######## hat_man_sprite_ctrl_flat ########
===== config.mk =====
export PLATFORM = sky130hd
export DESIGN_NAME = hat_man_sprite_ctrl_flat
export DESIGN_NICKNAME = d
export VERILOG_FILES = /design/src/rtl/hat_man_sprite_ctrl_if.sv /design/src/rtl/hat_man_sprite_ctrl.sv /design/src/flat_wrapper.sv
export SDC_FILE = /design/constraint.sdc
export NUM_CORES = 1
export LEC_CHECK = 0
export CAP_MARGIN = 30
export CORE_MARGIN = 2
export CORE_UTILIZATION = 30
export CTS_BUF_LIST = sky130_fd_sc_hd__clkbuf_4 sky130_fd_sc_hd__clkbuf_8
export DETAILED_ROUTE_END_ITERATION = 10
export GPL_TIMING_DRIVEN = 1
export PLACE_DENSITY = 0.58
export SYNTH_ARGS = -nofsm -noshare
export SYNTH_HDL_FRONTEND = slang
export SYNTH_SLANG_ARGS = --single-unit

===== constraint.sdc =====
create_clock -name vga_clk -period 12.86 [get_ports vga_clk]
set_clock_uncertainty 0.1 [all_clocks]
set_input_delay 1.929 -clock vga_clk [delete_from_list [all_inputs] [get_ports vga_clk]]
set_output_delay 1.929 -clock vga_clk [all_outputs]
set_load 0.02 [all_outputs]

===== src/rtl/hat_man_sprite_ctrl_if.sv =====
// rtl/hat_man_sprite_ctrl_if.sv - pixel bus between VGA timing, Hat_man sprite controller and sprite ROM
interface hat_man_sprite_ctrl_if #(
  parameter int ADDR_W = 15
);
  logic [9:0]        DrawX;
  logic [9:0]        DrawY;
  logic [ADDR_W-1:0] rom_address;
  logic              sprite_on;

  modport master (output DrawX, output DrawY, input rom_address, input sprite_on);
  modport slave  (input DrawX, input DrawY, output rom_address, output sprite_on);
endinterface


===== src/rtl/hat_man_sprite_ctrl.sv =====
// rtl/hat_man_sprite_ctrl.sv - Hat_man sprite motion, walk-cycle FSM and registered ROM addressing
// Define HAT_MAN_MIRROR_EN to draw the sprite horizontally mirrored while facing left.
module hat_man_sprite_ctrl #(
  parameter int SPR_W      = 70,
  parameter int SPR_H      = 70,
  parameter int NUM_FRAMES = 4,
  parameter int ANIM_DIV   = 8,
  parameter int STEP       = 2,
  parameter int SCREEN_W   = 640,
  parameter int SCREEN_H   = 480,
  parameter int START_X    = 285,
  parameter int START_Y    = 205,
  parameter int ADDR_W     = 15,
  localparam int FW = (NUM_FRAMES > 1) ? $clog2(NUM_FRAMES) : 1
) (
  input  logic                   vga_clk,
  input  logic                   reset,
  hat_man_sprite_ctrl_if.slave   pix,
  input  logic                   enable,
  input  logic                   key_left,
  input  logic                   key_right,
  input  logic                   key_up,
  input  logic                   key_down,
  output logic [9:0]             pos_x,
  output logic [9:0]             pos_y,
  output logic [FW-1:0]          frame_idx,
  output logic                   facing_left,
  output logic [1:0]             walk_state
);

  localparam int AW = (ANIM_DIV > 1) ? $clog2(ANIM_DIV) : 1;
  localparam logic signed [10:0] STEP_S = 11'(STEP);
  localparam logic signed [10:0] MAX_X  = 11'(SCREEN_W - SPR_W);
  localparam logic signed [10:0] MAX_Y  = 11'(SCREEN_H - SPR_H);

  typedef enum logic [1:0] {STAND = 2'b00, WALK = 2'b01, BLOCKED = 2'b10} state_t;

  state_t            state_q, state_d;
  logic [9:0]        pos_x_q, pos_x_d, pos_y_q, pos_y_d;
  logic [FW-1:0]     frame_idx_q, frame_idx_d, frame_adv;
  logic [AW-1:0]     anim_cnt_q, anim_cnt_d, anim_adv;
  logic              facing_left_q, facing_left_d;
  logic              raw_q, raw_d;
  logic [ADDR_W-1:0] rom_address_q, rom_address_d;
  logic              sprite_on_q, sprite_on_d;

  logic              tick, requested, moved, in_box;
  logic signed [10:0] dx, dy, sum_x, sum_y;
  logic [9:0]        new_x, new_y, rel_x, rel_y, col;

  always_comb begin
    raw_d = (pix.DrawX == 10'(SCREEN_W - 1)) && (pix.DrawY == 10'(SCREEN_H - 1));
    tick  = raw_d && !raw_q;

    dx = 11'sd0;
    if (key_right && !key_left) dx = STEP_S;
    if (key_left && !key_right) dx = -STEP_S;
    dy = 11'sd0;
    if (key_down && !key_up) dy = STEP_S;
    if (key_up && !key_down) dy = -STEP_S;

    // Signed 11-bit sums so a step left of column 0 clamps instead of wrapping.
    sum_x = $signed({1'b0, pos_x_q}) + dx;
    sum_y = $signed({1'b0, pos_y_q}) + dy;
    if (sum_x < 0)          new_x = 10'd0;
    else if (sum_x > MAX_X) new_x = MAX_X[9:0];
    else                    new_x = sum_x[9:0];
    if (sum_y < 0)          new_y = 10'd0;
    else if (sum_y > MAX_Y) new_y = MAX_Y[9:0];
    else                    new_y = sum_y[9:0];

    requested = (dx != 11'sd0) || (dy != 11'sd0);
    moved     = (new_x != pos_x_q) || (new_y != pos_y_q);

    // Every walking tick is an animation step, including the one leaving STAND.
    if (anim_cnt_q == AW'(ANIM_DIV - 1)) begin
      anim_adv  = '0;
      frame_adv = (frame_idx_q == FW'(NUM_FRAMES - 1)) ? '0 : frame_idx_q + 1'b1;
    end else begin
      anim_adv  = anim_cnt_q + 1'b1;
      frame_adv = frame_idx_q;
    end

    state_d       = state_q;
    pos_x_d       = pos_x_q;
    pos_y_d       = pos_y_q;
    frame_idx_d   = frame_idx_q;
    anim_cnt_d    = anim_cnt_q;
    facing_left_d = facing_left_q;

    if (tick && enable) begin
      pos_x_d = new_x;
      pos_y_d = new_y;
      if (key_left && !key_right) facing_left_d = 1'b1;
      if (key_right && !key_left) facing_left_d = 1'b0;
      case (state_q)
        STAND: begin
          frame_idx_d = '0;
          anim_cnt_d  = '0;
          if (moved) begin
            state_d     = WALK;
            frame_idx_d = frame_adv;
            anim_cnt_d  = anim_adv;
          end else if (requested) begin
            state_d = BLOCKED;
          end
        end
        WALK: begin
          if (!requested) begin
            state_d     = STAND;
            frame_idx_d = '0;
            anim_cnt_d  = '0;
          end else if (!moved) begin
            state_d = BLOCKED;
          end else begin
            frame_idx_d = frame_adv;
            anim_cnt_d  = anim_adv;
          end
        end
        BLOCKED: begin
          if (moved) begin
            state_d     = WALK;
            frame_idx_d = frame_adv;
            anim_cnt_d  = anim_adv;
          end else if (!requested) begin
            state_d     = STAND;
            frame_idx_d = '0;
            anim_cnt_d  = '0;
          end
        end
        default: begin
          state_d     = STAND;
          frame_idx_d = '0;
          anim_cnt_d  = '0;
        end
      endcase
    end
  end

  always_comb begin
    in_box = ({1'b0, pix.DrawX} >= {1'b0, pos_x_q}) &&
             ({1'b0, pix.DrawX} <  {1'b0, pos_x_q} + 11'(SPR_W)) &&
             ({1'b0, pix.DrawY} >= {1'b0, pos_y_q}) &&
             ({1'b0, pix.DrawY} <  {1'b0, pos_y_q} + 11'(SPR_H));
    rel_x = pix.DrawX - pos_x_q;
    rel_y = pix.DrawY - pos_y_q;
`ifdef HAT_MAN_MIRROR_EN
    col = facing_left_q ? (10'(SPR_W - 1) - rel_x) : rel_x;
`else
    col = rel_x;
`endif
    sprite_on_d   = in_box;
    rom_address_d = '0;
    if (in_box) begin
      rom_address_d = ADDR_W'(frame_idx_q) * ADDR_W'(SPR_W * SPR_H)
                    + ADDR_W'(rel_y) * ADDR_W'(SPR_W)
                    + ADDR_W'(col);
    end
  end

  always_ff @(posedge vga_clk) begin
    if (reset) begin
      state_q       <= STAND;
      pos_x_q       <= 10'(START_X);
      pos_y_q       <= 10'(START_Y);
      frame_idx_q   <= '0;
      anim_cnt_q    <= '0;
      facing_left_q <= 1'b0;
      raw_q         <= 1'b0;
      rom_address_q <= '0;
      sprite_on_q   <= 1'b0;
    end else begin
      state_q       <= state_d;
      pos_x_q       <= pos_x_d;
      pos_y_q       <= pos_y_d;
      frame_idx_q   <= frame_idx_d;
      anim_cnt_q    <= anim_cnt_d;
      facing_left_q <= facing_left_d;
      raw_q         <= raw_d;
      rom_address_q <= rom_address_d;
      sprite_on_q   <= sprite_on_d;
    end
  end

  assign pix.rom_address = rom_address_q;
  assign pix.sprite_on   = sprite_on_q;
  assign pos_x           = pos_x_q;
  assign pos_y           = pos_y_q;
  assign frame_idx       = frame_idx_q;
  assign facing_left     = facing_left_q;
  assign walk_state      = state_q;

endmodule


===== src/flat_wrapper.sv =====
// flat-port wrapper written by rule: the top's interface ports become plain ports
module hat_man_sprite_ctrl_flat 
#(
  parameter int SPR_W      = 70,
  parameter int SPR_H      = 70,
  parameter int NUM_FRAMES = 4,
  parameter int ANIM_DIV   = 8,
  parameter int STEP       = 2,
  parameter int SCREEN_W   = 640,
  parameter int SCREEN_H   = 480,
  parameter int START_X    = 285,
  parameter int START_Y    = 205,
  parameter int ADDR_W     = 15,
  localparam int FW = (NUM_FRAMES > 1) ? $clog2(NUM_FRAMES) : 1
)
  (vga_clk, reset, enable, key_left, key_right, key_up, key_down, pos_x, pos_y, frame_idx, facing_left, walk_state, pix_DrawX, pix_DrawY, pix_rom_address, pix_sprite_on);
  hat_man_sprite_ctrl_if #(.ADDR_W(ADDR_W)) pix_i ();
  input  logic vga_clk;
  input  logic reset;
  input  logic enable;
  input  logic key_left;
  input  logic key_right;
  input  logic key_up;
  input  logic key_down;
  output logic [9:0] pos_x;
  output logic [9:0] pos_y;
  output logic [FW-1:0] frame_idx;
  output logic facing_left;
  output logic [1:0] walk_state;
  input wire logic [$bits(pix_i.DrawX)-1:0] pix_DrawX;
  input wire logic [$bits(pix_i.DrawY)-1:0] pix_DrawY;
  output wire logic [$bits(pix_i.rom_address)-1:0] pix_rom_address;
  output wire logic [$bits(pix_i.sprite_on)-1:0] pix_sprite_on;
  assign pix_i.DrawX = pix_DrawX;
  assign pix_i.DrawY = pix_DrawY;
  assign pix_rom_address = pix_i.rom_address;
  assign pix_sprite_on = pix_i.sprite_on;
  hat_man_sprite_ctrl #(.SPR_W(SPR_W), .SPR_H(SPR_H), .NUM_FRAMES(NUM_FRAMES), .ANIM_DIV(ANIM_DIV), .STEP(STEP), .SCREEN_W(SCREEN_W), .SCREEN_H(SCREEN_H), .START_X(START_X), .START_Y(START_Y), .ADDR_W(ADDR_W)) u_core (.vga_clk(vga_clk), .reset(reset), .pix(pix_i), .enable(enable), .key_left(key_left), .key_right(key_right), .key_up(key_up), .key_down(key_down), .pos_x(pos_x), .pos_y(pos_y), .frame_idx(frame_idx), .facing_left(facing_left), .walk_state(walk_state));
endmodule

######## minmax_scan_ctrl ########
==> config.mk <==
export PLATFORM = sky130hd
export DESIGN_NAME = minmax_scan_ctrl
export DESIGN_NICKNAME = d
export VERILOG_FILES = /design/src/rtl/minmax_scan_ctrl.sv
export SDC_FILE = /design/constraint.sdc
export NUM_CORES = 1
export LEC_CHECK = 0
export ABC_CLOCK_PERIOD_IN_PS = 3500
export CAP_MARGIN = 20
export CORE_ASPECT_RATIO = 1.25
export CORE_UTILIZATION = 50
export DETAILED_ROUTE_END_ITERATION = 6
export PLACE_DENSITY = 0.76
export SLEW_MARGIN = 20
export SYNTH_ARGS = -nofsm -noshare
export SYNTH_HDL_FRONTEND = slang
export SYNTH_SLANG_ARGS = --single-unit
==> constraint.sdc <==
create_clock -name clk -period 3.5 [get_ports clk]
set_input_delay 0.35 -clock clk [delete_from_list [all_inputs] [get_ports clk]]
set_output_delay 0.35 -clock clk [all_outputs]
set_load 0.02 [all_outputs]
==> src/rtl/minmax_scan_ctrl.sv <==
module comparator (
  input  logic [3:0] a,
  input  logic [3:0] b,
  output logic       c,
  output logic       d,
  output logic       e
);

  assign c = (a > b);
  assign d = (a == b);
  assign e = (a < b);

endmodule

module minmax_scan_ctrl #(
  parameter int unsigned N    = 8,
  parameter int unsigned IDXW = $clog2(N)
) (
  input  logic            clk,
  input  logic            rst_n,
  input  logic            clear,
  input  logic            in_valid,
  input  logic [3:0]      in_data,
  output logic            in_ready,
  output logic            out_valid,
  input  logic            out_ready,
  output logic [3:0]      out_max,
  output logic [3:0]      out_min,
  output logic [IDXW-1:0] out_max_idx,
  output logic [IDXW-1:0] out_min_idx
);

  typedef enum logic [2:0] {
    FIRST   = 3'd0,
    NEXT    = 3'd1,
    CMP_MAX = 3'd2,
    CMP_MIN = 3'd3,
    DONE    = 3'd4
  } state_t;

  localparam logic [IDXW:0] CNT_LAST = (IDXW + 1)'(N - 1);

  state_t          state;
  state_t          state_nx;
  logic [3:0]      sample_q;
  logic [3:0]      max_q;
  logic [3:0]      min_q;
  logic [IDXW-1:0] max_idx_q;
  logic [IDXW-1:0] min_idx_q;
  logic [IDXW:0]   cnt_q;

  logic [3:0]      cmp_b;
  logic            cmp_gt;
  logic            cmp_eq_unused;
  logic            cmp_lt;

  // One shared comparator: A is the held sample, B selects the running extreme.
  assign cmp_b = (state == CMP_MIN) ? min_q : max_q;

  comparator u_cmp (
    .a (sample_q),
    .b (cmp_b),
    .c (cmp_gt),
    .d (cmp_eq_unused),
    .e (cmp_lt)
  );

  always_ff @(posedge clk or negedge rst_n) begin
    if (!rst_n) begin
      state <= FIRST;
    end else begin
      state <= state_nx;
    end
  end

  always_comb begin
    state_nx  = state;
    in_ready  = 1'b0;
    out_valid = 1'b0;
    case (state)
      FIRST: begin
        in_ready = 1'b1;
        if (in_valid) state_nx = NEXT;
      end
      NEXT: begin
        in_ready = 1'b1;
        if (in_valid) state_nx = CMP_MAX;
      end
      CMP_MAX: state_nx = CMP_MIN;
      CMP_MIN: state_nx = (cnt_q == CNT_LAST) ? DONE : NEXT;
      DONE: begin
        out_valid = 1'b1;
        if (out_ready) state_nx = FIRST;
      end
      default: state_nx = FIRST;
    endcase
    if (clear) state_nx = FIRST;
  end

  always_ff @(posedge clk or negedge rst_n) begin
    if (!rst_n) begin
      sample_q  <= '0;
      max_q     <= '0;
      min_q     <= '0;
      max_idx_q <= '0;
      min_idx_q <= '0;
      cnt_q     <= '0;
    end else if (clear) begin
      cnt_q <= '0;
    end else begin
      case (state)
        FIRST: begin
          if (in_valid) begin
            max_q     <= in_data;
            min_q     <= in_data;
            max_idx_q <= '0;
            min_idx_q <= '0;
            cnt_q     <= (IDXW + 1)'(1);
          end
        end
        NEXT: begin
          if (in_valid) sample_q <= in_data;
        end
        CMP_MAX: begin
          if (cmp_gt) begin
            max_q     <= sample_q;
            max_idx_q <= cnt_q[IDXW-1:0];
          end
        end
        CMP_MIN: begin
          if (cmp_lt) begin
            min_q     <= sample_q;
            min_idx_q <= cnt_q[IDXW-1:0];
          end
          cnt_q <= cnt_q + 1'b1;
        end
        default: ;
      endcase
    end
  end

  assign out_max     = max_q;
  assign out_min     = min_q;
  assign out_max_idx = max_idx_q;
  assign out_min_idx = min_idx_q;

endmodule

==> minmax_scan_ctrl/wires.png <==
Only two layers are drawn.
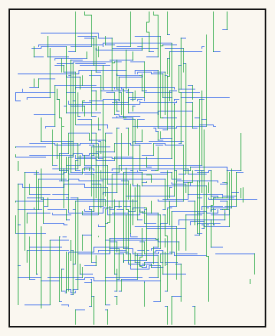
[blue] metal 1 | wire length: 1300 microns
[green] metal 2 | wire length: 1490 microns

==> qor.csv, minmax_scan_ctrl <==
stage;metric;value;unit
grt;all-layer global routing usage;21.4;%
finish;number of fill cells;220;
status;outcome;finished clean;
die;floorplan utilization;54.4;%
power_and_ir_drop;worst vdd ir;0.000383;V
run;Max Cap Viol;0;
synthesis;Synth Area in Simple Gates;17.3;%
detailed_routing;drt drc;0;
detailed_routing;via/cell ratio;5.56;
place;post-DP HPWL;2100;microns
synthesis;top cell type by total area after synthesis;dfrtp_1;
finish;post-route cell area;1760;sq um
grt;GRT met1 Usage;28.6;%
power_and_ir_drop;clock share of power;15.2;%
timing;fin crit period;2.71;ns
finish;Comb/total area;44.9;%
worst_setup_path;Setup crit start kind;register;
[minmax_scan_ctrl: cell families (layout without fill, tap and decap cells)]
family / count (synthesis) / count (layout)
buffers and inverters: 15 / 38
AND-OR/OR-AND: 15 / 15
AND/OR/NAND/NOR: 49 / 49
multiplexers: 27 / 27
flip-flops: 25 / 25
adder cells (fa/ha/maj): 5 / 5
[minmax_scan_ctrl: power by group through the flow]
stage,registers (mW),clock network [mW],logic [mW]
final,0.383,0.129,0.335
after global routing,0.389,0.144,0.361
after CTS,0.383,0.134,0.339
after detailed placement,0.387,0,0.338
after global placement,0.386,0,0.329
after floorplan,0.406,0,0.211
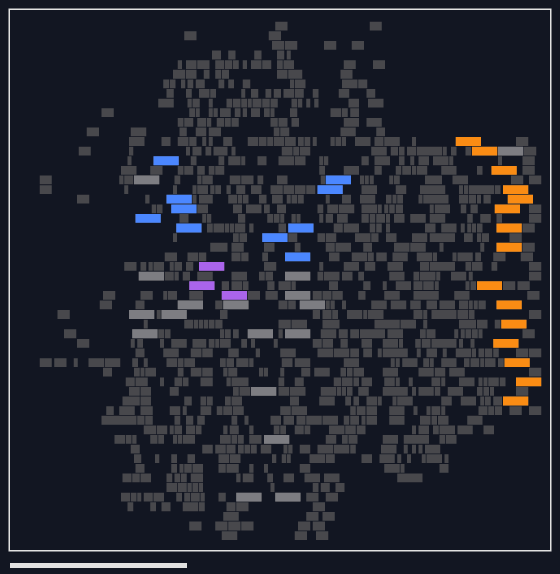
(hat_man_sprite_ctrl_flat/flops_by_reg.png)
Bar = 50 microns.
[orange] u_core.pix.rom_address | sequential cells: 15
[purple] u_core.anim_cnt_q | sequential cells: 3
[blue] u_core.pos_x | sequential cells: 10
not colored: 17

==> qor.csv, hat_man_sprite_ctrl_flat <==
stage;metric;value;unit
finish;number of diodes;0;
die;Tapcells;280;
synthesis;Synth logic family;AND-OR/OR-AND gates;
synthesis;synth warn;0;
power_and_ir_drop;worst vdd ir;0.0000657;V
power_and_ir_drop;P_clk;99.0;uW
worst_hold_path;hold depth;1;
worst_setup_path;internal reg-to-reg setup slack;6.12;ns
timing;fin crit period;8.14;ns
finish;Comb/total area;68.2;%
finish;logic area;5200;sq um
synthesis;Gate Count Post-Synth;856;
worst_setup_path;Worst Path Required;13.00;ns
status;outcome;finished clean;
timing;Final WS setup;4.72;ns
grt;largest net degree at the start of global routing;37;
detailed_routing;TritonRoute pass-1 iters;5;
worst_hold_path;worst hold path startpoint;u_core.anim_cnt_q[1];
synthesis;Most common reg cell;dfxtp_1;
clocking;Setup Buffers After CTS;0;
die;core area;21800;sq um
synthesis;top cell type by total area after synthesis;ha_1;
finish;post-route cell area;7620;sq um
power_and_ir_drop;clock share of power;14.0;%
place;dpl cells;1168;
hat_man_sprite_ctrl_flat: cell families after synthesis:
kind of cell,Yosys count
buf+inv,138
simple gates,223
flops,45
fa+ha+maj,120
mux,4
xor+xnor,66
compound gates,260
hat_man_sprite_ctrl_flat: routing by layer:
| layer | global-route usage, % | wire [microns] | up-vias |
|---|---|---|---|
| li1 | - | - | 3202 |
| met1 | 21.0 | 8620 | 2952 |
| met2 | 26.2 | 8490 | 114 |
| met3 | 2.98 | 886 | 9 |
| met4 | 3.00 | 125 | 0 |
| met5 | 0 | 0 | - |

######## fp_norm_lzc_pipe_flat ########
## src/rtl/fp_norm_lzc_pipe_if.sv

```systemverilog
// Handshake bundle for the normalisation stage: upstream mantissa/exponent in,
// shifter control plus adjusted exponent out.
interface fp_norm_lzc_pipe_if #(
  parameter int unsigned MW = 25,
  parameter int unsigned EW = 8,
  parameter int unsigned SW = 5
);
  logic          in_valid;
  logic          in_ready;
  logic          in_sign;
  logic [EW-1:0] in_exp;
  logic [MW-1:0] in_mant;

  logic          out_valid;
  logic          out_ready;
  logic          out_sign;
  logic [EW-1:0] out_exp;
  logic [MW-1:0] out_mant;
  logic [SW-1:0] out_shamt;
  logic          out_zero;
  logic          out_denorm;

  // Master drives the input bundle and consumes the output bundle.
  modport master (
    output in_valid, in_sign, in_exp, in_mant, out_ready,
    input  in_ready, out_valid, out_sign, out_exp, out_mant, out_shamt, out_zero, out_denorm
  );

  modport slave (
    input  in_valid, in_sign, in_exp, in_mant, out_ready,
    output in_ready, out_valid, out_sign, out_exp, out_mant, out_shamt, out_zero, out_denorm
  );
endinterface

```

## src/rtl/fp_norm_lzc_pipe.sv

```systemverilog
// Two-stage normalisation control: leading-zero count, shift select and exponent
// adjustment with denormal clamp, feeding the 25-bit left barrel shifter.
module fp_norm_lzc_pipe #(
  parameter int unsigned MW = 25,
  parameter int unsigned EW = 8
) (
  input logic              clk,
  input logic              rst_n,
  fp_norm_lzc_pipe_if.slave bus
);
  localparam int unsigned SW = 5;

  logic          s1_valid_q;
  logic          s1_sign_q;
  logic [EW-1:0] s1_exp_q;
  logic [MW-1:0] s1_mant_q;

  logic          out_valid_q;
  logic          out_sign_q;
  logic [EW-1:0] out_exp_q;
  logic [MW-1:0] out_mant_q;
  logic [SW-1:0] out_shamt_q;
  logic          out_zero_q;
  logic          out_denorm_q;

  logic          s2_free;
  logic          s1_load;
  logic          s1_move;

  logic [SW-1:0] lz;
  logic          lz_found;
  logic [EW-1:0] lz_ext;
  logic [EW-1:0] exp_m1;
  logic [EW-1:0] out_exp_d;
  logic [SW-1:0] out_shamt_d;
  logic          out_zero_d;
  logic          out_denorm_d;

  assign s2_free      = !out_valid_q || bus.out_ready;
  assign bus.in_ready = !s1_valid_q || s2_free;
  assign s1_load      = bus.in_valid && bus.in_ready;
  assign s1_move      = s1_valid_q && s2_free;

  // Priority scan from the MSB; an all-zero mantissa leaves lz at MW.
  always_comb begin
    lz       = SW'(MW);
    lz_found = 1'b0;
    for (int i = int'(MW) - 1; i >= 0; i--) begin
      if (!lz_found && s1_mant_q[i]) begin
        lz       = SW'(int'(MW) - 1 - i);
        lz_found = 1'b1;
      end
    end
  end

  assign lz_ext = {{(EW-SW){1'b0}}, lz};
  assign exp_m1 = s1_exp_q - EW'(1);

  always_comb begin
    out_exp_d    = '0;
    out_shamt_d  = '0;
    out_zero_d   = 1'b0;
    out_denorm_d = 1'b0;
    if (s1_mant_q == '0) begin
      out_zero_d = 1'b1;
    end else if (s1_exp_q > lz_ext) begin
      out_shamt_d = lz;
      out_exp_d   = s1_exp_q - lz_ext;
    end else begin
      // Shift only as far as the exponent allows; result lands at the denormal position.
      out_shamt_d  = (s1_exp_q == '0) ? '0 : exp_m1[SW-1:0];
      out_denorm_d = 1'b1;
    end
  end

  always_ff @(posedge clk or negedge rst_n) begin
    if (!rst_n) begin
      s1_valid_q <= 1'b0;
      s1_sign_q  <= 1'b0;
      s1_exp_q   <= '0;
      s1_mant_q  <= '0;
    end else begin
      if (s1_load) begin
        s1_valid_q <= 1'b1;
        s1_sign_q  <= bus.in_sign;
        s1_exp_q   <= bus.in_exp;
        s1_mant_q  <= bus.in_mant;
      end else if (s1_move) begin
        s1_valid_q <= 1'b0;
      end
    end
  end

  always_ff @(posedge clk or negedge rst_n) begin
    if (!rst_n) begin
      out_valid_q  <= 1'b0;
      out_sign_q   <= 1'b0;
      out_exp_q    <= '0;
      out_mant_q   <= '0;
      out_shamt_q  <= '0;
      out_zero_q   <= 1'b0;
      out_denorm_q <= 1'b0;
    end else if (s2_free) begin
      out_valid_q <= s1_valid_q;
      if (s1_valid_q) begin
        out_sign_q   <= s1_sign_q;
        out_exp_q    <= out_exp_d;
        out_mant_q   <= s1_mant_q;
        out_shamt_q  <= out_shamt_d;
        out_zero_q   <= out_zero_d;
        out_denorm_q <= out_denorm_d;
      end
    end
  end

  assign bus.out_valid  = out_valid_q;
  assign bus.out_sign   = out_sign_q;
  assign bus.out_exp    = out_exp_q;
  assign bus.out_mant   = out_mant_q;
  assign bus.out_shamt  = out_shamt_q;
  assign bus.out_zero   = out_zero_q;
  assign bus.out_denorm = out_denorm_q;

endmodule

```

## src/flat_wrapper.sv

```systemverilog
// flat-port wrapper written by rule: the top's interface ports become plain ports
module fp_norm_lzc_pipe_flat 
#(
  parameter int unsigned MW = 25,
  parameter int unsigned EW = 8
)
  (clk, rst_n, bus_in_valid, bus_in_sign, bus_in_exp, bus_in_mant, bus_out_ready, bus_in_ready, bus_out_valid, bus_out_sign, bus_out_exp, bus_out_mant, bus_out_shamt, bus_out_zero, bus_out_denorm);
  fp_norm_lzc_pipe_if #(.MW(MW), .EW(EW)) bus_i ();
  input logic clk;
  input logic rst_n;
  input wire logic [$bits(bus_i.in_valid)-1:0] bus_in_valid;
  input wire logic [$bits(bus_i.in_sign)-1:0] bus_in_sign;
  input wire logic [$bits(bus_i.in_exp)-1:0] bus_in_exp;
  input wire logic [$bits(bus_i.in_mant)-1:0] bus_in_mant;
  input wire logic [$bits(bus_i.out_ready)-1:0] bus_out_ready;
  output wire logic [$bits(bus_i.in_ready)-1:0] bus_in_ready;
  output wire logic [$bits(bus_i.out_valid)-1:0] bus_out_valid;
  output wire logic [$bits(bus_i.out_sign)-1:0] bus_out_sign;
  output wire logic [$bits(bus_i.out_exp)-1:0] bus_out_exp;
  output wire logic [$bits(bus_i.out_mant)-1:0] bus_out_mant;
  output wire logic [$bits(bus_i.out_shamt)-1:0] bus_out_shamt;
  output wire logic [$bits(bus_i.out_zero)-1:0] bus_out_zero;
  output wire logic [$bits(bus_i.out_denorm)-1:0] bus_out_denorm;
  assign bus_i.in_valid = bus_in_valid;
  assign bus_i.in_sign = bus_in_sign;
  assign bus_i.in_exp = bus_in_exp;
  assign bus_i.in_mant = bus_in_mant;
  assign bus_i.out_ready = bus_out_ready;
  assign bus_in_ready = bus_i.in_ready;
  assign bus_out_valid = bus_i.out_valid;
  assign bus_out_sign = bus_i.out_sign;
  assign bus_out_exp = bus_i.out_exp;
  assign bus_out_mant = bus_i.out_mant;
  assign bus_out_shamt = bus_i.out_shamt;
  assign bus_out_zero = bus_i.out_zero;
  assign bus_out_denorm = bus_i.out_denorm;
  fp_norm_lzc_pipe #(.MW(MW), .EW(EW)) u_core (.clk(clk), .rst_n(rst_n), .bus(bus_i));
endmodule
```

## config.mk

```make
export PLATFORM = sky130hd
export DESIGN_NAME = fp_norm_lzc_pipe_flat
export DESIGN_NICKNAME = d
export VERILOG_FILES = /design/src/rtl/fp_norm_lzc_pipe_if.sv /design/src/rtl/fp_norm_lzc_pipe.sv /design/src/flat_wrapper.sv
export SDC_FILE = /design/constraint.sdc
export NUM_CORES = 1
export LEC_CHECK = 0
export ABC_CLOCK_PERIOD_IN_PS = 9700
export CORE_MARGIN = 2
export CORE_UTILIZATION = 40
export DETAILED_ROUTE_END_ITERATION = 6
export PLACE_DENSITY = 0.66
export SKIP_LAST_GASP = 1
export SLEW_MARGIN = 20
export SYNTH_ARGS = -nofsm -noshare
export SYNTH_HDL_FRONTEND = slang
export SYNTH_SLANG_ARGS = --single-unit
```

## constraint.sdc

```tcl
create_clock -name clk -period 9.7 [get_ports clk]
set_input_delay 2.91 -clock clk [delete_from_list [all_inputs] [get_ports clk]]
set_output_delay 2.91 -clock clk [all_outputs]
set_load 0.03 [all_outputs]
```

######## bp_fe_gselect ########
**src/rtl/bp_fe_gselect_pkg.sv**
```systemverilog
// Shared helpers for the gselect predictor: counter reset value and table index formation.
package bp_fe_gselect_pkg;

  localparam int unsigned IdxWidthDef = 9;
  localparam int unsigned CntBitsDef  = 2;
  localparam int unsigned NHistDef    = 6;

  // Weakly not-taken: MSB clear, all lower bits set.
  function automatic logic [31:0] cnt_reset_val(input int unsigned cnt_bits);
    return (32'd1 << (cnt_bits - 1)) - 32'd1;
  endfunction

  // {idx[idx_w-n_hist-1:0], ghr[n_hist-1:0]}; callers truncate to idx_w bits.
  function automatic logic [31:0] bht_index(input logic [31:0] idx,
                                            input logic [31:0] ghr,
                                            input int unsigned idx_w,
                                            input int unsigned n_hist);
    logic [31:0] hist_mask;
    logic [31:0] idx_mask;
    hist_mask = (32'd1 << n_hist) - 32'd1;
    idx_mask  = (32'd1 << idx_w) - 32'd1;
    return ((idx << n_hist) | (ghr & hist_mask)) & idx_mask;
  endfunction

endpackage

```
**src/rtl/bp_fe_sat_cnt_update.sv**
```systemverilog
// Saturating counter training step and resolved branch outcome.
module bp_fe_sat_cnt_update #(
  parameter int unsigned bp_cnt_sat_bits_p = 2
) (
  input  logic [bp_cnt_sat_bits_p-1:0] cnt_i,
  input  logic                         correct_i,
  output logic [bp_cnt_sat_bits_p-1:0] cnt_nxt_o,
  output logic                         taken_o
);

  localparam int unsigned CntW = bp_cnt_sat_bits_p;
  localparam logic [CntW-1:0] CntMax = '1;

  logic pred;
  assign pred = cnt_i[CntW-1];

  // Correct moves toward the predicted direction (saturating); wrong moves away.
  always_comb begin
    cnt_nxt_o = cnt_i;
    if (correct_i) begin
      if (pred) begin
        if (cnt_i != CntMax) cnt_nxt_o = cnt_i + CntW'(1);
      end else begin
        if (cnt_i != '0) cnt_nxt_o = cnt_i - CntW'(1);
      end
    end else if (pred) begin
      cnt_nxt_o = cnt_i - CntW'(1);
    end else begin
      cnt_nxt_o = cnt_i + CntW'(1);
    end
  end

  assign taken_o = pred ^ ~correct_i;

endmodule

```
**src/rtl/bp_fe_gselect.sv**
```systemverilog
// Gselect direction predictor: branch index bits concatenated with global history select a counter.
module bp_fe_gselect
  import bp_fe_gselect_pkg::*;
#(
  parameter int unsigned bht_idx_width_p   = IdxWidthDef,
  parameter int unsigned bp_cnt_sat_bits_p = CntBitsDef,
  parameter int unsigned bp_n_hist         = NHistDef
) (
  input  logic                       clk_i,
  input  logic                       reset_n_i,
  input  logic                       w_v_i,
  input  logic [bht_idx_width_p-1:0] idx_w_i,
  input  logic                       correct_i,
  input  logic                       r_v_i,
  input  logic [bht_idx_width_p-1:0] idx_r_i,
  output logic                       predict_o
);

  localparam int unsigned IdxW  = bht_idx_width_p;
  localparam int unsigned CntW  = bp_cnt_sat_bits_p;
  localparam int unsigned NHist = bp_n_hist;
  localparam int unsigned Depth = 1 << IdxW;
  localparam logic [CntW-1:0] CntRst = CntW'(cnt_reset_val(CntW));

  logic [CntW-1:0]  cnt_q [Depth];
  logic [NHist-1:0] ghr_q;
  logic [NHist-1:0] ghr_d;
  logic             predict_q;

  logic [IdxW-1:0]  r_idx;
  logic [IdxW-1:0]  w_idx;
  logic [CntW-1:0]  r_cnt;
  logic [CntW-1:0]  w_cnt;
  logic [CntW-1:0]  w_cnt_d;
  logic             w_taken;

  // Both ports index with the pre-edge history.
  assign r_idx = IdxW'(bht_index(32'(idx_r_i), 32'(ghr_q), IdxW, NHist));
  assign w_idx = IdxW'(bht_index(32'(idx_w_i), 32'(ghr_q), IdxW, NHist));
  assign r_cnt = cnt_q[r_idx];
  assign w_cnt = cnt_q[w_idx];

  bp_fe_sat_cnt_update #(
    .bp_cnt_sat_bits_p(CntW)
  ) u_cnt_update (
    .cnt_i    (w_cnt),
    .correct_i(correct_i),
    .cnt_nxt_o(w_cnt_d),
    .taken_o  (w_taken)
  );

  assign ghr_d = NHist'({ghr_q, w_taken});

  always_ff @(posedge clk_i or negedge reset_n_i) begin
    if (!reset_n_i) begin
      for (int unsigned i = 0; i < Depth; i++) cnt_q[i] <= CntRst;
      ghr_q     <= '0;
      predict_q <= 1'b0;
    end else begin
      if (r_v_i) predict_q <= r_cnt[CntW-1];
      if (w_v_i) begin
        cnt_q[w_idx] <= w_cnt_d;
        ghr_q        <= ghr_d;
      end
    end
  end

  assign predict_o = predict_q;

endmodule

```
**config.mk**
```make
export PLATFORM = sky130hd
export DESIGN_NAME = bp_fe_gselect
export DESIGN_NICKNAME = d
export VERILOG_FILES = /design/src/rtl/bp_fe_gselect_pkg.sv /design/src/rtl/bp_fe_sat_cnt_update.sv /design/src/rtl/bp_fe_gselect.sv
export SDC_FILE = /design/constraint.sdc
export NUM_CORES = 2
export LEC_CHECK = 0
export CORE_MARGIN = 3
export CORE_UTILIZATION = 55
export CTS_CLUSTER_DIAMETER = 80
export DETAILED_ROUTE_END_ITERATION = 8
export HOLD_SLACK_MARGIN = 0.05
export PLACE_DENSITY = 0.68
export SLEW_MARGIN = 20
export SYNTH_ARGS = -nofsm -noshare
export SYNTH_HDL_FRONTEND = slang
export SYNTH_HIERARCHICAL = 1
export SYNTH_SLANG_ARGS = --single-unit
export TNS_END_PERCENT = 30
```
**constraint.sdc**
```tcl
create_clock -name clk_i -period 4.4 [get_ports clk_i]
set_input_delay 0.88 -clock clk_i [delete_from_list [all_inputs] [get_ports clk_i]]
set_output_delay 0.88 -clock clk_i [all_outputs]
set_load 0.05 [all_outputs]
```
==> bp_fe_gselect/flops_by_reg.png <==
Bar = 100 microns.
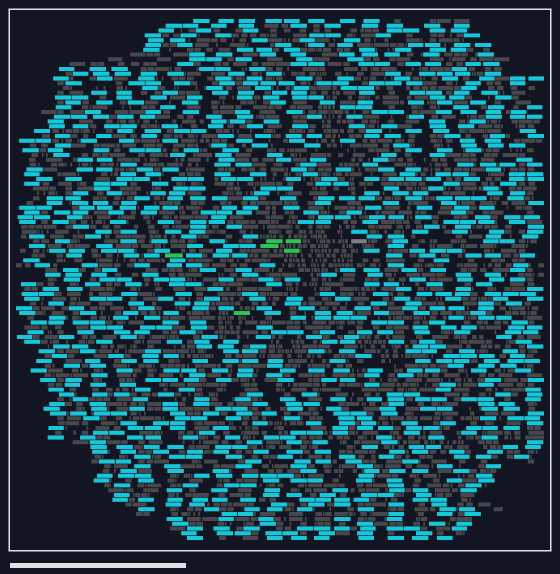
[green] ghr_q | sequential cells: 6 | where: center
[cyan] cnt_q | sequential cells: 1024 | where: all over the die
not colored: 1
sequential power: 10.8 mW
Final Util: 63.6%
Register Area: 26500 sq um
flop share of the area: 46.7%

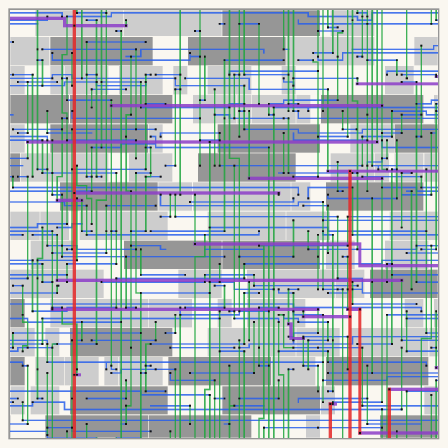
(bp_fe_gselect/detail.png)
Region (57, 210) to (97, 250) microns. Cells in gray, sequential cells in the stronger gray; small squares are vias.
[blue] metal 1
[purple] metal 3
[green] metal 2
[red] metal 4
sequential cells in the window: 22
cells with their middle in the window: 81
most frequent: mux2_2 (21), dfrtp_1 (13), dfstp_2 (9)
netlist names of flops here include: cnt_q (22)

==> qor.csv, bp_fe_gselect <==
stage;metric;value;unit
timing;fin crit period;4.41;ns
synthesis;Mux area share;36.4;%
finish;most numerous logic cells after layout;mux2_2, dfrtp_1, dfstp_2;
timing;Final WS setup;-0.00699;ns
detailed_routing;routed wl met3;10300;microns
power_and_ir_drop;Int Power;18.5;mW
clocking;clk slew on worst S/H paths;0.06;ns
worst_setup_path;Reg2Reg Depth;13;
place;dpl cells;4686;
clocking;Inserted Clock Buffers;109;
timing;setup violators final;2;
timing;Slew Limit Fails;0;
synthesis;# Cells Yosys;3541;
status;outcome;complete, but fails checks;
die;Die X;307;microns
place;Worst Setup Slack post-DPL;-0.0759;ns
detailed_routing;via/cell ratio;6.45;
die;I/O pin count;24;
power_and_ir_drop;switching part of the total;30.4;%
clocking;CTS tree;built;
grt;vias in the first global route;33600;
synthesis;Mapped Area;49800;sq um
die;area of the die;94100;sq um
grt;first-pass GRT wire length;214000;microns
clocking;clk sinks;1031;
place;Port-buffer cells;11;
status;failing checks;setup timing;
finish;non-clock buffer share of cell area;4.88;%
## bp_fe_gselect: what timing repair did
item | CTS | global route
endpoints found under the setup margin | 5 | 1005
gates cloned | 0 | 7
buffers inserted | 0 | 8
pin swaps | 0 | 1
gates resized | 1 | 17
## bp_fe_gselect: worst max-delay path, cell delays in order (launching register included)
cell and delay [ns]:
dfrtp_4 0.56, buf_4 0.20, buf_4 0.18, mux4_1 0.58, mux4_2 0.53, a22oi_2 0.37, nand2_1 0.11, a221o_1 0.33
a311o_1 0.37, nand2_2 0.19, o21ai_4 0.11, buf_12 0.19, clkbuf_16 0.21, mux2_2 0.30
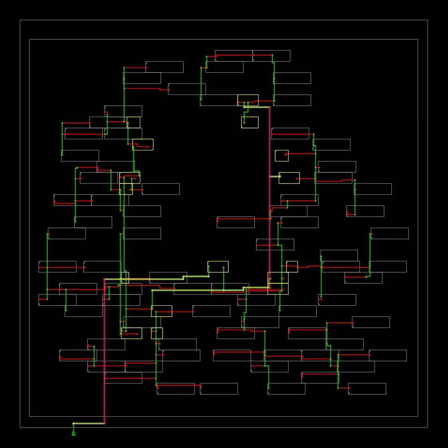
(fp_norm_lzc_pipe_flat/clocks.png)
clock buf count: 9
clk sinks: 77

==> qor.csv, fp_norm_lzc_pipe_flat <==
stage;metric;value;unit
detailed_routing;drt wl/cell;16.0;microns
grt;met2 GRT Util;26.1;%
finish;fraction of layout cells with a size suffix above 1;23.2;%
finish;number of diodes;0;
synthesis;synth warn;0;
place;post-DP HPWL;5740;microns
worst_setup_path;CP max-delay cell;clkdlybuf4s50_1;
status;outcome;finished clean;
grt;GR peak layer;met2;
timing;Worst-Margin Slew;0.957;ns
run;tool warnings;29;
detailed_routing;drt drc;0;
synthesis;XOR Share, Synth;2.38;%
die;core area;8810;sq um
detailed_routing;TritonRoute pass-1 iters;4;
synthesis;biggest area cells;dfrtp_1, mux2_2, ha_1;
finish;number of fill cells;757;
power_and_ir_drop;Flop pwr share;43.4;%
synthesis;Yosys reg bits;77;
timing;RSZ-0062 raised after global routing;false;
synthesis;Most common reg cell;dfrtp_1;
worst_hold_path;WHS Endpoint;u_core.bus.out_exp[3];
synthesis;top cell type by total area after synthesis;dfrtp_1;
worst_setup_path;Setup crit start kind;input port;
timing;Fmax;140;MHz
worst_setup_path;Critical Path Stages;3;
## fp_norm_lzc_pipe_flat: cell type report
cell class / instances / share of cell area, %
Inverter: 7 / 0.552
Tap cell: 108 / 2.84
Clock inverter: 7 / 1.21
Sequential cell: 77 / 40.5
Timing Repair Buffer: 82 / 17.1
Multi-Input combinational cell: 210 / 35.2
Clock buffer: 9 / 2.60
## fp_norm_lzc_pipe_flat: power groups by stage
stage	registers (mW)	logic [mW]	clock network, mW
CTS	0.445	0.360	0.230
global route	0.455	0.382	0.247
detailed placement	0.451	0.359	0
finish	0.445	0.356	0.224
global placement	0.448	0.356	0
floorplan	0.527	0.131	0

######## alu_arbiter ########
--- src/rtl/alu_arbiter.sv ---
// -----------------------------------------------------------------------------
// alu_arbiter
//   Arbitrates two requesters onto one shared, external, combinational ALU.
//   Only one operation is in flight. Each operation runs IDLE -> EXEC -> RESP.
//   In IDLE the granted requester sees its ready. Operands, opcode and id are
//   captured on the handshake. In EXEC the captured values drive the ALU. At
//   the end of EXEC the ALU outputs are captured into the response registers.
//   The response is then held until rsp_ready is seen.
//
//   Optional feature (compile-time macro):
//     ALU_ARB_RR_EN  defined   -> round-robin grant using a last-grant register
//                    undefined -> fixed priority, req0 wins whenever it is valid
//
// Ports
//   clk, rst_n                   clock (rising edge), async active-low reset
//   reqN_valid / reqN_ready      request handshake for requester N (N = 0, 1)
//   reqN_a, reqN_b, reqN_op      operands and 3-bit opcode for requester N
//   alu_srcA, alu_srcB, alu_ctrl drive the shared ALU
//   alu_result, alu_zero         same-cycle result returned by the shared ALU
//   rsp_valid / rsp_ready        response handshake
//   rsp_result, rsp_zero         captured ALU result and zero flag
//   rsp_id                       requester that owns the response
//   rsp_err                      opcode was illegal (110 or 111)
// -----------------------------------------------------------------------------
module alu_arbiter #(
    parameter int WIDTH = 32
) (
    input  logic             clk,
    input  logic             rst_n,
    input  logic             req0_valid,
    input  logic             req1_valid,
    output logic             req0_ready,
    output logic             req1_ready,
    input  logic [WIDTH-1:0] req0_a,
    input  logic [WIDTH-1:0] req0_b,
    input  logic [WIDTH-1:0] req1_a,
    input  logic [WIDTH-1:0] req1_b,
    input  logic [2:0]       req0_op,
    input  logic [2:0]       req1_op,
    output logic [WIDTH-1:0] alu_srcA,
    output logic [WIDTH-1:0] alu_srcB,
    output logic [2:0]       alu_ctrl,
    input  logic [WIDTH-1:0] alu_result,
    input  logic             alu_zero,
    output logic             rsp_valid,
    input  logic             rsp_ready,
    output logic [WIDTH-1:0] rsp_result,
    output logic             rsp_zero,
    output logic             rsp_id,
    output logic             rsp_err
);

    typedef enum logic [1:0] {
        S_IDLE = 2'd0,
        S_EXEC = 2'd1,
        S_RESP = 2'd2
    } state_t;

    state_t           r_state;
    state_t           w_next_state;

    logic [WIDTH-1:0] r_a;
    logic [WIDTH-1:0] r_b;
    logic [2:0]       r_ctrl;
    logic             r_id;
    logic             r_err;

    logic [WIDTH-1:0] r_rsp_result;
    logic             r_rsp_zero;
    logic             r_rsp_id;
    logic             r_rsp_err;

    logic             w_grant_id;
    logic             w_accept;
    logic [2:0]       w_sel_op;
    logic             w_sel_illegal;

    // -------------------------------------------------------------------------
    // Grant selection
    // -------------------------------------------------------------------------
`ifdef ALU_ARB_RR_EN
    // Resets to 1 so that the first contested grant goes to req0.
    logic r_last_grant;

    always_comb begin
        if (req0_valid && req1_valid) begin
            w_grant_id = ~r_last_grant;
        end else begin
            w_grant_id = req1_valid;
        end
    end

    always_ff @(posedge clk or negedge rst_n) begin
        if (!rst_n) begin
            r_last_grant <= 1'b1;
        end else if (w_accept) begin
            r_last_grant <= w_grant_id;
        end
    end
`else
    // Fixed priority: req1 is granted only when req0 is idle.
    always_comb begin
        w_grant_id = ~req0_valid;
    end
`endif

    // rst_n is included so that no ready can appear while reset is held.
    assign w_accept   = (r_state == S_IDLE) && (req0_valid || req1_valid) && rst_n;
    assign req0_ready = w_accept && !w_grant_id;
    assign req1_ready = w_accept &&  w_grant_id;

    assign w_sel_op      = w_grant_id ? req1_op : req0_op;
    assign w_sel_illegal = w_sel_op[2] && w_sel_op[1];

    // -------------------------------------------------------------------------
    // FSM
    // -------------------------------------------------------------------------
    // NOTE: state and data registers use non-blocking assignments, so every
    // always_ff sees the values from before the clock edge regardless of
    // evaluation order.
    always_ff @(posedge clk or negedge rst_n) begin
        if (!rst_n) begin
            r_state <= S_IDLE;
        end else begin
            r_state <= w_next_state;
        end
    end

    // NOTE: the default assignment at the top of the block keeps every path
    // assigned, so no latch is inferred for w_next_state.
    always_comb begin
        w_next_state = r_state;
        case (r_state)
            S_IDLE:  if (w_accept)  w_next_state = S_EXEC;
            S_EXEC:                 w_next_state = S_RESP;
            S_RESP:  if (rsp_ready) w_next_state = S_IDLE;
            default:                w_next_state = S_IDLE;
        endcase
    end

    // -------------------------------------------------------------------------
    // Request capture and response capture
    // -------------------------------------------------------------------------
    // NOTE: every datapath register is reset. Reset values are visible on the
    // ports: the ALU drives and the response fields read zero after reset.
    always_ff @(posedge clk or negedge rst_n) begin
        if (!rst_n) begin
            r_a          <= '0;
            r_b          <= '0;
            r_ctrl       <= 3'b000;
            r_id         <= 1'b0;
            r_err        <= 1'b0;
            r_rsp_result <= '0;
            r_rsp_zero   <= 1'b0;
            r_rsp_id     <= 1'b0;
            r_rsp_err    <= 1'b0;
        end else begin
            if (w_accept) begin
                r_a    <= w_grant_id ? req1_a : req0_a;
                r_b    <= w_grant_id ? req1_b : req0_b;
                // Illegal opcodes drive ADD into the ALU. The result is then
                // discarded when the response is captured.
                r_ctrl <= w_sel_illegal ? 3'b000 : w_sel_op;
                r_id   <= w_grant_id;
                r_err  <= w_sel_illegal;
            end
            if (r_state == S_EXEC) begin
                r_rsp_result <= r_err ? '0   : alu_result;
                r_rsp_zero   <= r_err ? 1'b1 : alu_zero;
                r_rsp_id     <= r_id;
                r_rsp_err    <= r_err;
            end
        end
    end

    // The ALU drives stay at the last captured values outside EXEC.
    assign alu_srcA   = r_a;
    assign alu_srcB   = r_b;
    assign alu_ctrl   = r_ctrl;

    // rsp_valid is decoded from the state register. It is therefore glitch-free,
    // and reset clears it immediately.
    assign rsp_valid  = (r_state == S_RESP);
    assign rsp_result = r_rsp_result;
    assign rsp_zero   = r_rsp_zero;
    assign rsp_id     = r_rsp_id;
    assign rsp_err    = r_rsp_err;

endmodule

--- config.mk ---
export PLATFORM = sky130hd
export DESIGN_NAME = alu_arbiter
export DESIGN_NICKNAME = d
export VERILOG_FILES = /design/src/rtl/alu_arbiter.sv
export SDC_FILE = /design/constraint.sdc
export NUM_CORES = 1
export LEC_CHECK = 0
export CAP_MARGIN = 40
export CORE_ASPECT_RATIO = 0.8
export CORE_MARGIN = 4
export CORE_UTILIZATION = 35
export CTS_BUF_LIST = sky130_fd_sc_hd__clkbuf_4 sky130_fd_sc_hd__clkbuf_8 sky130_fd_sc_hd__clkbuf_16
export CTS_CLUSTER_DIAMETER = 60
export DETAILED_ROUTE_END_ITERATION = 10
export GPL_TIMING_DRIVEN = 0
export HOLD_SLACK_MARGIN = 0.02
export PLACE_DENSITY = 0.78
export SLEW_MARGIN = 20
export SYNTH_ARGS = -nofsm -noshare
export SYNTH_HDL_FRONTEND = slang
export SYNTH_SLANG_ARGS = --single-unit
--- constraint.sdc ---
create_clock -name clk -period 4.6 [get_ports clk]
set_input_delay 0.69 -clock clk [delete_from_list [all_inputs] [get_ports clk]]
set_output_delay 0.69 -clock clk [all_outputs]
set_load 0.1 [all_outputs]
######## bcd_to_binary_seq ########
`src/rtl/bcd_to_binary_seq.sv`:
```
// bcd_to_binary_seq: sequential multi-digit BCD-to-binary converter.
// Converts a packed BCD word MSD-first by Horner accumulation (acc = acc*10 + digit),
// one digit per clock, and pulses done with the result.
// Optional macro BCD2BIN_ERR_EN: builds nibble validation. An invalid operand
// reports err=1 with Binary=0. Without the macro, err is tied low and invalid
// nibbles are accumulated at face value.
module bcd_to_binary_seq #(
  parameter int DIGITS = 4,
  parameter int BIN_W  = 14,
  parameter int CNT_W  = 3
) (
  input  logic                  clk,
  input  logic                  rst,
  input  logic                  start,
  input  logic [4*DIGITS-1:0]   Number,
  output logic                  busy,
  output logic                  done,
  output logic                  err,
  output logic [BIN_W-1:0]      Binary
);

  typedef enum logic {IDLE, CONV} state_t;

  state_t              state, state_nx;
  logic [4*DIGITS-1:0] sreg;
  logic [BIN_W-1:0]    acc;
  logic [BIN_W-1:0]    acc_nx;
  logic [CNT_W-1:0]    cnt;
  logic                last;
  logic                accept;

  // One Horner step on the current top nibble; *10 built as (acc<<3)+(acc<<1)
  always_comb begin
    acc_nx = (acc << 3) + (acc << 1) + BIN_W'(sreg[4*DIGITS-1 -: 4]);
    last   = (cnt == CNT_W'(DIGITS - 1));
    accept = (state == IDLE) && start;
  end

  // State register
  always_ff @(posedge clk or posedge rst) begin
    if (rst) state <= IDLE;
    else     state <= state_nx;
  end

  // Next-state logic
  always_comb begin
    state_nx = state;
    case (state)
      IDLE:    if (start) state_nx = CONV;
      CONV:    if (last)  state_nx = IDLE;
      default: state_nx = IDLE;
    endcase
  end

  // Moore output
  always_comb begin
    busy = (state == CONV);
  end

`ifdef BCD2BIN_ERR_EN
  logic bad;

  function automatic logic any_bad(input logic [4*DIGITS-1:0] w);
    logic b;
    b = 1'b0;
    for (int unsigned i = 0; i < DIGITS; i++)
      if (w[4*i +: 4] > 4'd9) b = 1'b1;
    return b;
  endfunction

  // Validation flag captured with the operand, published on done
  always_ff @(posedge clk or posedge rst) begin
    if (rst) begin
      bad <= 1'b0;
      err <= 1'b0;
    end else begin
      if (accept) bad <= any_bad(Number);
      if (state == CONV && last) err <= bad;
    end
  end
`else
  assign err = 1'b0;
`endif

  // Datapath: operand capture, accumulation, result and done pulse
  always_ff @(posedge clk or posedge rst) begin
    if (rst) begin
      sreg   <= '0;
      acc    <= '0;
      cnt    <= '0;
      done   <= 1'b0;
      Binary <= '0;
    end else begin
      done <= 1'b0;
      if (accept) begin
        sreg <= Number;
        acc  <= '0;
        cnt  <= '0;
      end else if (state == CONV) begin
        acc  <= acc_nx;
        sreg <= sreg << 4;
        cnt  <= cnt + CNT_W'(1);
        if (last) begin
          done <= 1'b1;
`ifdef BCD2BIN_ERR_EN
          Binary <= bad ? '0 : acc_nx;
`else
          Binary <= acc_nx;
`endif
        end
      end
    end
  end

endmodule
```
`config.mk`:
```
export PLATFORM = sky130hd
export DESIGN_NAME = bcd_to_binary_seq
export DESIGN_NICKNAME = d
export VERILOG_FILES = /design/src/rtl/bcd_to_binary_seq.sv
export SDC_FILE = /design/constraint.sdc
export NUM_CORES = 1
export LEC_CHECK = 0
export CORE_MARGIN = 2
export CORE_UTILIZATION = 62
export CTS_BUF_LIST = sky130_fd_sc_hd__clkbuf_8
export CTS_CLUSTER_SIZE = 12
export DETAILED_ROUTE_END_ITERATION = 7
export GPL_ROUTABILITY_DRIVEN = 1
export PLACE_DENSITY_LB_ADDON = 0.25
export SYNTH_ARGS = -nofsm -noshare
export SYNTH_HDL_FRONTEND = slang
export SYNTH_SLANG_ARGS = --single-unit
```
`constraint.sdc`:
```
create_clock -name clk -period 4.6 [get_ports clk]
set_input_delay 0.69 -clock clk [delete_from_list [all_inputs] [get_ports clk]]
set_output_delay 0.69 -clock clk [all_outputs]
set_load 0.02 [all_outputs]
```
######## pixel_packetizer ########
`config.mk`:
```
export PLATFORM = sky130hd
export DESIGN_NAME = pixel_packetizer
export DESIGN_NICKNAME = d
export VERILOG_FILES = /design/src/rtl/pixel_packetizer_pkg.sv /design/src/rtl/pixel_packetizer.sv
export SDC_FILE = /design/constraint.sdc
export NUM_CORES = 1
export LEC_CHECK = 0
export ABC_CLOCK_PERIOD_IN_PS = 2400
export CAP_MARGIN = 20
export CELL_PAD_IN_SITES_DETAIL_PLACEMENT = 0
export CELL_PAD_IN_SITES_GLOBAL_PLACEMENT = 1
export CORE_ASPECT_RATIO = 0.8
export CORE_MARGIN = 3
export CORE_UTILIZATION = 30
export CTS_BUF_LIST = sky130_fd_sc_hd__clkbuf_8
export DETAILED_ROUTE_END_ITERATION = 6
export PLACE_DENSITY_LB_ADDON = 0.2
export SYNTH_ARGS = -nofsm -noshare
export SYNTH_HDL_FRONTEND = slang
export SYNTH_SLANG_ARGS = --single-unit
```
`constraint.sdc`:
```
create_clock -name clk -period 2.4 [get_ports clk]
set_input_delay 0.36 -clock clk [delete_from_list [all_inputs] [get_ports clk]]
set_output_delay 0.36 -clock clk [all_outputs]
set_load 0.1 [all_outputs]
```
`src/rtl/pixel_packetizer_pkg.sv`:
```
// Shared CCD-side constants: sync bytes, default frame size and packetizer state encoding.
// Other CCD blocks import this package to stay byte-compatible with the host link.
package pixel_packetizer_pkg;

  localparam int unsigned NPIX_DEFAULT  = 1024;
  localparam logic [7:0]  SYNC0_DEFAULT = 8'hA5;
  localparam logic [7:0]  SYNC1_DEFAULT = 8'h5A;

  typedef enum logic [3:0] {
    ST_IDLE   = 4'd0,
    ST_HDR0   = 4'd1,
    ST_HDR1   = 4'd2,
    ST_FID    = 4'd3,
    ST_CNT_HI = 4'd4,
    ST_CNT_LO = 4'd5,
    ST_PIX_HI = 4'd6,
    ST_PIX_LO = 4'd7,
    ST_CSUM   = 4'd8
  } pkt_state_t;

endpackage

```
`src/rtl/pixel_packetizer.sv`:
```
// Frames 16-bit pixels into SYNC0 SYNC1 FID NPIX_HI NPIX_LO <pixels hi/lo> CSUM bytes
// for the TX FIFO; the checksum is the XOR of the pixel bytes only.
module pixel_packetizer
  import pixel_packetizer_pkg::*;
#(
  parameter int unsigned NPIX  = NPIX_DEFAULT,
  parameter logic [7:0]  SYNC0 = SYNC0_DEFAULT,
  parameter logic [7:0]  SYNC1 = SYNC1_DEFAULT
) (
  input  logic        clk,
  input  logic        rst_n,
  input  logic        frame_start,
  input  logic        pixel_valid,
  input  logic [15:0] pixel_data,
  output logic        pixel_ready,
  output logic [7:0]  tx_wdata,
  output logic        tx_winc,
  input  logic        tx_wfull,
  output logic        busy,
  output logic        frame_dropped
);

  localparam logic [15:0] NPIX_W = 16'(NPIX);

  pkt_state_t  state_reg, state_next;
  logic [7:0]  frame_id_reg;
  logic [7:0]  csum_reg;
  logic [15:0] pix_cnt_reg;
  logic [7:0]  lo_byte_reg;
  logic        dropped_reg;

  always_comb begin
    state_next  = state_reg;
    tx_winc     = 1'b0;
    tx_wdata    = 8'h00;
    pixel_ready = 1'b0;
    case (state_reg)
      ST_IDLE: begin
        if (frame_start) state_next = ST_HDR0;
      end
      ST_HDR0: begin
        tx_wdata = SYNC0;
        if (!tx_wfull) begin
          tx_winc    = 1'b1;
          state_next = ST_HDR1;
        end
      end
      ST_HDR1: begin
        tx_wdata = SYNC1;
        if (!tx_wfull) begin
          tx_winc    = 1'b1;
          state_next = ST_FID;
        end
      end
      ST_FID: begin
        tx_wdata = frame_id_reg;
        if (!tx_wfull) begin
          tx_winc    = 1'b1;
          state_next = ST_CNT_HI;
        end
      end
      ST_CNT_HI: begin
        tx_wdata = NPIX_W[15:8];
        if (!tx_wfull) begin
          tx_winc    = 1'b1;
          state_next = ST_CNT_LO;
        end
      end
      ST_CNT_LO: begin
        tx_wdata = NPIX_W[7:0];
        if (!tx_wfull) begin
          tx_winc    = 1'b1;
          state_next = ST_PIX_HI;
        end
      end
      ST_PIX_HI: begin
        // The hi byte goes straight from the input; the lo byte is parked for the next cycle.
        pixel_ready = ~tx_wfull;
        tx_wdata    = pixel_data[15:8];
        if (pixel_valid && !tx_wfull) begin
          tx_winc    = 1'b1;
          state_next = ST_PIX_LO;
        end
      end
      ST_PIX_LO: begin
        tx_wdata = lo_byte_reg;
        if (!tx_wfull) begin
          tx_winc    = 1'b1;
          state_next = (pix_cnt_reg == NPIX_W) ? ST_CSUM : ST_PIX_HI;
        end
      end
      ST_CSUM: begin
        tx_wdata = csum_reg;
        if (!tx_wfull) begin
          tx_winc    = 1'b1;
          state_next = ST_IDLE;
        end
      end
      default: state_next = ST_IDLE;
    endcase
  end

  always_ff @(posedge clk or negedge rst_n) begin
    if (!rst_n) begin
      state_reg    <= ST_IDLE;
      frame_id_reg <= 8'h00;
      csum_reg     <= 8'h00;
      pix_cnt_reg  <= 16'h0000;
      lo_byte_reg  <= 8'h00;
      dropped_reg  <= 1'b0;
    end else begin
      state_reg   <= state_next;
      dropped_reg <= frame_start && (state_reg != ST_IDLE);
      case (state_reg)
        ST_IDLE: begin
          csum_reg    <= 8'h00;
          pix_cnt_reg <= 16'h0000;
        end
        ST_PIX_HI: begin
          if (pixel_valid && !tx_wfull) begin
            csum_reg    <= csum_reg ^ pixel_data[15:8];
            lo_byte_reg <= pixel_data[7:0];
            pix_cnt_reg <= pix_cnt_reg + 16'd1;
          end
        end
        ST_PIX_LO: begin
          if (!tx_wfull) csum_reg <= csum_reg ^ lo_byte_reg;
        end
        ST_CSUM: begin
          if (!tx_wfull) frame_id_reg <= frame_id_reg + 8'd1;
        end
        default: ;
      endcase
    end
  end

  assign busy          = (state_reg != ST_IDLE);
  assign frame_dropped = dropped_reg;

endmodule

```
######## rotary_decoder ########
<file path="config.mk">
export PLATFORM = sky130hd
export DESIGN_NAME = rotary_decoder
export DESIGN_NICKNAME = d
export VERILOG_FILES = /design/src/rtl/rotary_decoder_pkg.sv /design/src/rtl/rotary_debounce.sv /design/src/rtl/rotary_decoder.sv
export SDC_FILE = /design/constraint.sdc
export NUM_CORES = 1
export LEC_CHECK = 0
export CAP_MARGIN = 20
export CORE_ASPECT_RATIO = 1.5
export CORE_UTILIZATION = 55
export DETAILED_ROUTE_END_ITERATION = 8
export GPL_TIMING_DRIVEN = 0
export PLACE_DENSITY_LB_ADDON = 0.12
export SYNTH_ARGS = -nofsm -noshare
export SYNTH_HDL_FRONTEND = slang
export SYNTH_SLANG_ARGS = --single-unit
</file>
<file path="constraint.sdc">
create_clock -name CLK -period 3.68 [get_ports CLK]
set_input_delay 0.736 -clock CLK [delete_from_list [all_inputs] [get_ports CLK]]
set_output_delay 0.736 -clock CLK [all_outputs]
set_load 0.02 [all_outputs]
</file>
<file path="src/rtl/rotary_decoder_pkg.sv">
// Shared types and constants for the quadrature rotary encoder decoder.
package rotary_decoder_pkg;

  localparam int DEBOUNCE_CYCLES_DEFAULT = 1000;

  typedef enum logic [2:0] {
    REST,
    R1,
    R2,
    R3,
    L1,
    L2,
    L3,
    SYNC
  } state_t;

endpackage

</file>
<file path="src/rtl/rotary_debounce.sv">
// One encoder channel: 2-flop synchronizer followed by a stability filter that
// only follows the input after DEBOUNCE_CYCLES consecutive differing clocks.
module rotary_debounce
  import rotary_decoder_pkg::*;
#(
  parameter int DEBOUNCE_CYCLES = DEBOUNCE_CYCLES_DEFAULT
) (
  input  logic clk,
  input  logic reset,
  input  logic raw,
  output logic filtered
);

  localparam int CW = $clog2(DEBOUNCE_CYCLES + 1);

  logic          meta;
  logic          sync;
  logic [CW-1:0] count;

  always_ff @(posedge clk) begin
    if (reset) begin
      meta     <= 1'b1;
      sync     <= 1'b1;
      filtered <= 1'b1;
      count    <= '0;
    end else begin
      meta <= raw;
      sync <= meta;
      // count holds (differing clocks so far - 1) on the clock being evaluated
      if (sync == filtered) begin
        count <= '0;
      end else if (count == CW'(DEBOUNCE_CYCLES - 1)) begin
        filtered <= ~filtered;
        count    <= '0;
      end else begin
        count <= count + 1'b1;
      end
    end
  end

endmodule

</file>
<file path="src/rtl/rotary_decoder.sv">
// Rotary encoder decoder: debounces A/B and tracks the quadrature sequence,
// pulsing rotary_event once per completed detent.
module rotary_decoder
  import rotary_decoder_pkg::*;
#(
  parameter int DEBOUNCE_CYCLES = DEBOUNCE_CYCLES_DEFAULT
) (
  input  logic CLK,
  input  logic reset,
  input  logic rotary_a,
  input  logic rotary_b,
  output logic rotary_event,
  output logic rotary_right
);

  logic   filt_a;
  logic   filt_b;
  logic   [1:0] ab;
  state_t state;

  rotary_debounce #(.DEBOUNCE_CYCLES(DEBOUNCE_CYCLES)) u_deb_a (
    .clk      (CLK),
    .reset    (reset),
    .raw      (rotary_a),
    .filtered (filt_a)
  );

  rotary_debounce #(.DEBOUNCE_CYCLES(DEBOUNCE_CYCLES)) u_deb_b (
    .clk      (CLK),
    .reset    (reset),
    .raw      (rotary_b),
    .filtered (filt_b)
  );

  assign ab = {filt_a, filt_b};

  // rotary_event is a single-cycle strobe; rotary_right is qualified by it and
  // holds its value until the next strobe. There is no back-pressure.
  always_ff @(posedge CLK) begin
    if (reset) begin
      state        <= REST;
      rotary_event <= 1'b0;
      rotary_right <= 1'b0;
    end else begin
      rotary_event <= 1'b0;
      unique case (state)
        REST: case (ab)
          2'b01:   state <= R1;
          2'b10:   state <= L1;
          2'b00:   state <= SYNC;
          default: ;
        endcase
        R1: case (ab)
          2'b00:   state <= R2;
          2'b11:   state <= REST;
          2'b10:   state <= SYNC;
          default: ;
        endcase
        R2: case (ab)
          2'b10:   state <= R3;
          2'b01:   state <= R1;
          2'b11:   state <= SYNC;
          default: ;
        endcase
        R3: case (ab)
          2'b11: begin
            state        <= REST;
            rotary_event <= 1'b1;
            rotary_right <= 1'b1;
          end
          2'b00:   state <= R2;
          2'b01:   state <= SYNC;
          default: ;
        endcase
        L1: case (ab)
          2'b00:   state <= L2;
          2'b11:   state <= REST;
          2'b01:   state <= SYNC;
          default: ;
        endcase
        L2: case (ab)
          2'b01:   state <= L3;
          2'b10:   state <= L1;
          2'b11:   state <= SYNC;
          default: ;
        endcase
        L3: case (ab)
          2'b11: begin
            state        <= REST;
            rotary_event <= 1'b1;
            rotary_right <= 1'b0;
          end
          2'b00:   state <= L2;
          2'b10:   state <= SYNC;
          default: ;
        endcase
        SYNC: if (ab == 2'b11) state <= REST;
        default: state <= SYNC;
      endcase
    end
  end

endmodule
</file>
######## ov_dvp_capture ########
[config.mk]
export PLATFORM = sky130hd
export DESIGN_NAME = ov_dvp_capture
export DESIGN_NICKNAME = d
export VERILOG_FILES = /design/src/rtl/ov_dvp_capture.sv
export SDC_FILE = /design/constraint.sdc
export NUM_CORES = 1
export LEC_CHECK = 0
export ABC_AREA = 1
export CAP_MARGIN = 0
export CORE_UTILIZATION = 57
export CTS_CLUSTER_SIZE = 24
export DETAILED_ROUTE_END_ITERATION = 6
export DONT_BUFFER_PORTS = 1
export PLACE_DENSITY = 0.82
export SYNTH_ARGS = -nofsm -noshare
export SYNTH_HDL_FRONTEND = slang
export SYNTH_SLANG_ARGS = --single-unit
export TNS_END_PERCENT = 30
[constraint.sdc]
create_clock -name clk -period 1.9 [get_ports clk]
set_clock_uncertainty 0.2 [all_clocks]
set_input_delay 0.38 -clock clk [delete_from_list [all_inputs] [get_ports clk]]
set_output_delay 0.38 -clock clk [all_outputs]
set_load 0.02 [all_outputs]
[src/rtl/ov_dvp_capture.sv]
// DVP camera capture front end: registers the sensor bus, skips settling frames,
// then packs byte pairs into RGB565 words with frame strobes and sticky geometry flags.
module ov_dvp_capture #(
   parameter int   WAIT_FRAMES = 10,
   parameter int   H_PIXELS    = 640,
   parameter int   V_LINES     = 480,
   parameter logic VS_POL      = 1'b1
) (
   input  logic        clk,
   input  logic        rst_n,
   input  logic        camera_rstn,
   input  logic        cam_vsync,
   input  logic        cam_href,
   input  logic [7:0]  cam_data,
   output logic        camera_en,
   output logic [15:0] camera_data,
   output logic        frame_start,
   output logic        frame_done,
   output logic        capturing,
   output logic        line_err,
   output logic        frame_err
);

   localparam int PIX_W  = $clog2(H_PIXELS + 1);
   localparam int LINE_W = $clog2(V_LINES + 1);
   localparam int WAIT_W = $clog2(WAIT_FRAMES + 1);

   localparam logic [PIX_W-1:0]  PIX_EXP   = PIX_W'(H_PIXELS);
   localparam logic [LINE_W-1:0] LINE_EXP  = LINE_W'(V_LINES);
   localparam logic [WAIT_W-1:0] WAIT_DONE = WAIT_W'(WAIT_FRAMES);

   localparam logic [0:0] ST_WAIT_STABLE = 1'b0;
   localparam logic [0:0] ST_CAPTURE     = 1'b1;

   logic              r_vsync;
   logic              r_href;
   logic [7:0]        r_data;
   logic              r_vs_act_d;
   logic              r_href_q_d;

   logic [0:0]        r_state;
   logic [WAIT_W-1:0] r_wait_cnt;
   logic [PIX_W-1:0]  r_pix_cnt;
   logic [LINE_W-1:0] r_line_cnt;
   logic              r_phase;
   logic [7:0]        r_hi;
   logic              r_camera_en;
   logic [15:0]       r_camera_data;
   logic              r_frame_start;
   logic              r_frame_done;
   logic              r_line_err;
   logic              r_frame_err;

   logic              w_vs_act;
   logic              w_href_q;
   logic              w_fs_edge;
   logic              w_fe_edge;
   logic              w_href_fall;
   logic [PIX_W-1:0]  w_pix_inc;
   logic [LINE_W-1:0] w_line_nxt;

   // href is only meaningful outside the vsync pulse; its fall closes a line
   assign w_vs_act    = (r_vsync == VS_POL);
   assign w_href_q    = r_href & ~w_vs_act;
   assign w_fs_edge   = r_vs_act_d & ~w_vs_act;
   assign w_fe_edge   = ~r_vs_act_d & w_vs_act;
   assign w_href_fall = r_href_q_d & ~w_href_q;

   assign w_pix_inc  = (r_pix_cnt == '1) ? r_pix_cnt : r_pix_cnt + PIX_W'(1);
   // a line closing on the same edge as the frame end still belongs to that frame
   assign w_line_nxt = (w_href_fall && r_line_cnt != '1) ? r_line_cnt + LINE_W'(1) : r_line_cnt;

   // NOTE: sequential state uses non-blocking assignments so every register
   // samples pre-edge values, independent of statement order.
   always_ff @(posedge clk or negedge rst_n) begin
      if (!rst_n) begin
         r_vsync    <= 1'b0;
         r_href     <= 1'b0;
         r_data     <= 8'd0;
         r_vs_act_d <= 1'b0;
         r_href_q_d <= 1'b0;
      end else begin
         r_vsync    <= cam_vsync;
         r_href     <= cam_href;
         r_data     <= cam_data;
         r_vs_act_d <= w_vs_act;
         r_href_q_d <= w_href_q;
      end
   end

   always_ff @(posedge clk or negedge rst_n) begin
      if (!rst_n) begin
         r_state       <= ST_WAIT_STABLE;
         r_wait_cnt    <= '0;
         r_pix_cnt     <= '0;
         r_line_cnt    <= '0;
         r_phase       <= 1'b0;
         r_hi          <= 8'd0;
         r_camera_en   <= 1'b0;
         r_camera_data <= 16'd0;
         r_frame_start <= 1'b0;
         r_frame_done  <= 1'b0;
         r_line_err    <= 1'b0;
         r_frame_err   <= 1'b0;
      end else if (!camera_rstn) begin
         r_state       <= ST_WAIT_STABLE;
         r_wait_cnt    <= '0;
         r_pix_cnt     <= '0;
         r_line_cnt    <= '0;
         r_phase       <= 1'b0;
         r_hi          <= 8'd0;
         r_camera_en   <= 1'b0;
         r_camera_data <= 16'd0;
         r_frame_start <= 1'b0;
         r_frame_done  <= 1'b0;
         r_line_err    <= 1'b0;
         r_frame_err   <= 1'b0;
      end else begin
         r_camera_en   <= 1'b0;
         r_frame_start <= 1'b0;
         r_frame_done  <= 1'b0;
         case (r_state)
            ST_WAIT_STABLE: begin
               if (w_fs_edge) begin
                  if (r_wait_cnt == WAIT_DONE) begin
                     r_state       <= ST_CAPTURE;
                     r_frame_start <= 1'b1;
                     r_line_cnt    <= '0;
                     r_pix_cnt     <= '0;
                     r_phase       <= 1'b0;
                  end else begin
                     r_wait_cnt <= r_wait_cnt + WAIT_W'(1);
                  end
               end
            end
            ST_CAPTURE: begin
               if (w_href_q) begin
                  if (!r_phase) begin
                     r_hi    <= r_data;
                     r_phase <= 1'b1;
                  end else begin
                     r_camera_data <= {r_hi, r_data};
                     r_camera_en   <= 1'b1;
                     r_pix_cnt     <= w_pix_inc;
                     r_phase       <= 1'b0;
                  end
               end
               if (w_href_fall) begin
                  if (r_phase || r_pix_cnt != PIX_EXP) r_line_err <= 1'b1;
                  r_pix_cnt <= '0;
                  r_phase   <= 1'b0;
               end
               if (w_fe_edge) begin
                  r_frame_done <= 1'b1;
                  if (w_line_nxt != LINE_EXP) r_frame_err <= 1'b1;
               end
               if (w_fs_edge) begin
                  r_line_cnt    <= '0;
                  r_frame_start <= 1'b1;
               end else begin
                  r_line_cnt <= w_line_nxt;
               end
            end
            default: r_state <= ST_WAIT_STABLE;
         endcase
      end
   end

   assign camera_en   = r_camera_en;
   assign camera_data = r_camera_data;
   assign frame_start = r_frame_start;
   assign frame_done  = r_frame_done;
   assign capturing   = (r_state == ST_CAPTURE);
   assign line_err    = r_line_err;
   assign frame_err   = r_frame_err;

endmodule


==> screenshots <==
Port wiring.
(a)
Bar = 50 microns.
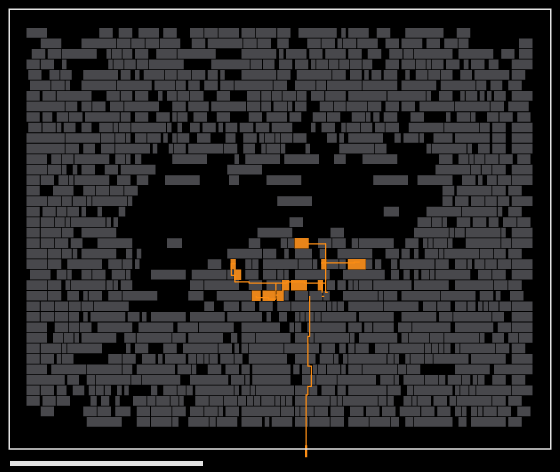
(b)
Bar = 10 microns.
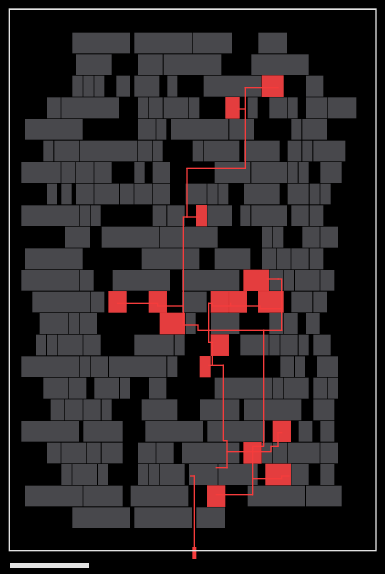
(c)
Bar = 20 microns.
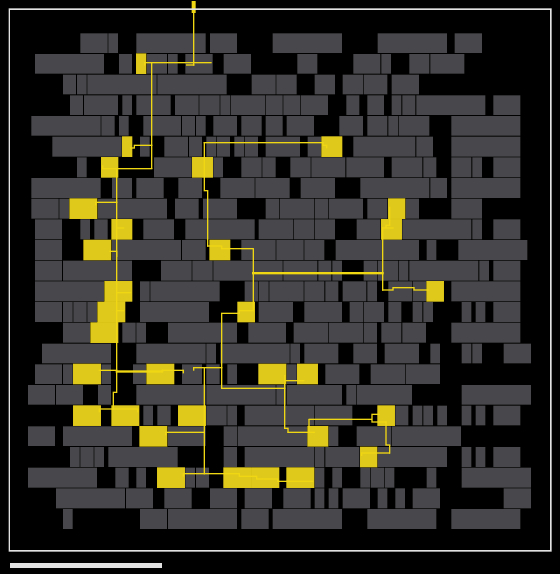
(d)
Bar = 20 microns.
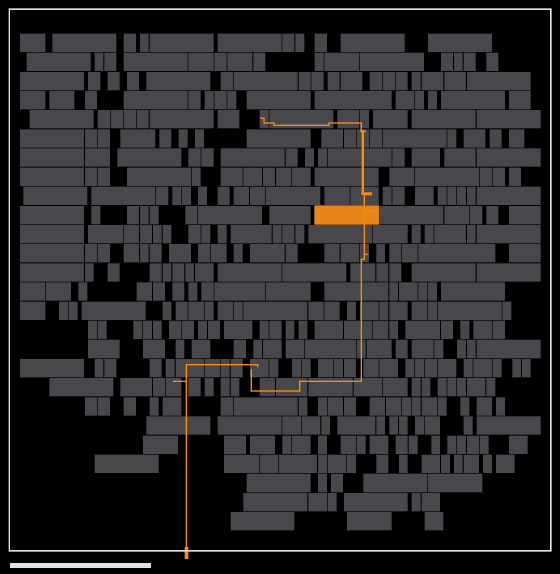
(e)
Bar = 20 microns.
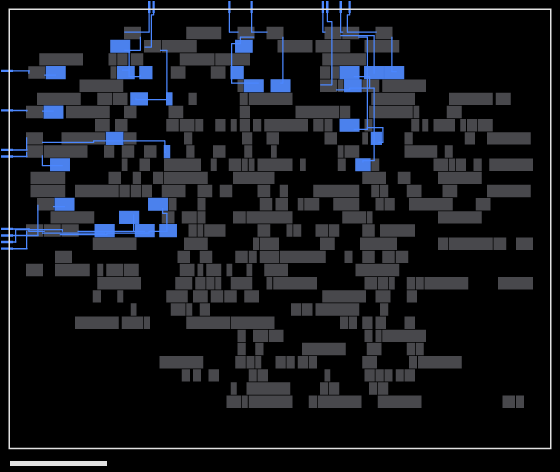
alu_arbiter is (a).
rotary_decoder is (b).
bcd_to_binary_seq is (c).
ov_dvp_capture is (d).
pixel_packetizer is (e).
The one with the largest die is (a).
The one with the fewest cells is (b).

==> pixel_packetizer/flops_by_reg.png <==
Bar = 20 microns.
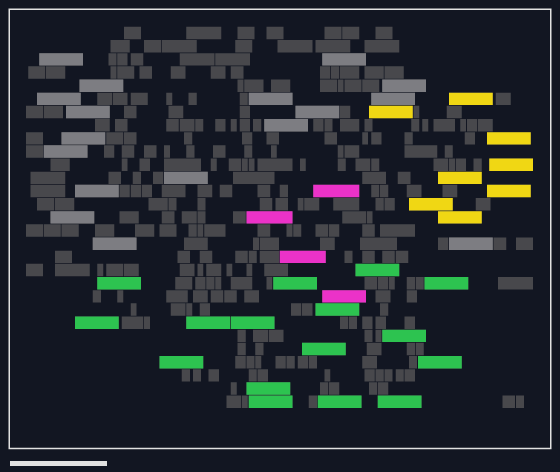
[yellow] frame_id_reg | sequential cells: 8
[magenta] state_reg | sequential cells: 4 | where: center
[green] pix_cnt_reg | sequential cells: 16
not colored: 17

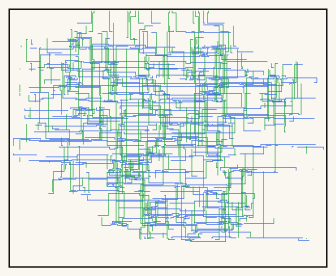
(pixel_packetizer/wires.png)
Only two layers are drawn.
[green] metal 2 | wire length: 2790 microns
[blue] metal 1 | wire length: 3700 microns

==> qor.csv, pixel_packetizer <==
stage;metric;value;unit
status;outcome;finished clean;
finish;fraction of layout cells with a size suffix above 1;23.2;%
grt;GR Layer Usage met3;2.88;%
die;core area;8560;sq um
clocking;CTS root buf;clkbuf_8;
grt;initial antenna violation count;0;
finish;Top cell excl fill/tap;dfrtp_1;
synthesis;# Cells Yosys;276;
finish;non-clock buffer share of cell area;16.6;%
clocking;Inserted Clock Buffers;5;
finish;logic area;1460;sq um
die;area of the die;10100;sq um
detailed_routing;WL met2;2790;microns
place;Worst Setup Slack post-DPL;0.151;ns
detailed_routing;drt initial violations;155;
timing;Final TNS setup;0;ns
detailed_routing;via/cell ratio;5.15;
timing;final hold viol count;0;
synthesis;Area leader share;42.1;%
synthesis;Mux area share;8.98;%
finish;Top class by area;multi-input combinational cells;
finish;number of fill cells;877;
worst_setup_path;CP arrival;1.93;ns
clocking;clk sinks;45;
finish;Final Util;40.3;%
place;post-DP HPWL;5100;microns
timing;Final Skew;0.0116;ns
[pixel_packetizer: worst max-delay path by stage]
stage / startpoint / to / slack [ns] / depth (start not counted)
after floorplan: state_reg[1] / tx_winc / -0.32 / 5
after global placement: pixel_valid / pix_cnt_reg[15] / 0.20 / 5
after detailed placement: pixel_valid / pix_cnt_reg[10] / 0.15 / 5
after CTS: state_reg[0] / tx_wdata[2] / 0.03 / 5
after global routing: state_reg[0] / tx_wdata[2] / 0.002 / 5
final: state_reg[3] / tx_winc / 0.11 / 6
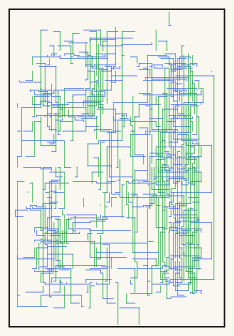
(rotary_decoder/wires.png)
Only two layers are drawn.
[blue] metal 1 | wire length: 1260 microns
[green] metal 2 | wire length: 1760 microns
total wire length: 3180 microns
all-layer global routing usage: 23.7%

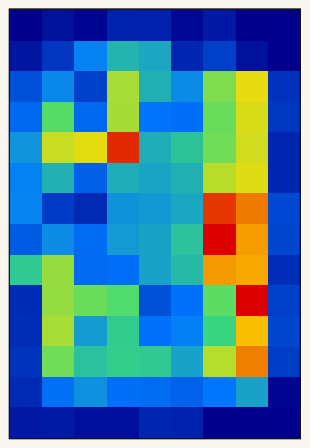
(rotary_decoder/metal_density.png)
9 x 14 tiles, from dark blue (low) to red (high), scaled to the fullest tile. Values are wire area over tile area, all layers added.
fullest tile: 0.48
mean over tiles: 0.16
tiles over half the peak: 25%

==> qor.csv, rotary_decoder <==
stage;metric;value;unit
status;outcome;finished clean;
clocking;Inserted Clock Buffers;5;
finish;Top cell excl fill/tap;dfxtp_1;
timing;setup violators final;0;
timing;worst hold margin;0.410;ns
place;Port-buffer cells;5;
synthesis;Area leader share;38.8;%
clocking;Max clock buf depth;2;
die;Tapcells;37;
clocking;clk latency of the worst-skew pair;0.28;ns
timing;Worst-Margin Slew;0.435;ns
run;tool warnings;32;
worst_setup_path;CP arrival;2.21;ns
synthesis;Cell Type Count;37;
synthesis;Post-synth top cells;dfxtp_1, nor2_1, nand2_1;
synthesis;count of library flops with an enable pin;0;
place;Worst Setup Slack post-DPL;1.53;ns
worst_setup_path;R2R Path Start;u_deb_a.filtered;
finish;fin cells;240;
clocking;post-CTS sizing;0;
timing;final period utilization;55.6;%
finish;number of diodes;0;
place;dpl cells;232;
-- rotary_decoder: worst max-delay path, stage by stage, from the launching register on --
cell	delay, ns
dfxtp_1	0.48
inv_1	0.13
ha_1	0.31
or4_4	0.44
a211oi_2	0.31
nor2_1	0.12
mux2i_1	0.14
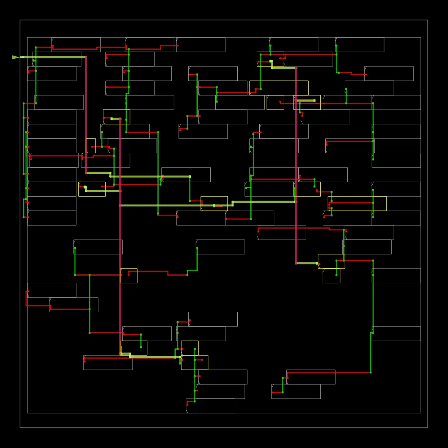
(ov_dvp_capture/clocks.png)
Inserted Clock Buffers: 9
number of sequential cells: 66

==> qor.csv, ov_dvp_capture <==
stage;metric;value;unit
status;outcome;complete, but fails checks;
status;failing checks;hold timing, setup timing;
timing;setup violators final;10;
timing;worst hold margin;-0.487;ns
worst_setup_path;Reg2Reg Depth;13;
finish;clock network contribution to total cell area;5.71;%
timing;Final WS setup;-0.181;ns
timing;final hold viol count;66;
grt;vias in the first global route;2732;
run;Max Cap Viol;0;
synthesis;XOR Share, Synth;0.275;%
finish;logic area;1410;sq um
worst_setup_path;CP Capture Point;frame_err;
worst_setup_path;R2R Path Start;r_line_cnt[0];
detailed_routing;TritonRoute pass-1 iters;6;
worst_setup_path;Critical Path Stages;13;
place;post-DP HPWL;4860;microns
run;tool warnings;33;
finish;Final Util;74.8;%
==> ov_dvp_capture: per-layer routing <==
layer | routed length [microns] | GRT usage, % | vias to the layer above
met5 | 0 | 0 | -
met4 | 192 | 12.7 | 0
met3 | 558 | 5.95 | 18
met2 | 4040 | 49.4 | 131
met1 | 3370 | 38.3 | 1354
li1 | - | - | 1303
==> ov_dvp_capture: timing repair <==
action                                  4_1_cts  5_1_grt
pin swaps                                    11        7
resized                                      16       11
endpoints found under the hold margin        98       67
endpoints found under the setup margin       19       24
setup buffers                                 3        3
hold buffers                                 13        1
cloned                                        1        0
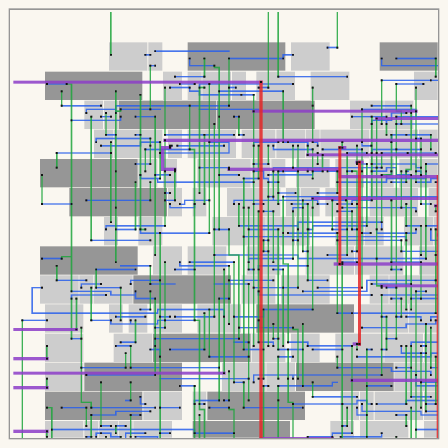
(bcd_to_binary_seq/detail.png)
Region (0, 31) to (40, 71) microns. Cells in gray, sequential cells in the stronger gray; small squares are vias.
[green] metal 2
[purple] metal 3
[red] metal 4
[blue] metal 1
most frequent: dfrtp_1 (16), ha_1 (13), nand2_1 (12)
netlist names of flops here include: sreg (5), acc (4), Binary (3)
cells with their middle in the window: 107
sequential cells in the window: 16

==> qor.csv, bcd_to_binary_seq <==
stage;metric;value;unit
worst_setup_path;WP buf/inv;2;
finish;Largest regs;sreg x16, Binary x14, acc x13;
synthesis;Synth Area per Inst;9.94;sq um
status;outcome;finished clean;
place;post-DP HPWL;3710;microns
clocking;CTS root buf;clkbuf_8;
detailed_routing;drt wl/cell;14.9;microns
synthesis;# Cells Yosys;280;
synthesis;Synth logic family;AND-OR/OR-AND gates;
timing;Slew Limit Fails;0;
finish;fin nets;355;
synthesis;Yosys top cell by instances;nand2_1;
synthesis;Mapped Area;2780;sq um
synthesis;synth warn;0;
worst_setup_path;Worst Setup End Kind;register;
==> bcd_to_binary_seq: area by class of cell <==
type                            instances  area (sq um)
Clock inverter                          1          30.0
Clock buffer                            7          96.3
Multi-Input combinational cell        208          1480
Timing Repair Buffer                   37           363
Tap cell                               52          65.1
Sequential cell                        48          1200
Inverter                               10          37.5
Fill cell                             327          1050
==> bcd_to_binary_seq: layer usage <==
layer	GRT usage [%]	vias up	part of all wire [%]
li1	-	1042	-
met1	32.0	975	47
met2	37.0	61	45
met3	4.99	10	6.4
met4	8.81	0	1.8
met5	0	-	0
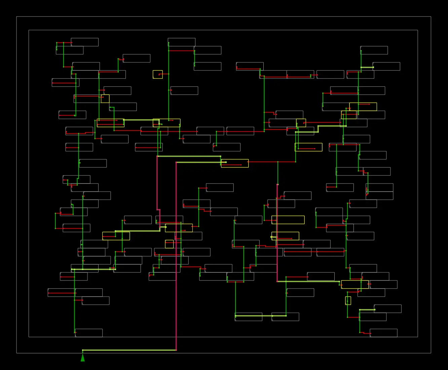
(alu_arbiter/clocks.png)
Inserted Clock Buffers: 9
clk sinks: 106
Final Skew: 0.00959 ns
clk latency of the worst-skew pair: 0.35 ns

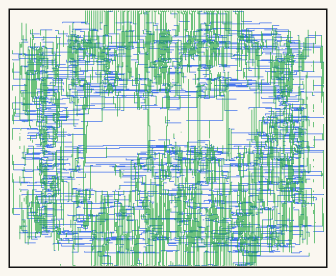
(alu_arbiter/wires.png)
Only two layers are drawn.
[green] metal 2 | wire length: 11400 microns
[blue] metal 1 | wire length: 8030 microns

==> qor.csv, alu_arbiter <==
stage;metric;value;unit
worst_setup_path;CP arrival;3.21;ns
grt;GRT met1 Usage;30.2;%
die;Tapcells;180;
grt;all-layer global routing usage;26.5;%
die;Die X;140;microns
finish;Top class by area;buffers;
clocking;CTS tree;built;
status;outcome;finished clean;
timing;Fmax;256;MHz
timing;Final TNS setup;0;ns
worst_setup_path;CP Capture Point;req1_ready;
timing;Max-Slew Margin vs Limit;56.9;%
place;Port-buffer cells;276;
grt;vias in the first global route;6151;
detailed_routing;Detail Route Antenna Nets;0;
worst_setup_path;crit-path most repeated cell;buf_16;
clocking;CTS Hold Bufs;0;
worst_setup_path;Worst Setup End Kind;primary output;
synthesis;count of library flops with an enable pin;0;
timing;setup violators final;0;
alu_arbiter: per-stage QoR:
| stage | hold WS (ns) | setup WS, ns |
|---|---|---|
| 2_1_floorplan | 0.394 | 1.21 |
| 3_3_place_gp | 0.464 | -3.09 |
| 3_5_place_dp | 0.478 | 0.601 |
| 4_1_cts | 0.318 | 0.602 |
| 5_1_grt | 0.338 | 0.467 |
| 6_report | 0.307 | 0.697 |

######## mem_access_ctrl ########
**config.mk**
```make
export PLATFORM = sky130hd
export DESIGN_NAME = mem_access_ctrl
export DESIGN_NICKNAME = d
export VERILOG_FILES = /design/src/rtl/mem_access_ctrl_pkg.sv /design/src/rtl/mem_access_ctrl_load_extend.sv /design/src/rtl/mem_access_ctrl.sv
export SDC_FILE = /design/constraint.sdc
export NUM_CORES = 1
export LEC_CHECK = 0
export ABC_CLOCK_PERIOD_IN_PS = 2200
export CAP_MARGIN = 20
export CORE_ASPECT_RATIO = 1.5
export CORE_MARGIN = 2
export CORE_UTILIZATION = 40
export DETAILED_ROUTE_END_ITERATION = 10
export HOLD_SLACK_MARGIN = 0.12
export PLACE_DENSITY = 0.77
export SLEW_MARGIN = 20
export SYNTH_ARGS = -nofsm -noshare
export SYNTH_HDL_FRONTEND = slang
export SYNTH_HIERARCHICAL = 1
export SYNTH_SLANG_ARGS = --single-unit
```
**constraint.sdc**
```tcl
create_clock -name clk -period 2.2 [get_ports clk]
set_clock_uncertainty 0.15 [all_clocks]
set_input_delay 0.22 -clock clk [delete_from_list [all_inputs] [get_ports clk]]
set_output_delay 0.22 -clock clk [all_outputs]
set_load 0.1 [all_outputs]
```
**src/rtl/mem_access_ctrl_pkg.sv**
```systemverilog
// -----------------------------------------------------------------------------
// mem_access_ctrl_pkg
// Shared encodings for the data-memory access controller: pipeline load and
// store type codes, the controller FSM states, and an alignment helper.
// -----------------------------------------------------------------------------
package mem_access_ctrl_pkg;

  // Load type as presented by the MEM stage.
  typedef enum logic [2:0] {
    LOAD_LB   = 3'b000,
    LOAD_LH   = 3'b001,
    LOAD_LW   = 3'b010,
    LOAD_LBU  = 3'b100,
    LOAD_LHU  = 3'b101,
    LOAD_NONE = 3'b111
  } load_type_e;

  // Store type as presented by the MEM stage.
  typedef enum logic [1:0] {
    STORE_NONE = 2'b00,
    STORE_SB   = 2'b01,
    STORE_SH   = 2'b10,
    STORE_SW   = 2'b11
  } store_type_e;

  // Controller FSM.
  typedef enum logic [1:0] {
    ST_IDLE   = 2'd0,
    ST_ACCESS = 2'd1,
    ST_DONE   = 2'd2
  } state_e;

  // Access size codes used by the alignment check.
  localparam logic [1:0] SIZE_BYTE = 2'd0;
  localparam logic [1:0] SIZE_HALF = 2'd1;
  localparam logic [1:0] SIZE_WORD = 2'd2;

  // Width of the optional access timeout counter.
  localparam int TIMER_W = 8;

  // Halfwords need addr[0]=0, words need addr[1:0]=00, bytes are always fine.
  function automatic logic is_aligned(input logic [1:0] size,
                                      input logic [1:0] addr_lo);
    case (size)
      SIZE_HALF: return ~addr_lo[0];
      SIZE_WORD: return (addr_lo == 2'b00);
      default:   return 1'b1;
    endcase
  endfunction

endpackage

```
**src/rtl/mem_access_ctrl_load_extend.sv**
```systemverilog
// -----------------------------------------------------------------------------
// load_extend
// Combinational load formatter: picks the byte or halfword lane addressed by
// addr_lo out of the read word and sign- or zero-extends it to 32 bits.
//
// Ports
//   rdata     in  32  raw word returned by the memory
//   addr_lo   in   2  low byte-address bits of the access
//   load_type in   3  load encoding (see mem_access_ctrl_pkg::load_type_e)
//   data      out 32  extended load result
// -----------------------------------------------------------------------------
module load_extend
  import mem_access_ctrl_pkg::*;
(
  input  logic [31:0] rdata,
  input  logic [1:0]  addr_lo,
  input  logic [2:0]  load_type,
  output logic [31:0] data
);

  logic [7:0]  byte_sel;
  logic [15:0] half_sel;

  always_comb begin
    // NOTE: every always_comb output gets a default first so no path can
    // leave it unassigned and infer a latch.
    data     = rdata;
    byte_sel = rdata[{addr_lo, 3'b000} +: 8];
    half_sel = addr_lo[1] ? rdata[31:16] : rdata[15:0];
    case (load_type)
      LOAD_LB:  data = {{24{byte_sel[7]}}, byte_sel};
      LOAD_LBU: data = {24'h0, byte_sel};
      LOAD_LH:  data = {{16{half_sel[15]}}, half_sel};
      LOAD_LHU: data = {16'h0, half_sel};
      default:  data = rdata;
    endcase
  end

endmodule

```
**src/rtl/mem_access_ctrl.sv**
```systemverilog
// -----------------------------------------------------------------------------
// mem_access_ctrl
// MEM-stage data-memory access controller. Accepts one aligned load or store
// from the pipeline, stalls the pipeline while the memory handshake is in
// flight, formats store lanes / byte enables and extends load data.
//
// Optional feature: define DMEM_TIMEOUT_EN to abort an access that has not
// seen dmem_ready after TIMEOUT_CYCLES access cycles (reported as bus_err).
//
// Ports
//   clk, rst_n               clock, asynchronous active-low reset
//   mem_result            in  byte address
//   mem_op2_selected      in  store data
//   mem_memory_write      in  store enable
//   mem_memory_load_type  in  load encoding (111 = no load)
//   mem_memory_store_type in  store encoding (00 = no store)
//   dmem_req/we/addr/wdata/be  out  memory request, held stable while pending
//   dmem_ready/rdata/err  in  memory completion, read word, bus error
//   mem_stall             out freeze upstream pipeline registers
//   mem_load_data         out extended load result (holds outside DONE)
//   mem_load_valid        out load result valid (DONE cycle of a load)
//   misalign_err          out one-cycle pulse after a rejected misaligned op
//   bus_err               out one-cycle pulse in DONE of a failed access
// -----------------------------------------------------------------------------
module mem_access_ctrl
  import mem_access_ctrl_pkg::*;
#(
  parameter int unsigned TIMEOUT_CYCLES = 255
) (
  input  logic        clk,
  input  logic        rst_n,
  input  logic [31:0] mem_result,
  input  logic [31:0] mem_op2_selected,
  input  logic        mem_memory_write,
  input  logic [2:0]  mem_memory_load_type,
  input  logic [1:0]  mem_memory_store_type,
  output logic        dmem_req,
  output logic        dmem_we,
  output logic [31:0] dmem_addr,
  output logic [31:0] dmem_wdata,
  output logic [3:0]  dmem_be,
  input  logic        dmem_ready,
  input  logic [31:0] dmem_rdata,
  input  logic        dmem_err,
  output logic        mem_stall,
  output logic [31:0] mem_load_data,
  output logic        mem_load_valid,
  output logic        misalign_err,
  output logic        bus_err
);

  state_e      state_q, state_d;
  logic        is_store, is_load, op_valid, aligned;
  logic        accept, misalign;
  logic [1:0]  op_size;
  logic [3:0]  be_d;
  logic [31:0] wdata_d;
  logic        is_load_q, err_q;
  logic [2:0]  ld_type_q;
  logic [1:0]  addr_lo_q;
  logic [31:0] ext_data;
  logic        timeout_hit;
  logic        finish;

  // ---------------------------------------------------------------------------
  // Request decode (only meaningful in IDLE)
  // ---------------------------------------------------------------------------
  always_comb begin
    is_store = mem_memory_write && (mem_memory_store_type != STORE_NONE);
    is_load  = (mem_memory_load_type != LOAD_NONE);
    op_valid = is_store || is_load;
    op_size  = SIZE_WORD;
    if (is_store) begin
      case (mem_memory_store_type)
        STORE_SB: op_size = SIZE_BYTE;
        STORE_SH: op_size = SIZE_HALF;
        default:  op_size = SIZE_WORD;
      endcase
    end else begin
      case (mem_memory_load_type)
        LOAD_LB, LOAD_LBU: op_size = SIZE_BYTE;
        LOAD_LH, LOAD_LHU: op_size = SIZE_HALF;
        default:           op_size = SIZE_WORD;
      endcase
    end
    aligned  = is_aligned(op_size, mem_result[1:0]);
    accept   = (state_q == ST_IDLE) && op_valid && aligned;
    misalign = (state_q == ST_IDLE) && op_valid && !aligned;
  end

  // Store lane formatting; loads always fetch the whole word.
  always_comb begin
    be_d    = 4'b1111;
    wdata_d = '0;
    if (is_store) begin
      case (op_size)
        SIZE_BYTE: begin
          be_d    = 4'b0001 << mem_result[1:0];
          wdata_d = {4{mem_op2_selected[7:0]}};
        end
        SIZE_HALF: begin
          be_d    = 4'b0011 << mem_result[1:0];
          wdata_d = {2{mem_op2_selected[15:0]}};
        end
        default: begin
          be_d    = 4'b1111;
          wdata_d = mem_op2_selected;
        end
      endcase
    end
  end

  // ---------------------------------------------------------------------------
  // Optional access timeout
  // ---------------------------------------------------------------------------
`ifdef DMEM_TIMEOUT_EN
  localparam logic [TIMER_W-1:0] TIMEOUT_LAST = TIMER_W'(TIMEOUT_CYCLES - 1);
  logic [TIMER_W-1:0] tmo_cnt_q;

  always_ff @(posedge clk or negedge rst_n) begin
    if (!rst_n) begin
      tmo_cnt_q <= '0;
    end else if (accept) begin
      tmo_cnt_q <= '0;
    end else if (state_q == ST_ACCESS) begin
      tmo_cnt_q <= tmo_cnt_q + 1'b1;
    end
  end

  // The counter value equals the number of ACCESS cycles already spent.
  assign timeout_hit = (state_q == ST_ACCESS) && !dmem_ready &&
                       (tmo_cnt_q == TIMEOUT_LAST);
`else
  assign timeout_hit = 1'b0;
`endif

  assign finish = (state_q == ST_ACCESS) && (dmem_ready || timeout_hit);

  // ---------------------------------------------------------------------------
  // FSM
  // ---------------------------------------------------------------------------
  always_ff @(posedge clk or negedge rst_n) begin
    // NOTE: state registers use non-blocking assignment so every flop samples
    // pre-edge values regardless of block ordering.
    if (!rst_n) state_q <= ST_IDLE;
    else        state_q <= state_d;
  end

  always_comb begin
    state_d = state_q;
    case (state_q)
      ST_IDLE:   if (accept) state_d = ST_ACCESS;
      ST_ACCESS: if (finish) state_d = ST_DONE;
      ST_DONE:   state_d = ST_IDLE;
      default:   state_d = ST_IDLE;
    endcase
  end

  always_comb begin
    dmem_req       = (state_q == ST_ACCESS);
    // NOTE: the accept term comes straight from pipeline inputs, so it is
    // qualified with rst_n to keep mem_stall low while reset is asserted.
    mem_stall      = (state_q == ST_ACCESS) || (accept && rst_n);
    mem_load_valid = (state_q == ST_DONE) && is_load_q;
    bus_err        = (state_q == ST_DONE) && err_q;
  end

  // ---------------------------------------------------------------------------
  // Request / response registers
  // ---------------------------------------------------------------------------
  load_extend u_load_extend (
    .rdata     (dmem_rdata),
    .addr_lo   (addr_lo_q),
    .load_type (ld_type_q),
    .data      (ext_data)
  );

  always_ff @(posedge clk or negedge rst_n) begin
    if (!rst_n) begin
      dmem_addr     <= '0;
      dmem_wdata    <= '0;
      dmem_be       <= '0;
      dmem_we       <= 1'b0;
      is_load_q     <= 1'b0;
      ld_type_q     <= LOAD_NONE;
      addr_lo_q     <= '0;
      err_q         <= 1'b0;
      mem_load_data <= '0;
      misalign_err  <= 1'b0;
    end else begin
      misalign_err <= misalign;
      if (accept) begin
        dmem_addr  <= {mem_result[31:2], 2'b00};
        dmem_wdata <= wdata_d;
        dmem_be    <= be_d;
        dmem_we    <= is_store;
        is_load_q  <= !is_store;
        ld_type_q  <= mem_memory_load_type;
        addr_lo_q  <= mem_result[1:0];
      end
      if (finish) begin
        // A timeout is reported exactly like a bus error.
        err_q <= dmem_ready ? dmem_err : 1'b1;
        if (is_load_q) begin
          mem_load_data <= (dmem_ready && !dmem_err) ? ext_data : '0;
        end
      end
    end
  end

endmodule
```
######## axil_arbiter ########
$ cat config.mk
export PLATFORM = sky130hd
export DESIGN_NAME = axil_arbiter
export DESIGN_NICKNAME = d
export VERILOG_FILES = /design/src/rtl/axil_arbiter.sv
export SDC_FILE = /design/constraint.sdc
export NUM_CORES = 1
export LEC_CHECK = 0
export ABC_CLOCK_PERIOD_IN_PS = 1400
export CAP_MARGIN = 0
export CORE_ASPECT_RATIO = 1.25
export CORE_UTILIZATION = 35
export DETAILED_ROUTE_END_ITERATION = 16
export PLACE_DENSITY = 0.88
export SYNTH_ARGS = -nofsm -noshare
export SYNTH_HDL_FRONTEND = slang
export SYNTH_SLANG_ARGS = --single-unit
export TNS_END_PERCENT = 30
$ cat constraint.sdc
create_clock -name i_Clock -period 1.4 [get_ports i_Clock]
set_input_delay 0.21 -clock i_Clock [delete_from_list [all_inputs] [get_ports i_Clock]]
set_output_delay 0.21 -clock i_Clock [all_outputs]
set_load 0.005 [all_outputs]
$ cat src/rtl/axil_arbiter.sv
// Two-requester round-robin arbiter onto a single AXI-lite master port.
// One transaction in flight at a time; completion is a one-cycle pulse to the owner.
module axil_arbiter #(
  parameter int ADDR_WIDTH = 16,
  parameter int DATA_WIDTH = 32
) (
  input  logic                      i_Clock,
  input  logic                      i_Reset_n,
  input  logic [1:0]                i_Req_Valid,
  input  logic [1:0]                i_Req_Write,
  input  logic [2*ADDR_WIDTH-1:0]   i_Req_Addr,
  input  logic [2*DATA_WIDTH-1:0]   i_Req_Wdata,
  input  logic [2*DATA_WIDTH/8-1:0] i_Req_Wstrb,
  output logic [1:0]                o_Req_Done,
  output logic [DATA_WIDTH-1:0]     o_Rdata,
  output logic [1:0]                o_Resp,
  output logic                      o_Grant,
  output logic [ADDR_WIDTH-1:0]     m_axil_araddr,
  output logic                      m_axil_arvalid,
  input  logic                      m_axil_arready,
  input  logic [DATA_WIDTH-1:0]     m_axil_rdata,
  input  logic [1:0]                m_axil_rresp,
  input  logic                      m_axil_rvalid,
  output logic                      m_axil_rready,
  output logic [ADDR_WIDTH-1:0]     m_axil_awaddr,
  output logic                      m_axil_awvalid,
  input  logic                      m_axil_awready,
  output logic [DATA_WIDTH-1:0]     m_axil_wdata,
  output logic [DATA_WIDTH/8-1:0]   m_axil_wstrb,
  output logic                      m_axil_wvalid,
  input  logic                      m_axil_wready,
  input  logic [1:0]                m_axil_bresp,
  input  logic                      m_axil_bvalid,
  output logic                      m_axil_bready
);

  localparam int STRB_WIDTH = DATA_WIDTH / 8;

  typedef enum logic [2:0] {IDLE, AR, R, AW, B, DONE} state_t;

  state_t                  state;
  logic                    prefer;
  logic                    owner;
  logic [ADDR_WIDTH-1:0]   addr;
  logic [DATA_WIDTH-1:0]   wdata;
  logic [STRB_WIDTH-1:0]   wstrb;
  logic                    arvalid, rready, awvalid, wvalid, bready;
  logic [1:0]              done;
  logic [DATA_WIDTH-1:0]   rdata;
  logic [1:0]              resp;

  logic                    sel;
  logic                    req_write;
  logic [ADDR_WIDTH-1:0]   aligned;
  logic                    aw_ok, w_ok;

  always_comb begin
    // Contention goes to whoever was not granted last; a lone request wins outright.
    sel       = (i_Req_Valid == 2'b11) ? prefer : i_Req_Valid[1];
    req_write = i_Req_Write[sel];
    aligned   = addr & {{(ADDR_WIDTH-2){1'b1}}, 2'b00};
    aw_ok     = !awvalid || m_axil_awready;
    w_ok      = !wvalid  || m_axil_wready;
  end

  always_ff @(posedge i_Clock or negedge i_Reset_n) begin
    if (!i_Reset_n) begin
      state   <= IDLE;
      prefer  <= 1'b0;
      owner   <= 1'b0;
      addr    <= '0;
      wdata   <= '0;
      wstrb   <= '0;
      arvalid <= 1'b0;
      rready  <= 1'b0;
      awvalid <= 1'b0;
      wvalid  <= 1'b0;
      bready  <= 1'b0;
      done    <= '0;
      rdata   <= '0;
      resp    <= '0;
    end else begin
      case (state)
        IDLE: begin
          if (|i_Req_Valid) begin
            owner  <= sel;
            prefer <= ~sel;
            addr   <= sel ? i_Req_Addr[2*ADDR_WIDTH-1:ADDR_WIDTH] : i_Req_Addr[ADDR_WIDTH-1:0];
            wdata  <= sel ? i_Req_Wdata[2*DATA_WIDTH-1:DATA_WIDTH] : i_Req_Wdata[DATA_WIDTH-1:0];
            wstrb  <= sel ? i_Req_Wstrb[2*STRB_WIDTH-1:STRB_WIDTH] : i_Req_Wstrb[STRB_WIDTH-1:0];
            if (req_write) begin
              awvalid <= 1'b1;
              wvalid  <= 1'b1;
              state   <= AW;
            end else begin
              arvalid <= 1'b1;
              state   <= AR;
            end
          end
        end
        AR: begin
          if (m_axil_arready) begin
            arvalid <= 1'b0;
            rready  <= 1'b1;
            state   <= R;
          end
        end
        R: begin
          if (m_axil_rvalid) begin
            rready <= 1'b0;
            rdata  <= m_axil_rdata;
            resp   <= m_axil_rresp;
            done   <= owner ? 2'b10 : 2'b01;
            state  <= DONE;
          end
        end
        AW: begin
          // Address and data channels retire independently, possibly on the same edge.
          if (m_axil_awready) awvalid <= 1'b0;
          if (m_axil_wready)  wvalid  <= 1'b0;
          if (aw_ok && w_ok) begin
            bready <= 1'b1;
            state  <= B;
          end
        end
        B: begin
          if (m_axil_bvalid) begin
            bready <= 1'b0;
            rdata  <= '0;
            resp   <= m_axil_bresp;
            done   <= owner ? 2'b10 : 2'b01;
            state  <= DONE;
          end
        end
        DONE: begin
          done  <= '0;
          rdata <= '0;
          resp  <= '0;
          state <= IDLE;
        end
        default: state <= IDLE;
      endcase
    end
  end

  assign o_Req_Done     = done;
  assign o_Rdata        = rdata;
  assign o_Resp         = resp;
  assign o_Grant        = owner;
  assign m_axil_araddr  = arvalid ? aligned : '0;
  assign m_axil_arvalid = arvalid;
  assign m_axil_rready  = rready;
  assign m_axil_awaddr  = awvalid ? aligned : '0;
  assign m_axil_awvalid = awvalid;
  assign m_axil_wdata   = wvalid ? wdata : '0;
  assign m_axil_wstrb   = wvalid ? wstrb : '0;
  assign m_axil_wvalid  = wvalid;
  assign m_axil_bready  = bready;

endmodule

######## sr_flag_arbiter ########
<file path="config.mk">
export PLATFORM = sky130hd
export DESIGN_NAME = sr_flag_arbiter
export DESIGN_NICKNAME = d
export VERILOG_FILES = /design/src/rtl/sr_flag_arbiter.sv
export SDC_FILE = /design/constraint.sdc
export NUM_CORES = 1
export LEC_CHECK = 0
export CORE_MARGIN = 4
export CORE_UTILIZATION = 40
export DETAILED_ROUTE_END_ITERATION = 10
export GPL_ROUTABILITY_DRIVEN = 0
export PLACE_DENSITY_LB_ADDON = 0.2
export SLEW_MARGIN = 20
export SYNTH_ARGS = -nofsm -noshare
export SYNTH_HDL_FRONTEND = slang
export SYNTH_SLANG_ARGS = --single-unit
export TNS_END_PERCENT = 50
</file>
<file path="constraint.sdc">
create_clock -name clk -period 5.45 [get_ports clk]
set_input_delay 0.8175 -clock clk [delete_from_list [all_inputs] [get_ports clk]]
set_output_delay 0.8175 -clock clk [all_outputs]
set_load 0.05 [all_outputs]
</file>
<file path="src/rtl/sr_flag_arbiter.sv">
// Round-robin arbiter that applies one set/reset/toggle/hold command per cycle to a shared flag bank.
// Optional saturating error counter: define SR_ARB_ERRCNT_EN to add the err_cnt output.
module sr_flag_arbiter #(
    parameter int NREQ   = 4,
    parameter int NFLAG  = 8,
    parameter int FIDX_W = 3
) (
    input  logic                     clk,
    input  logic                     rst_n,
    input  logic                     clr,
    input  logic [NREQ-1:0]          req,
    input  logic [2*NREQ-1:0]        req_op,
    input  logic [FIDX_W*NREQ-1:0]   req_idx,
    output logic [NREQ-1:0]          gnt,
    output logic [NFLAG-1:0]         flags
`ifdef SR_ARB_ERRCNT_EN
    ,
    output logic [7:0]               err_cnt
`endif
);

    localparam int PTR_W = (NREQ > 1) ? $clog2(NREQ) : 1;

    // Handshake: a requester raises req with a stable {op, idx}; the command is
    // taken at the edge that raises gnt[i], and gnt[i] masks req[i] for one
    // cycle so a requester that is still dropping req cannot win twice.

    logic [1:0]        op_a  [NREQ];
    logic [FIDX_W-1:0] idx_a [NREQ];

    for (genvar g = 0; g < NREQ; g++) begin : g_unpack
        assign op_a[g]  = req_op[2*g +: 2];
        assign idx_a[g] = req_idx[FIDX_W*g +: FIDX_W];
    end

    logic [PTR_W-1:0]  ptr;
    logic [PTR_W-1:0]  ptr_nxt;
    logic [NREQ-1:0]   elig;
    logic [NREQ-1:0]   win_oh;
    logic              win_vld;
    logic [1:0]        win_op;
    logic [FIDX_W-1:0] win_idx;
    logic              win_in_rng;
    logic [NFLAG-1:0]  flags_nxt;
    logic [PTR_W:0]    cand_w;
    logic [PTR_W:0]    next_w;
    logic [PTR_W-1:0]  cand;

    // Scan from ptr upward with wrap; the first eligible requester wins.
    always_comb begin
        elig    = req & ~gnt;
        win_oh  = '0;
        win_vld = 1'b0;
        win_op  = 2'b00;
        win_idx = '0;
        ptr_nxt = ptr;
        cand_w  = '0;
        next_w  = '0;
        cand    = '0;
        for (int k = 0; k < NREQ; k++) begin
            cand_w = {1'b0, ptr} + (PTR_W+1)'(k);
            if (cand_w >= (PTR_W+1)'(NREQ)) begin
                cand_w = cand_w - (PTR_W+1)'(NREQ);
            end
            cand = cand_w[PTR_W-1:0];
            if (!win_vld && elig[cand]) begin
                win_vld      = 1'b1;
                win_oh[cand] = 1'b1;
                win_op       = op_a[cand];
                win_idx      = idx_a[cand];
                next_w       = cand_w + (PTR_W+1)'(1);
                if (next_w >= (PTR_W+1)'(NREQ)) begin
                    ptr_nxt = '0;
                end else begin
                    ptr_nxt = next_w[PTR_W-1:0];
                end
            end
        end
    end

    // An out-of-range index still consumes the grant but touches no flag.
    always_comb begin
        win_in_rng = (int'(win_idx) < NFLAG);
        flags_nxt  = flags;
        for (int f = 0; f < NFLAG; f++) begin
            if (win_vld && win_in_rng && (int'(win_idx) == f)) begin
                case (win_op)
                    2'b01:   flags_nxt[f] = 1'b0;
                    2'b10:   flags_nxt[f] = 1'b1;
                    2'b11:   flags_nxt[f] = ~flags[f];
                    default: flags_nxt[f] = flags[f];
                endcase
            end
        end
    end

    // clr outranks arbitration: requests stay pending and ptr is untouched.
    always_ff @(posedge clk or negedge rst_n) begin
        if (!rst_n) begin
            gnt   <= '0;
            flags <= '0;
            ptr   <= '0;
        end else if (clr) begin
            gnt   <= '0;
            flags <= '0;
        end else begin
            gnt   <= win_oh;
            flags <= flags_nxt;
            ptr   <= ptr_nxt;
        end
    end

`ifdef SR_ARB_ERRCNT_EN
    logic err_hit;

    assign err_hit = win_vld && ((win_op == 2'b00) || !win_in_rng);

    // Saturates at 255 and survives clr; only rst_n clears it.
    always_ff @(posedge clk or negedge rst_n) begin
        if (!rst_n) begin
            err_cnt <= 8'd0;
        end else if (!clr && err_hit && (err_cnt != 8'hFF)) begin
            err_cnt <= err_cnt + 8'd1;
        end
    end
`endif

endmodule

</file>
==> sr_flag_arbiter/detail.png <==
Region (0, 38) to (40, 78) microns. Cells in gray, sequential cells in the stronger gray; small squares are vias.
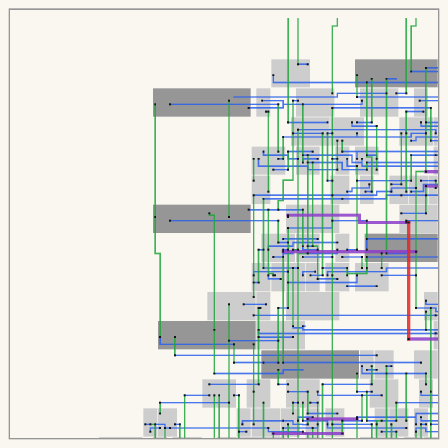
[purple] metal 3
[red] metal 4
[blue] metal 1
[green] metal 2
sequential cells in the window: 6
cells with their middle in the window: 56
netlist names of flops here include: flags (4), ptr (2)
most frequent: a21oi_1 (8), inv_1 (7), dfrtp_1 (6)

==> qor.csv, sr_flag_arbiter <==
stage;metric;value;unit
status;outcome;finished clean;
detailed_routing;top routing layer in use;met4;
detailed_routing;routed wl met3;272;microns
die;Tapcells;54;
detailed_routing;via/cell ratio;6.24;
synthesis;Cell Type Count;55;
place;placed cell area;2320;sq um
die;core area;4690;sq um
synthesis;Post-synth ARST share;100;%
synthesis;Post-Synth AOI/OAI Area;29.0;%
finish;logic area;1450;sq um
grt;total congestion overflow;0;
synthesis;Post-synth top cells;nand2_1, nor2_1, a21oi_1;
die;row cnt;25;
clocking;post-CTS sizing;0;
worst_setup_path;CP Capture Point;flags[4];
finish;flop share of the area;14.7;%
die;Die X;77.5;microns
detailed_routing;met1 WL;2280;microns
clocking;CTS root buf;clkbuf_8;
[sr_flag_arbiter: cell usage in the layout, fill, tap and decap left out, types with 5 or more instances in the layout]
cell type,netlist,routed
a21oi_1,16,16
a311oi_1,7,7
a31oi_1,7,7
clkdlybuf4s50_1,0,38
dfrtp_1,14,14
ha_1,10,10
inv_1,10,10
mux2_2,5,5
mux2i_1,5,5
mux4_2,13,13
nand2_1,19,19
nor2_1,18,18
o21ai_0,9,9
[sr_flag_arbiter: sequential cells by signal (all words and copies together), names as in the netlist]
| name | count |
|---|---|
| flags | 8 |
| gnt | 4 |
| ptr | 2 |
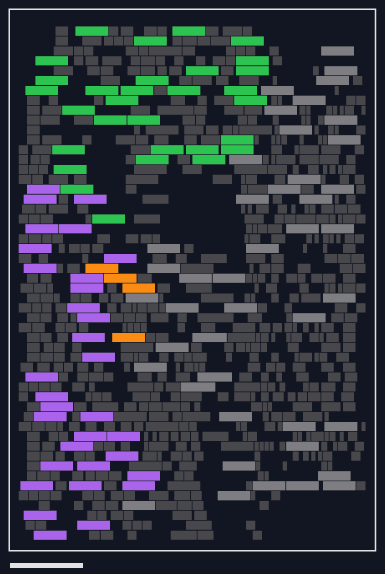
(mem_access_ctrl/flops_by_reg.png)
Bar = 20 microns.
[purple] dmem_wdata | sequential cells: 32
[green] dmem_addr | sequential cells: 30
[orange] dmem_be | sequential cells: 4

==> qor.csv, mem_access_ctrl <==
stage;metric;value;unit
status;outcome;complete, but fails checks;
status;failing checks;setup timing;
timing;Final WS setup;-0.0658;ns
worst_setup_path;Setup crit start kind;input port;
clocking;H-tree depth;3;
synthesis;Adder Area Share;1.12;%
synthesis;XOR Share, Synth;0;%
synthesis;Synth Area per Inst;11.4;sq um
finish;fin nets;831;
die;core area;13500;sq um
timing;setup violators final;12;
synthesis;Area leader share;47.6;%
clocking;CTS Hold Bufs;1;
detailed_routing;routed wl met3;1260;microns
die;floorplan utilization;41.2;%
synthesis;Synth logic family;AND-OR/OR-AND gates;
run;Max Cap Viol;0;
## mem_access_ctrl: layout make-up
| class | count | share of cell area [%] |
|---|---|---|
| inverter | 9 | 0.642 |
| clock inverter | 6 | 0.612 |
| clock buffer | 10 | 2.85 |
| timing repair buffer | 258 | 28.8 |
| multi-input combinational | 333 | 32.1 |
| tap | 162 | 2.42 |
| sequential | 109 | 32.6 |
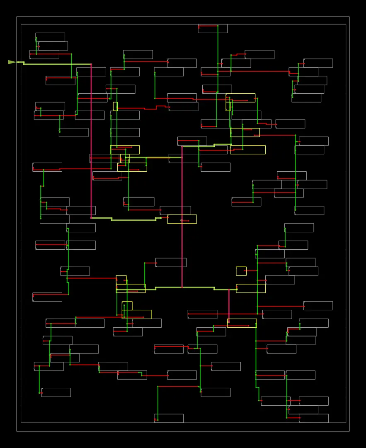
(axil_arbiter/clocks.png)
Final Skew: 0.00876 ns
number of sequential cells: 96
clock buf count: 11
Inserted Clock Buffers: 9

==> qor.csv, axil_arbiter <==
stage;metric;value;unit
status;outcome;complete, but fails checks;
status;failing checks;setup timing;
clocking;CTS tree;built;
detailed_routing;Detail Route Antenna Nets;0;
die;row cnt;46;
timing;fin crit period;1.62;ns
detailed_routing;routed wl met3;1050;microns
die;die height;130;microns
worst_hold_path;worst hold path startpoint;m_axil_rdata[30];
synthesis;synth warn;0;
timing;RSZ-0062 raised after global routing;true;
finish;Area Growth Syn to Fin;84.0;%
worst_setup_path;Top Family by Delay on Critical Path;AND-OR/OR-AND gates;
timing;Final TNS setup;-12.57;ns
synthesis;Cell Type Count;35;
worst_setup_path;CP Capture Point;addr[5];
detailed_routing;drt drc;0;
die;area of the die;13600;sq um
finish;number of fill cells;991;
finish;logic area;1870;sq um
timing;Final WS setup;-0.220;ns
finish;clock network contribution to total cell area;3.50;%
worst_setup_path;Critical Path Stages;6;
timing;setup violators final;143;
place;dpl cells;894;
worst_hold_path;Min-Delay Path Class;in2reg;
detailed_routing;TritonRoute pass-1 iters;8;
[axil_arbiter: flip-flops by register name (all words and copies together), names as in the netlist]
name,count
o_Resp,2
m_axil_rready,1
o_Grant,1
state,3
m_axil_arvalid,1
m_axil_wvalid,1
wdata,32
addr,14
prefer,1
wstrb,4
o_Rdata,32
m_axil_awvalid,1
m_axil_bready,1
o_Req_Done,2
[axil_arbiter: cells by family (layout without fill, tap and decap cells)]
family,Yosys count,in the layout,synth area share [%]
buf+inv,130,424,13.1
simple gates,126,126,15.8
compound gates,111,111,18.7
flops,96,96,52.2
other cells,1,4,0.0814
mux,1,1,0.245


## Gallery

Port wiring.
picture 1
Bar = 20 microns.
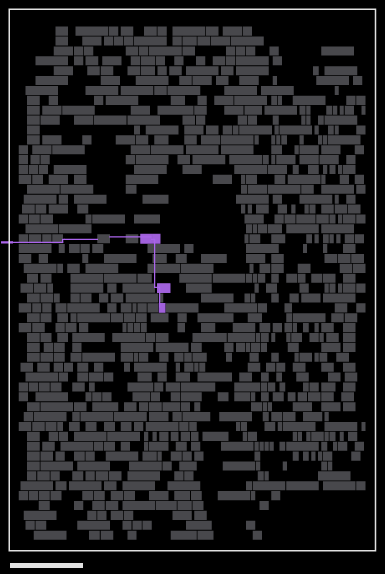
picture 2
Bar = 20 microns.
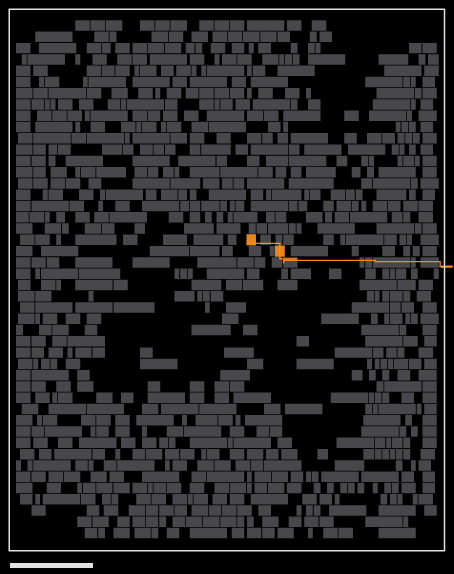
picture 3
Bar = 100 microns.
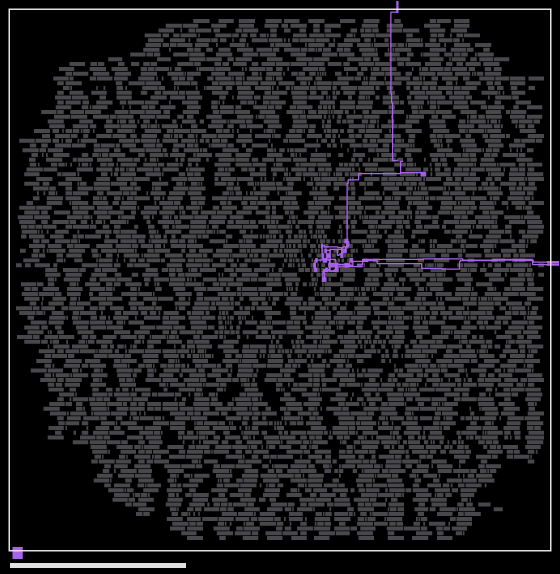
picture 4
Bar = 20 microns.
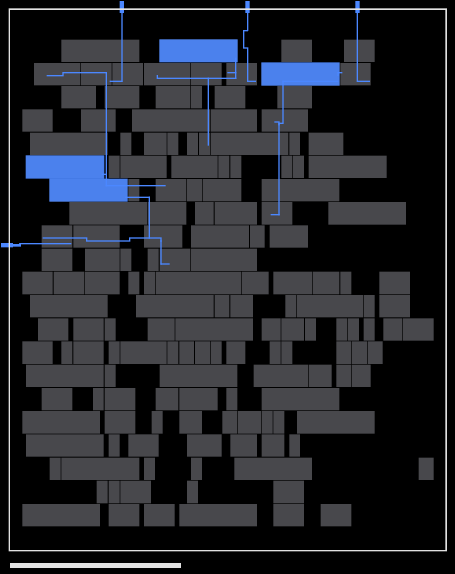
picture 5
Bar = 20 microns.
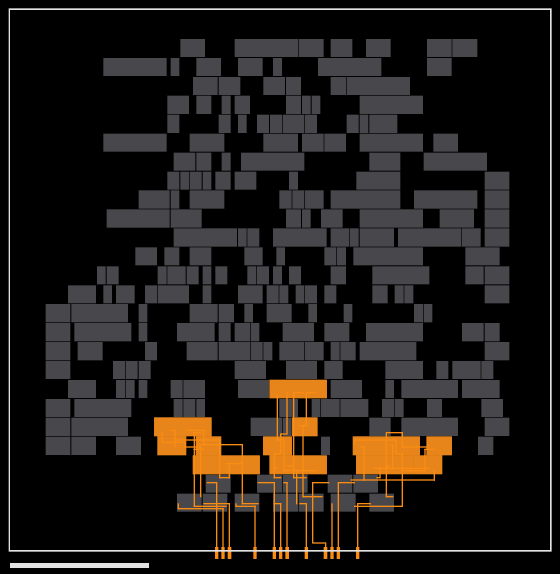
picture 6
Bar = 50 microns.
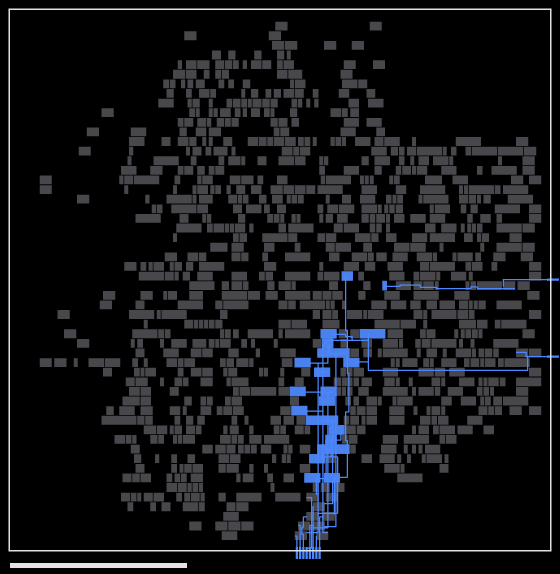
- largest die: picture 3
| picture | from |
|---|---|
| picture 4 | minmax_scan_ctrl |
| picture 3 | bp_fe_gselect |
| picture 2 | axil_arbiter |
| picture 1 | mem_access_ctrl |
| picture 5 | sr_flag_arbiter |
| picture 6 | hat_man_sprite_ctrl_flat |


==> notes/layouts.md <==
Pictures saved along the way, in no particular order.

Signal wires by layer.
Only two layers are drawn.
panel A
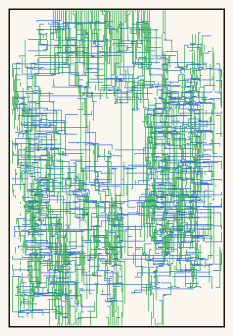
panel B
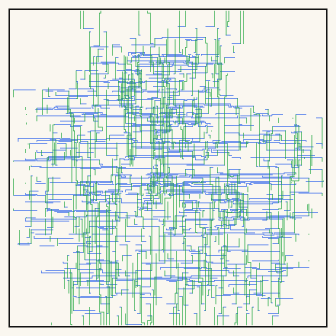
panel C
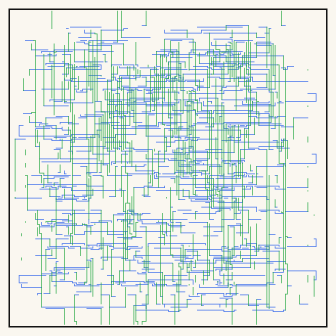
panel D
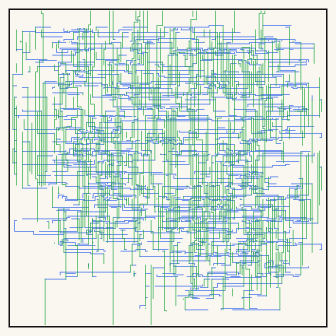
panel E
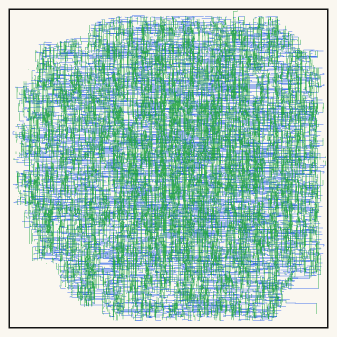
panel F
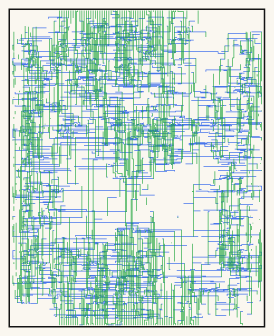
| picture | from |
|---|---|
| panel F | axil_arbiter |
| panel B | fp_norm_lzc_pipe_flat |
| panel E | bp_fe_gselect |
| panel C | bcd_to_binary_seq |
| panel A | mem_access_ctrl |
| panel D | ov_dvp_capture |

Key to panel D:
[green] metal 2 | wire length: 4040 microns
[blue] metal 1 | wire length: 3370 microns

Power figures rest on the tool's default switching activity, not on a simulated workload.
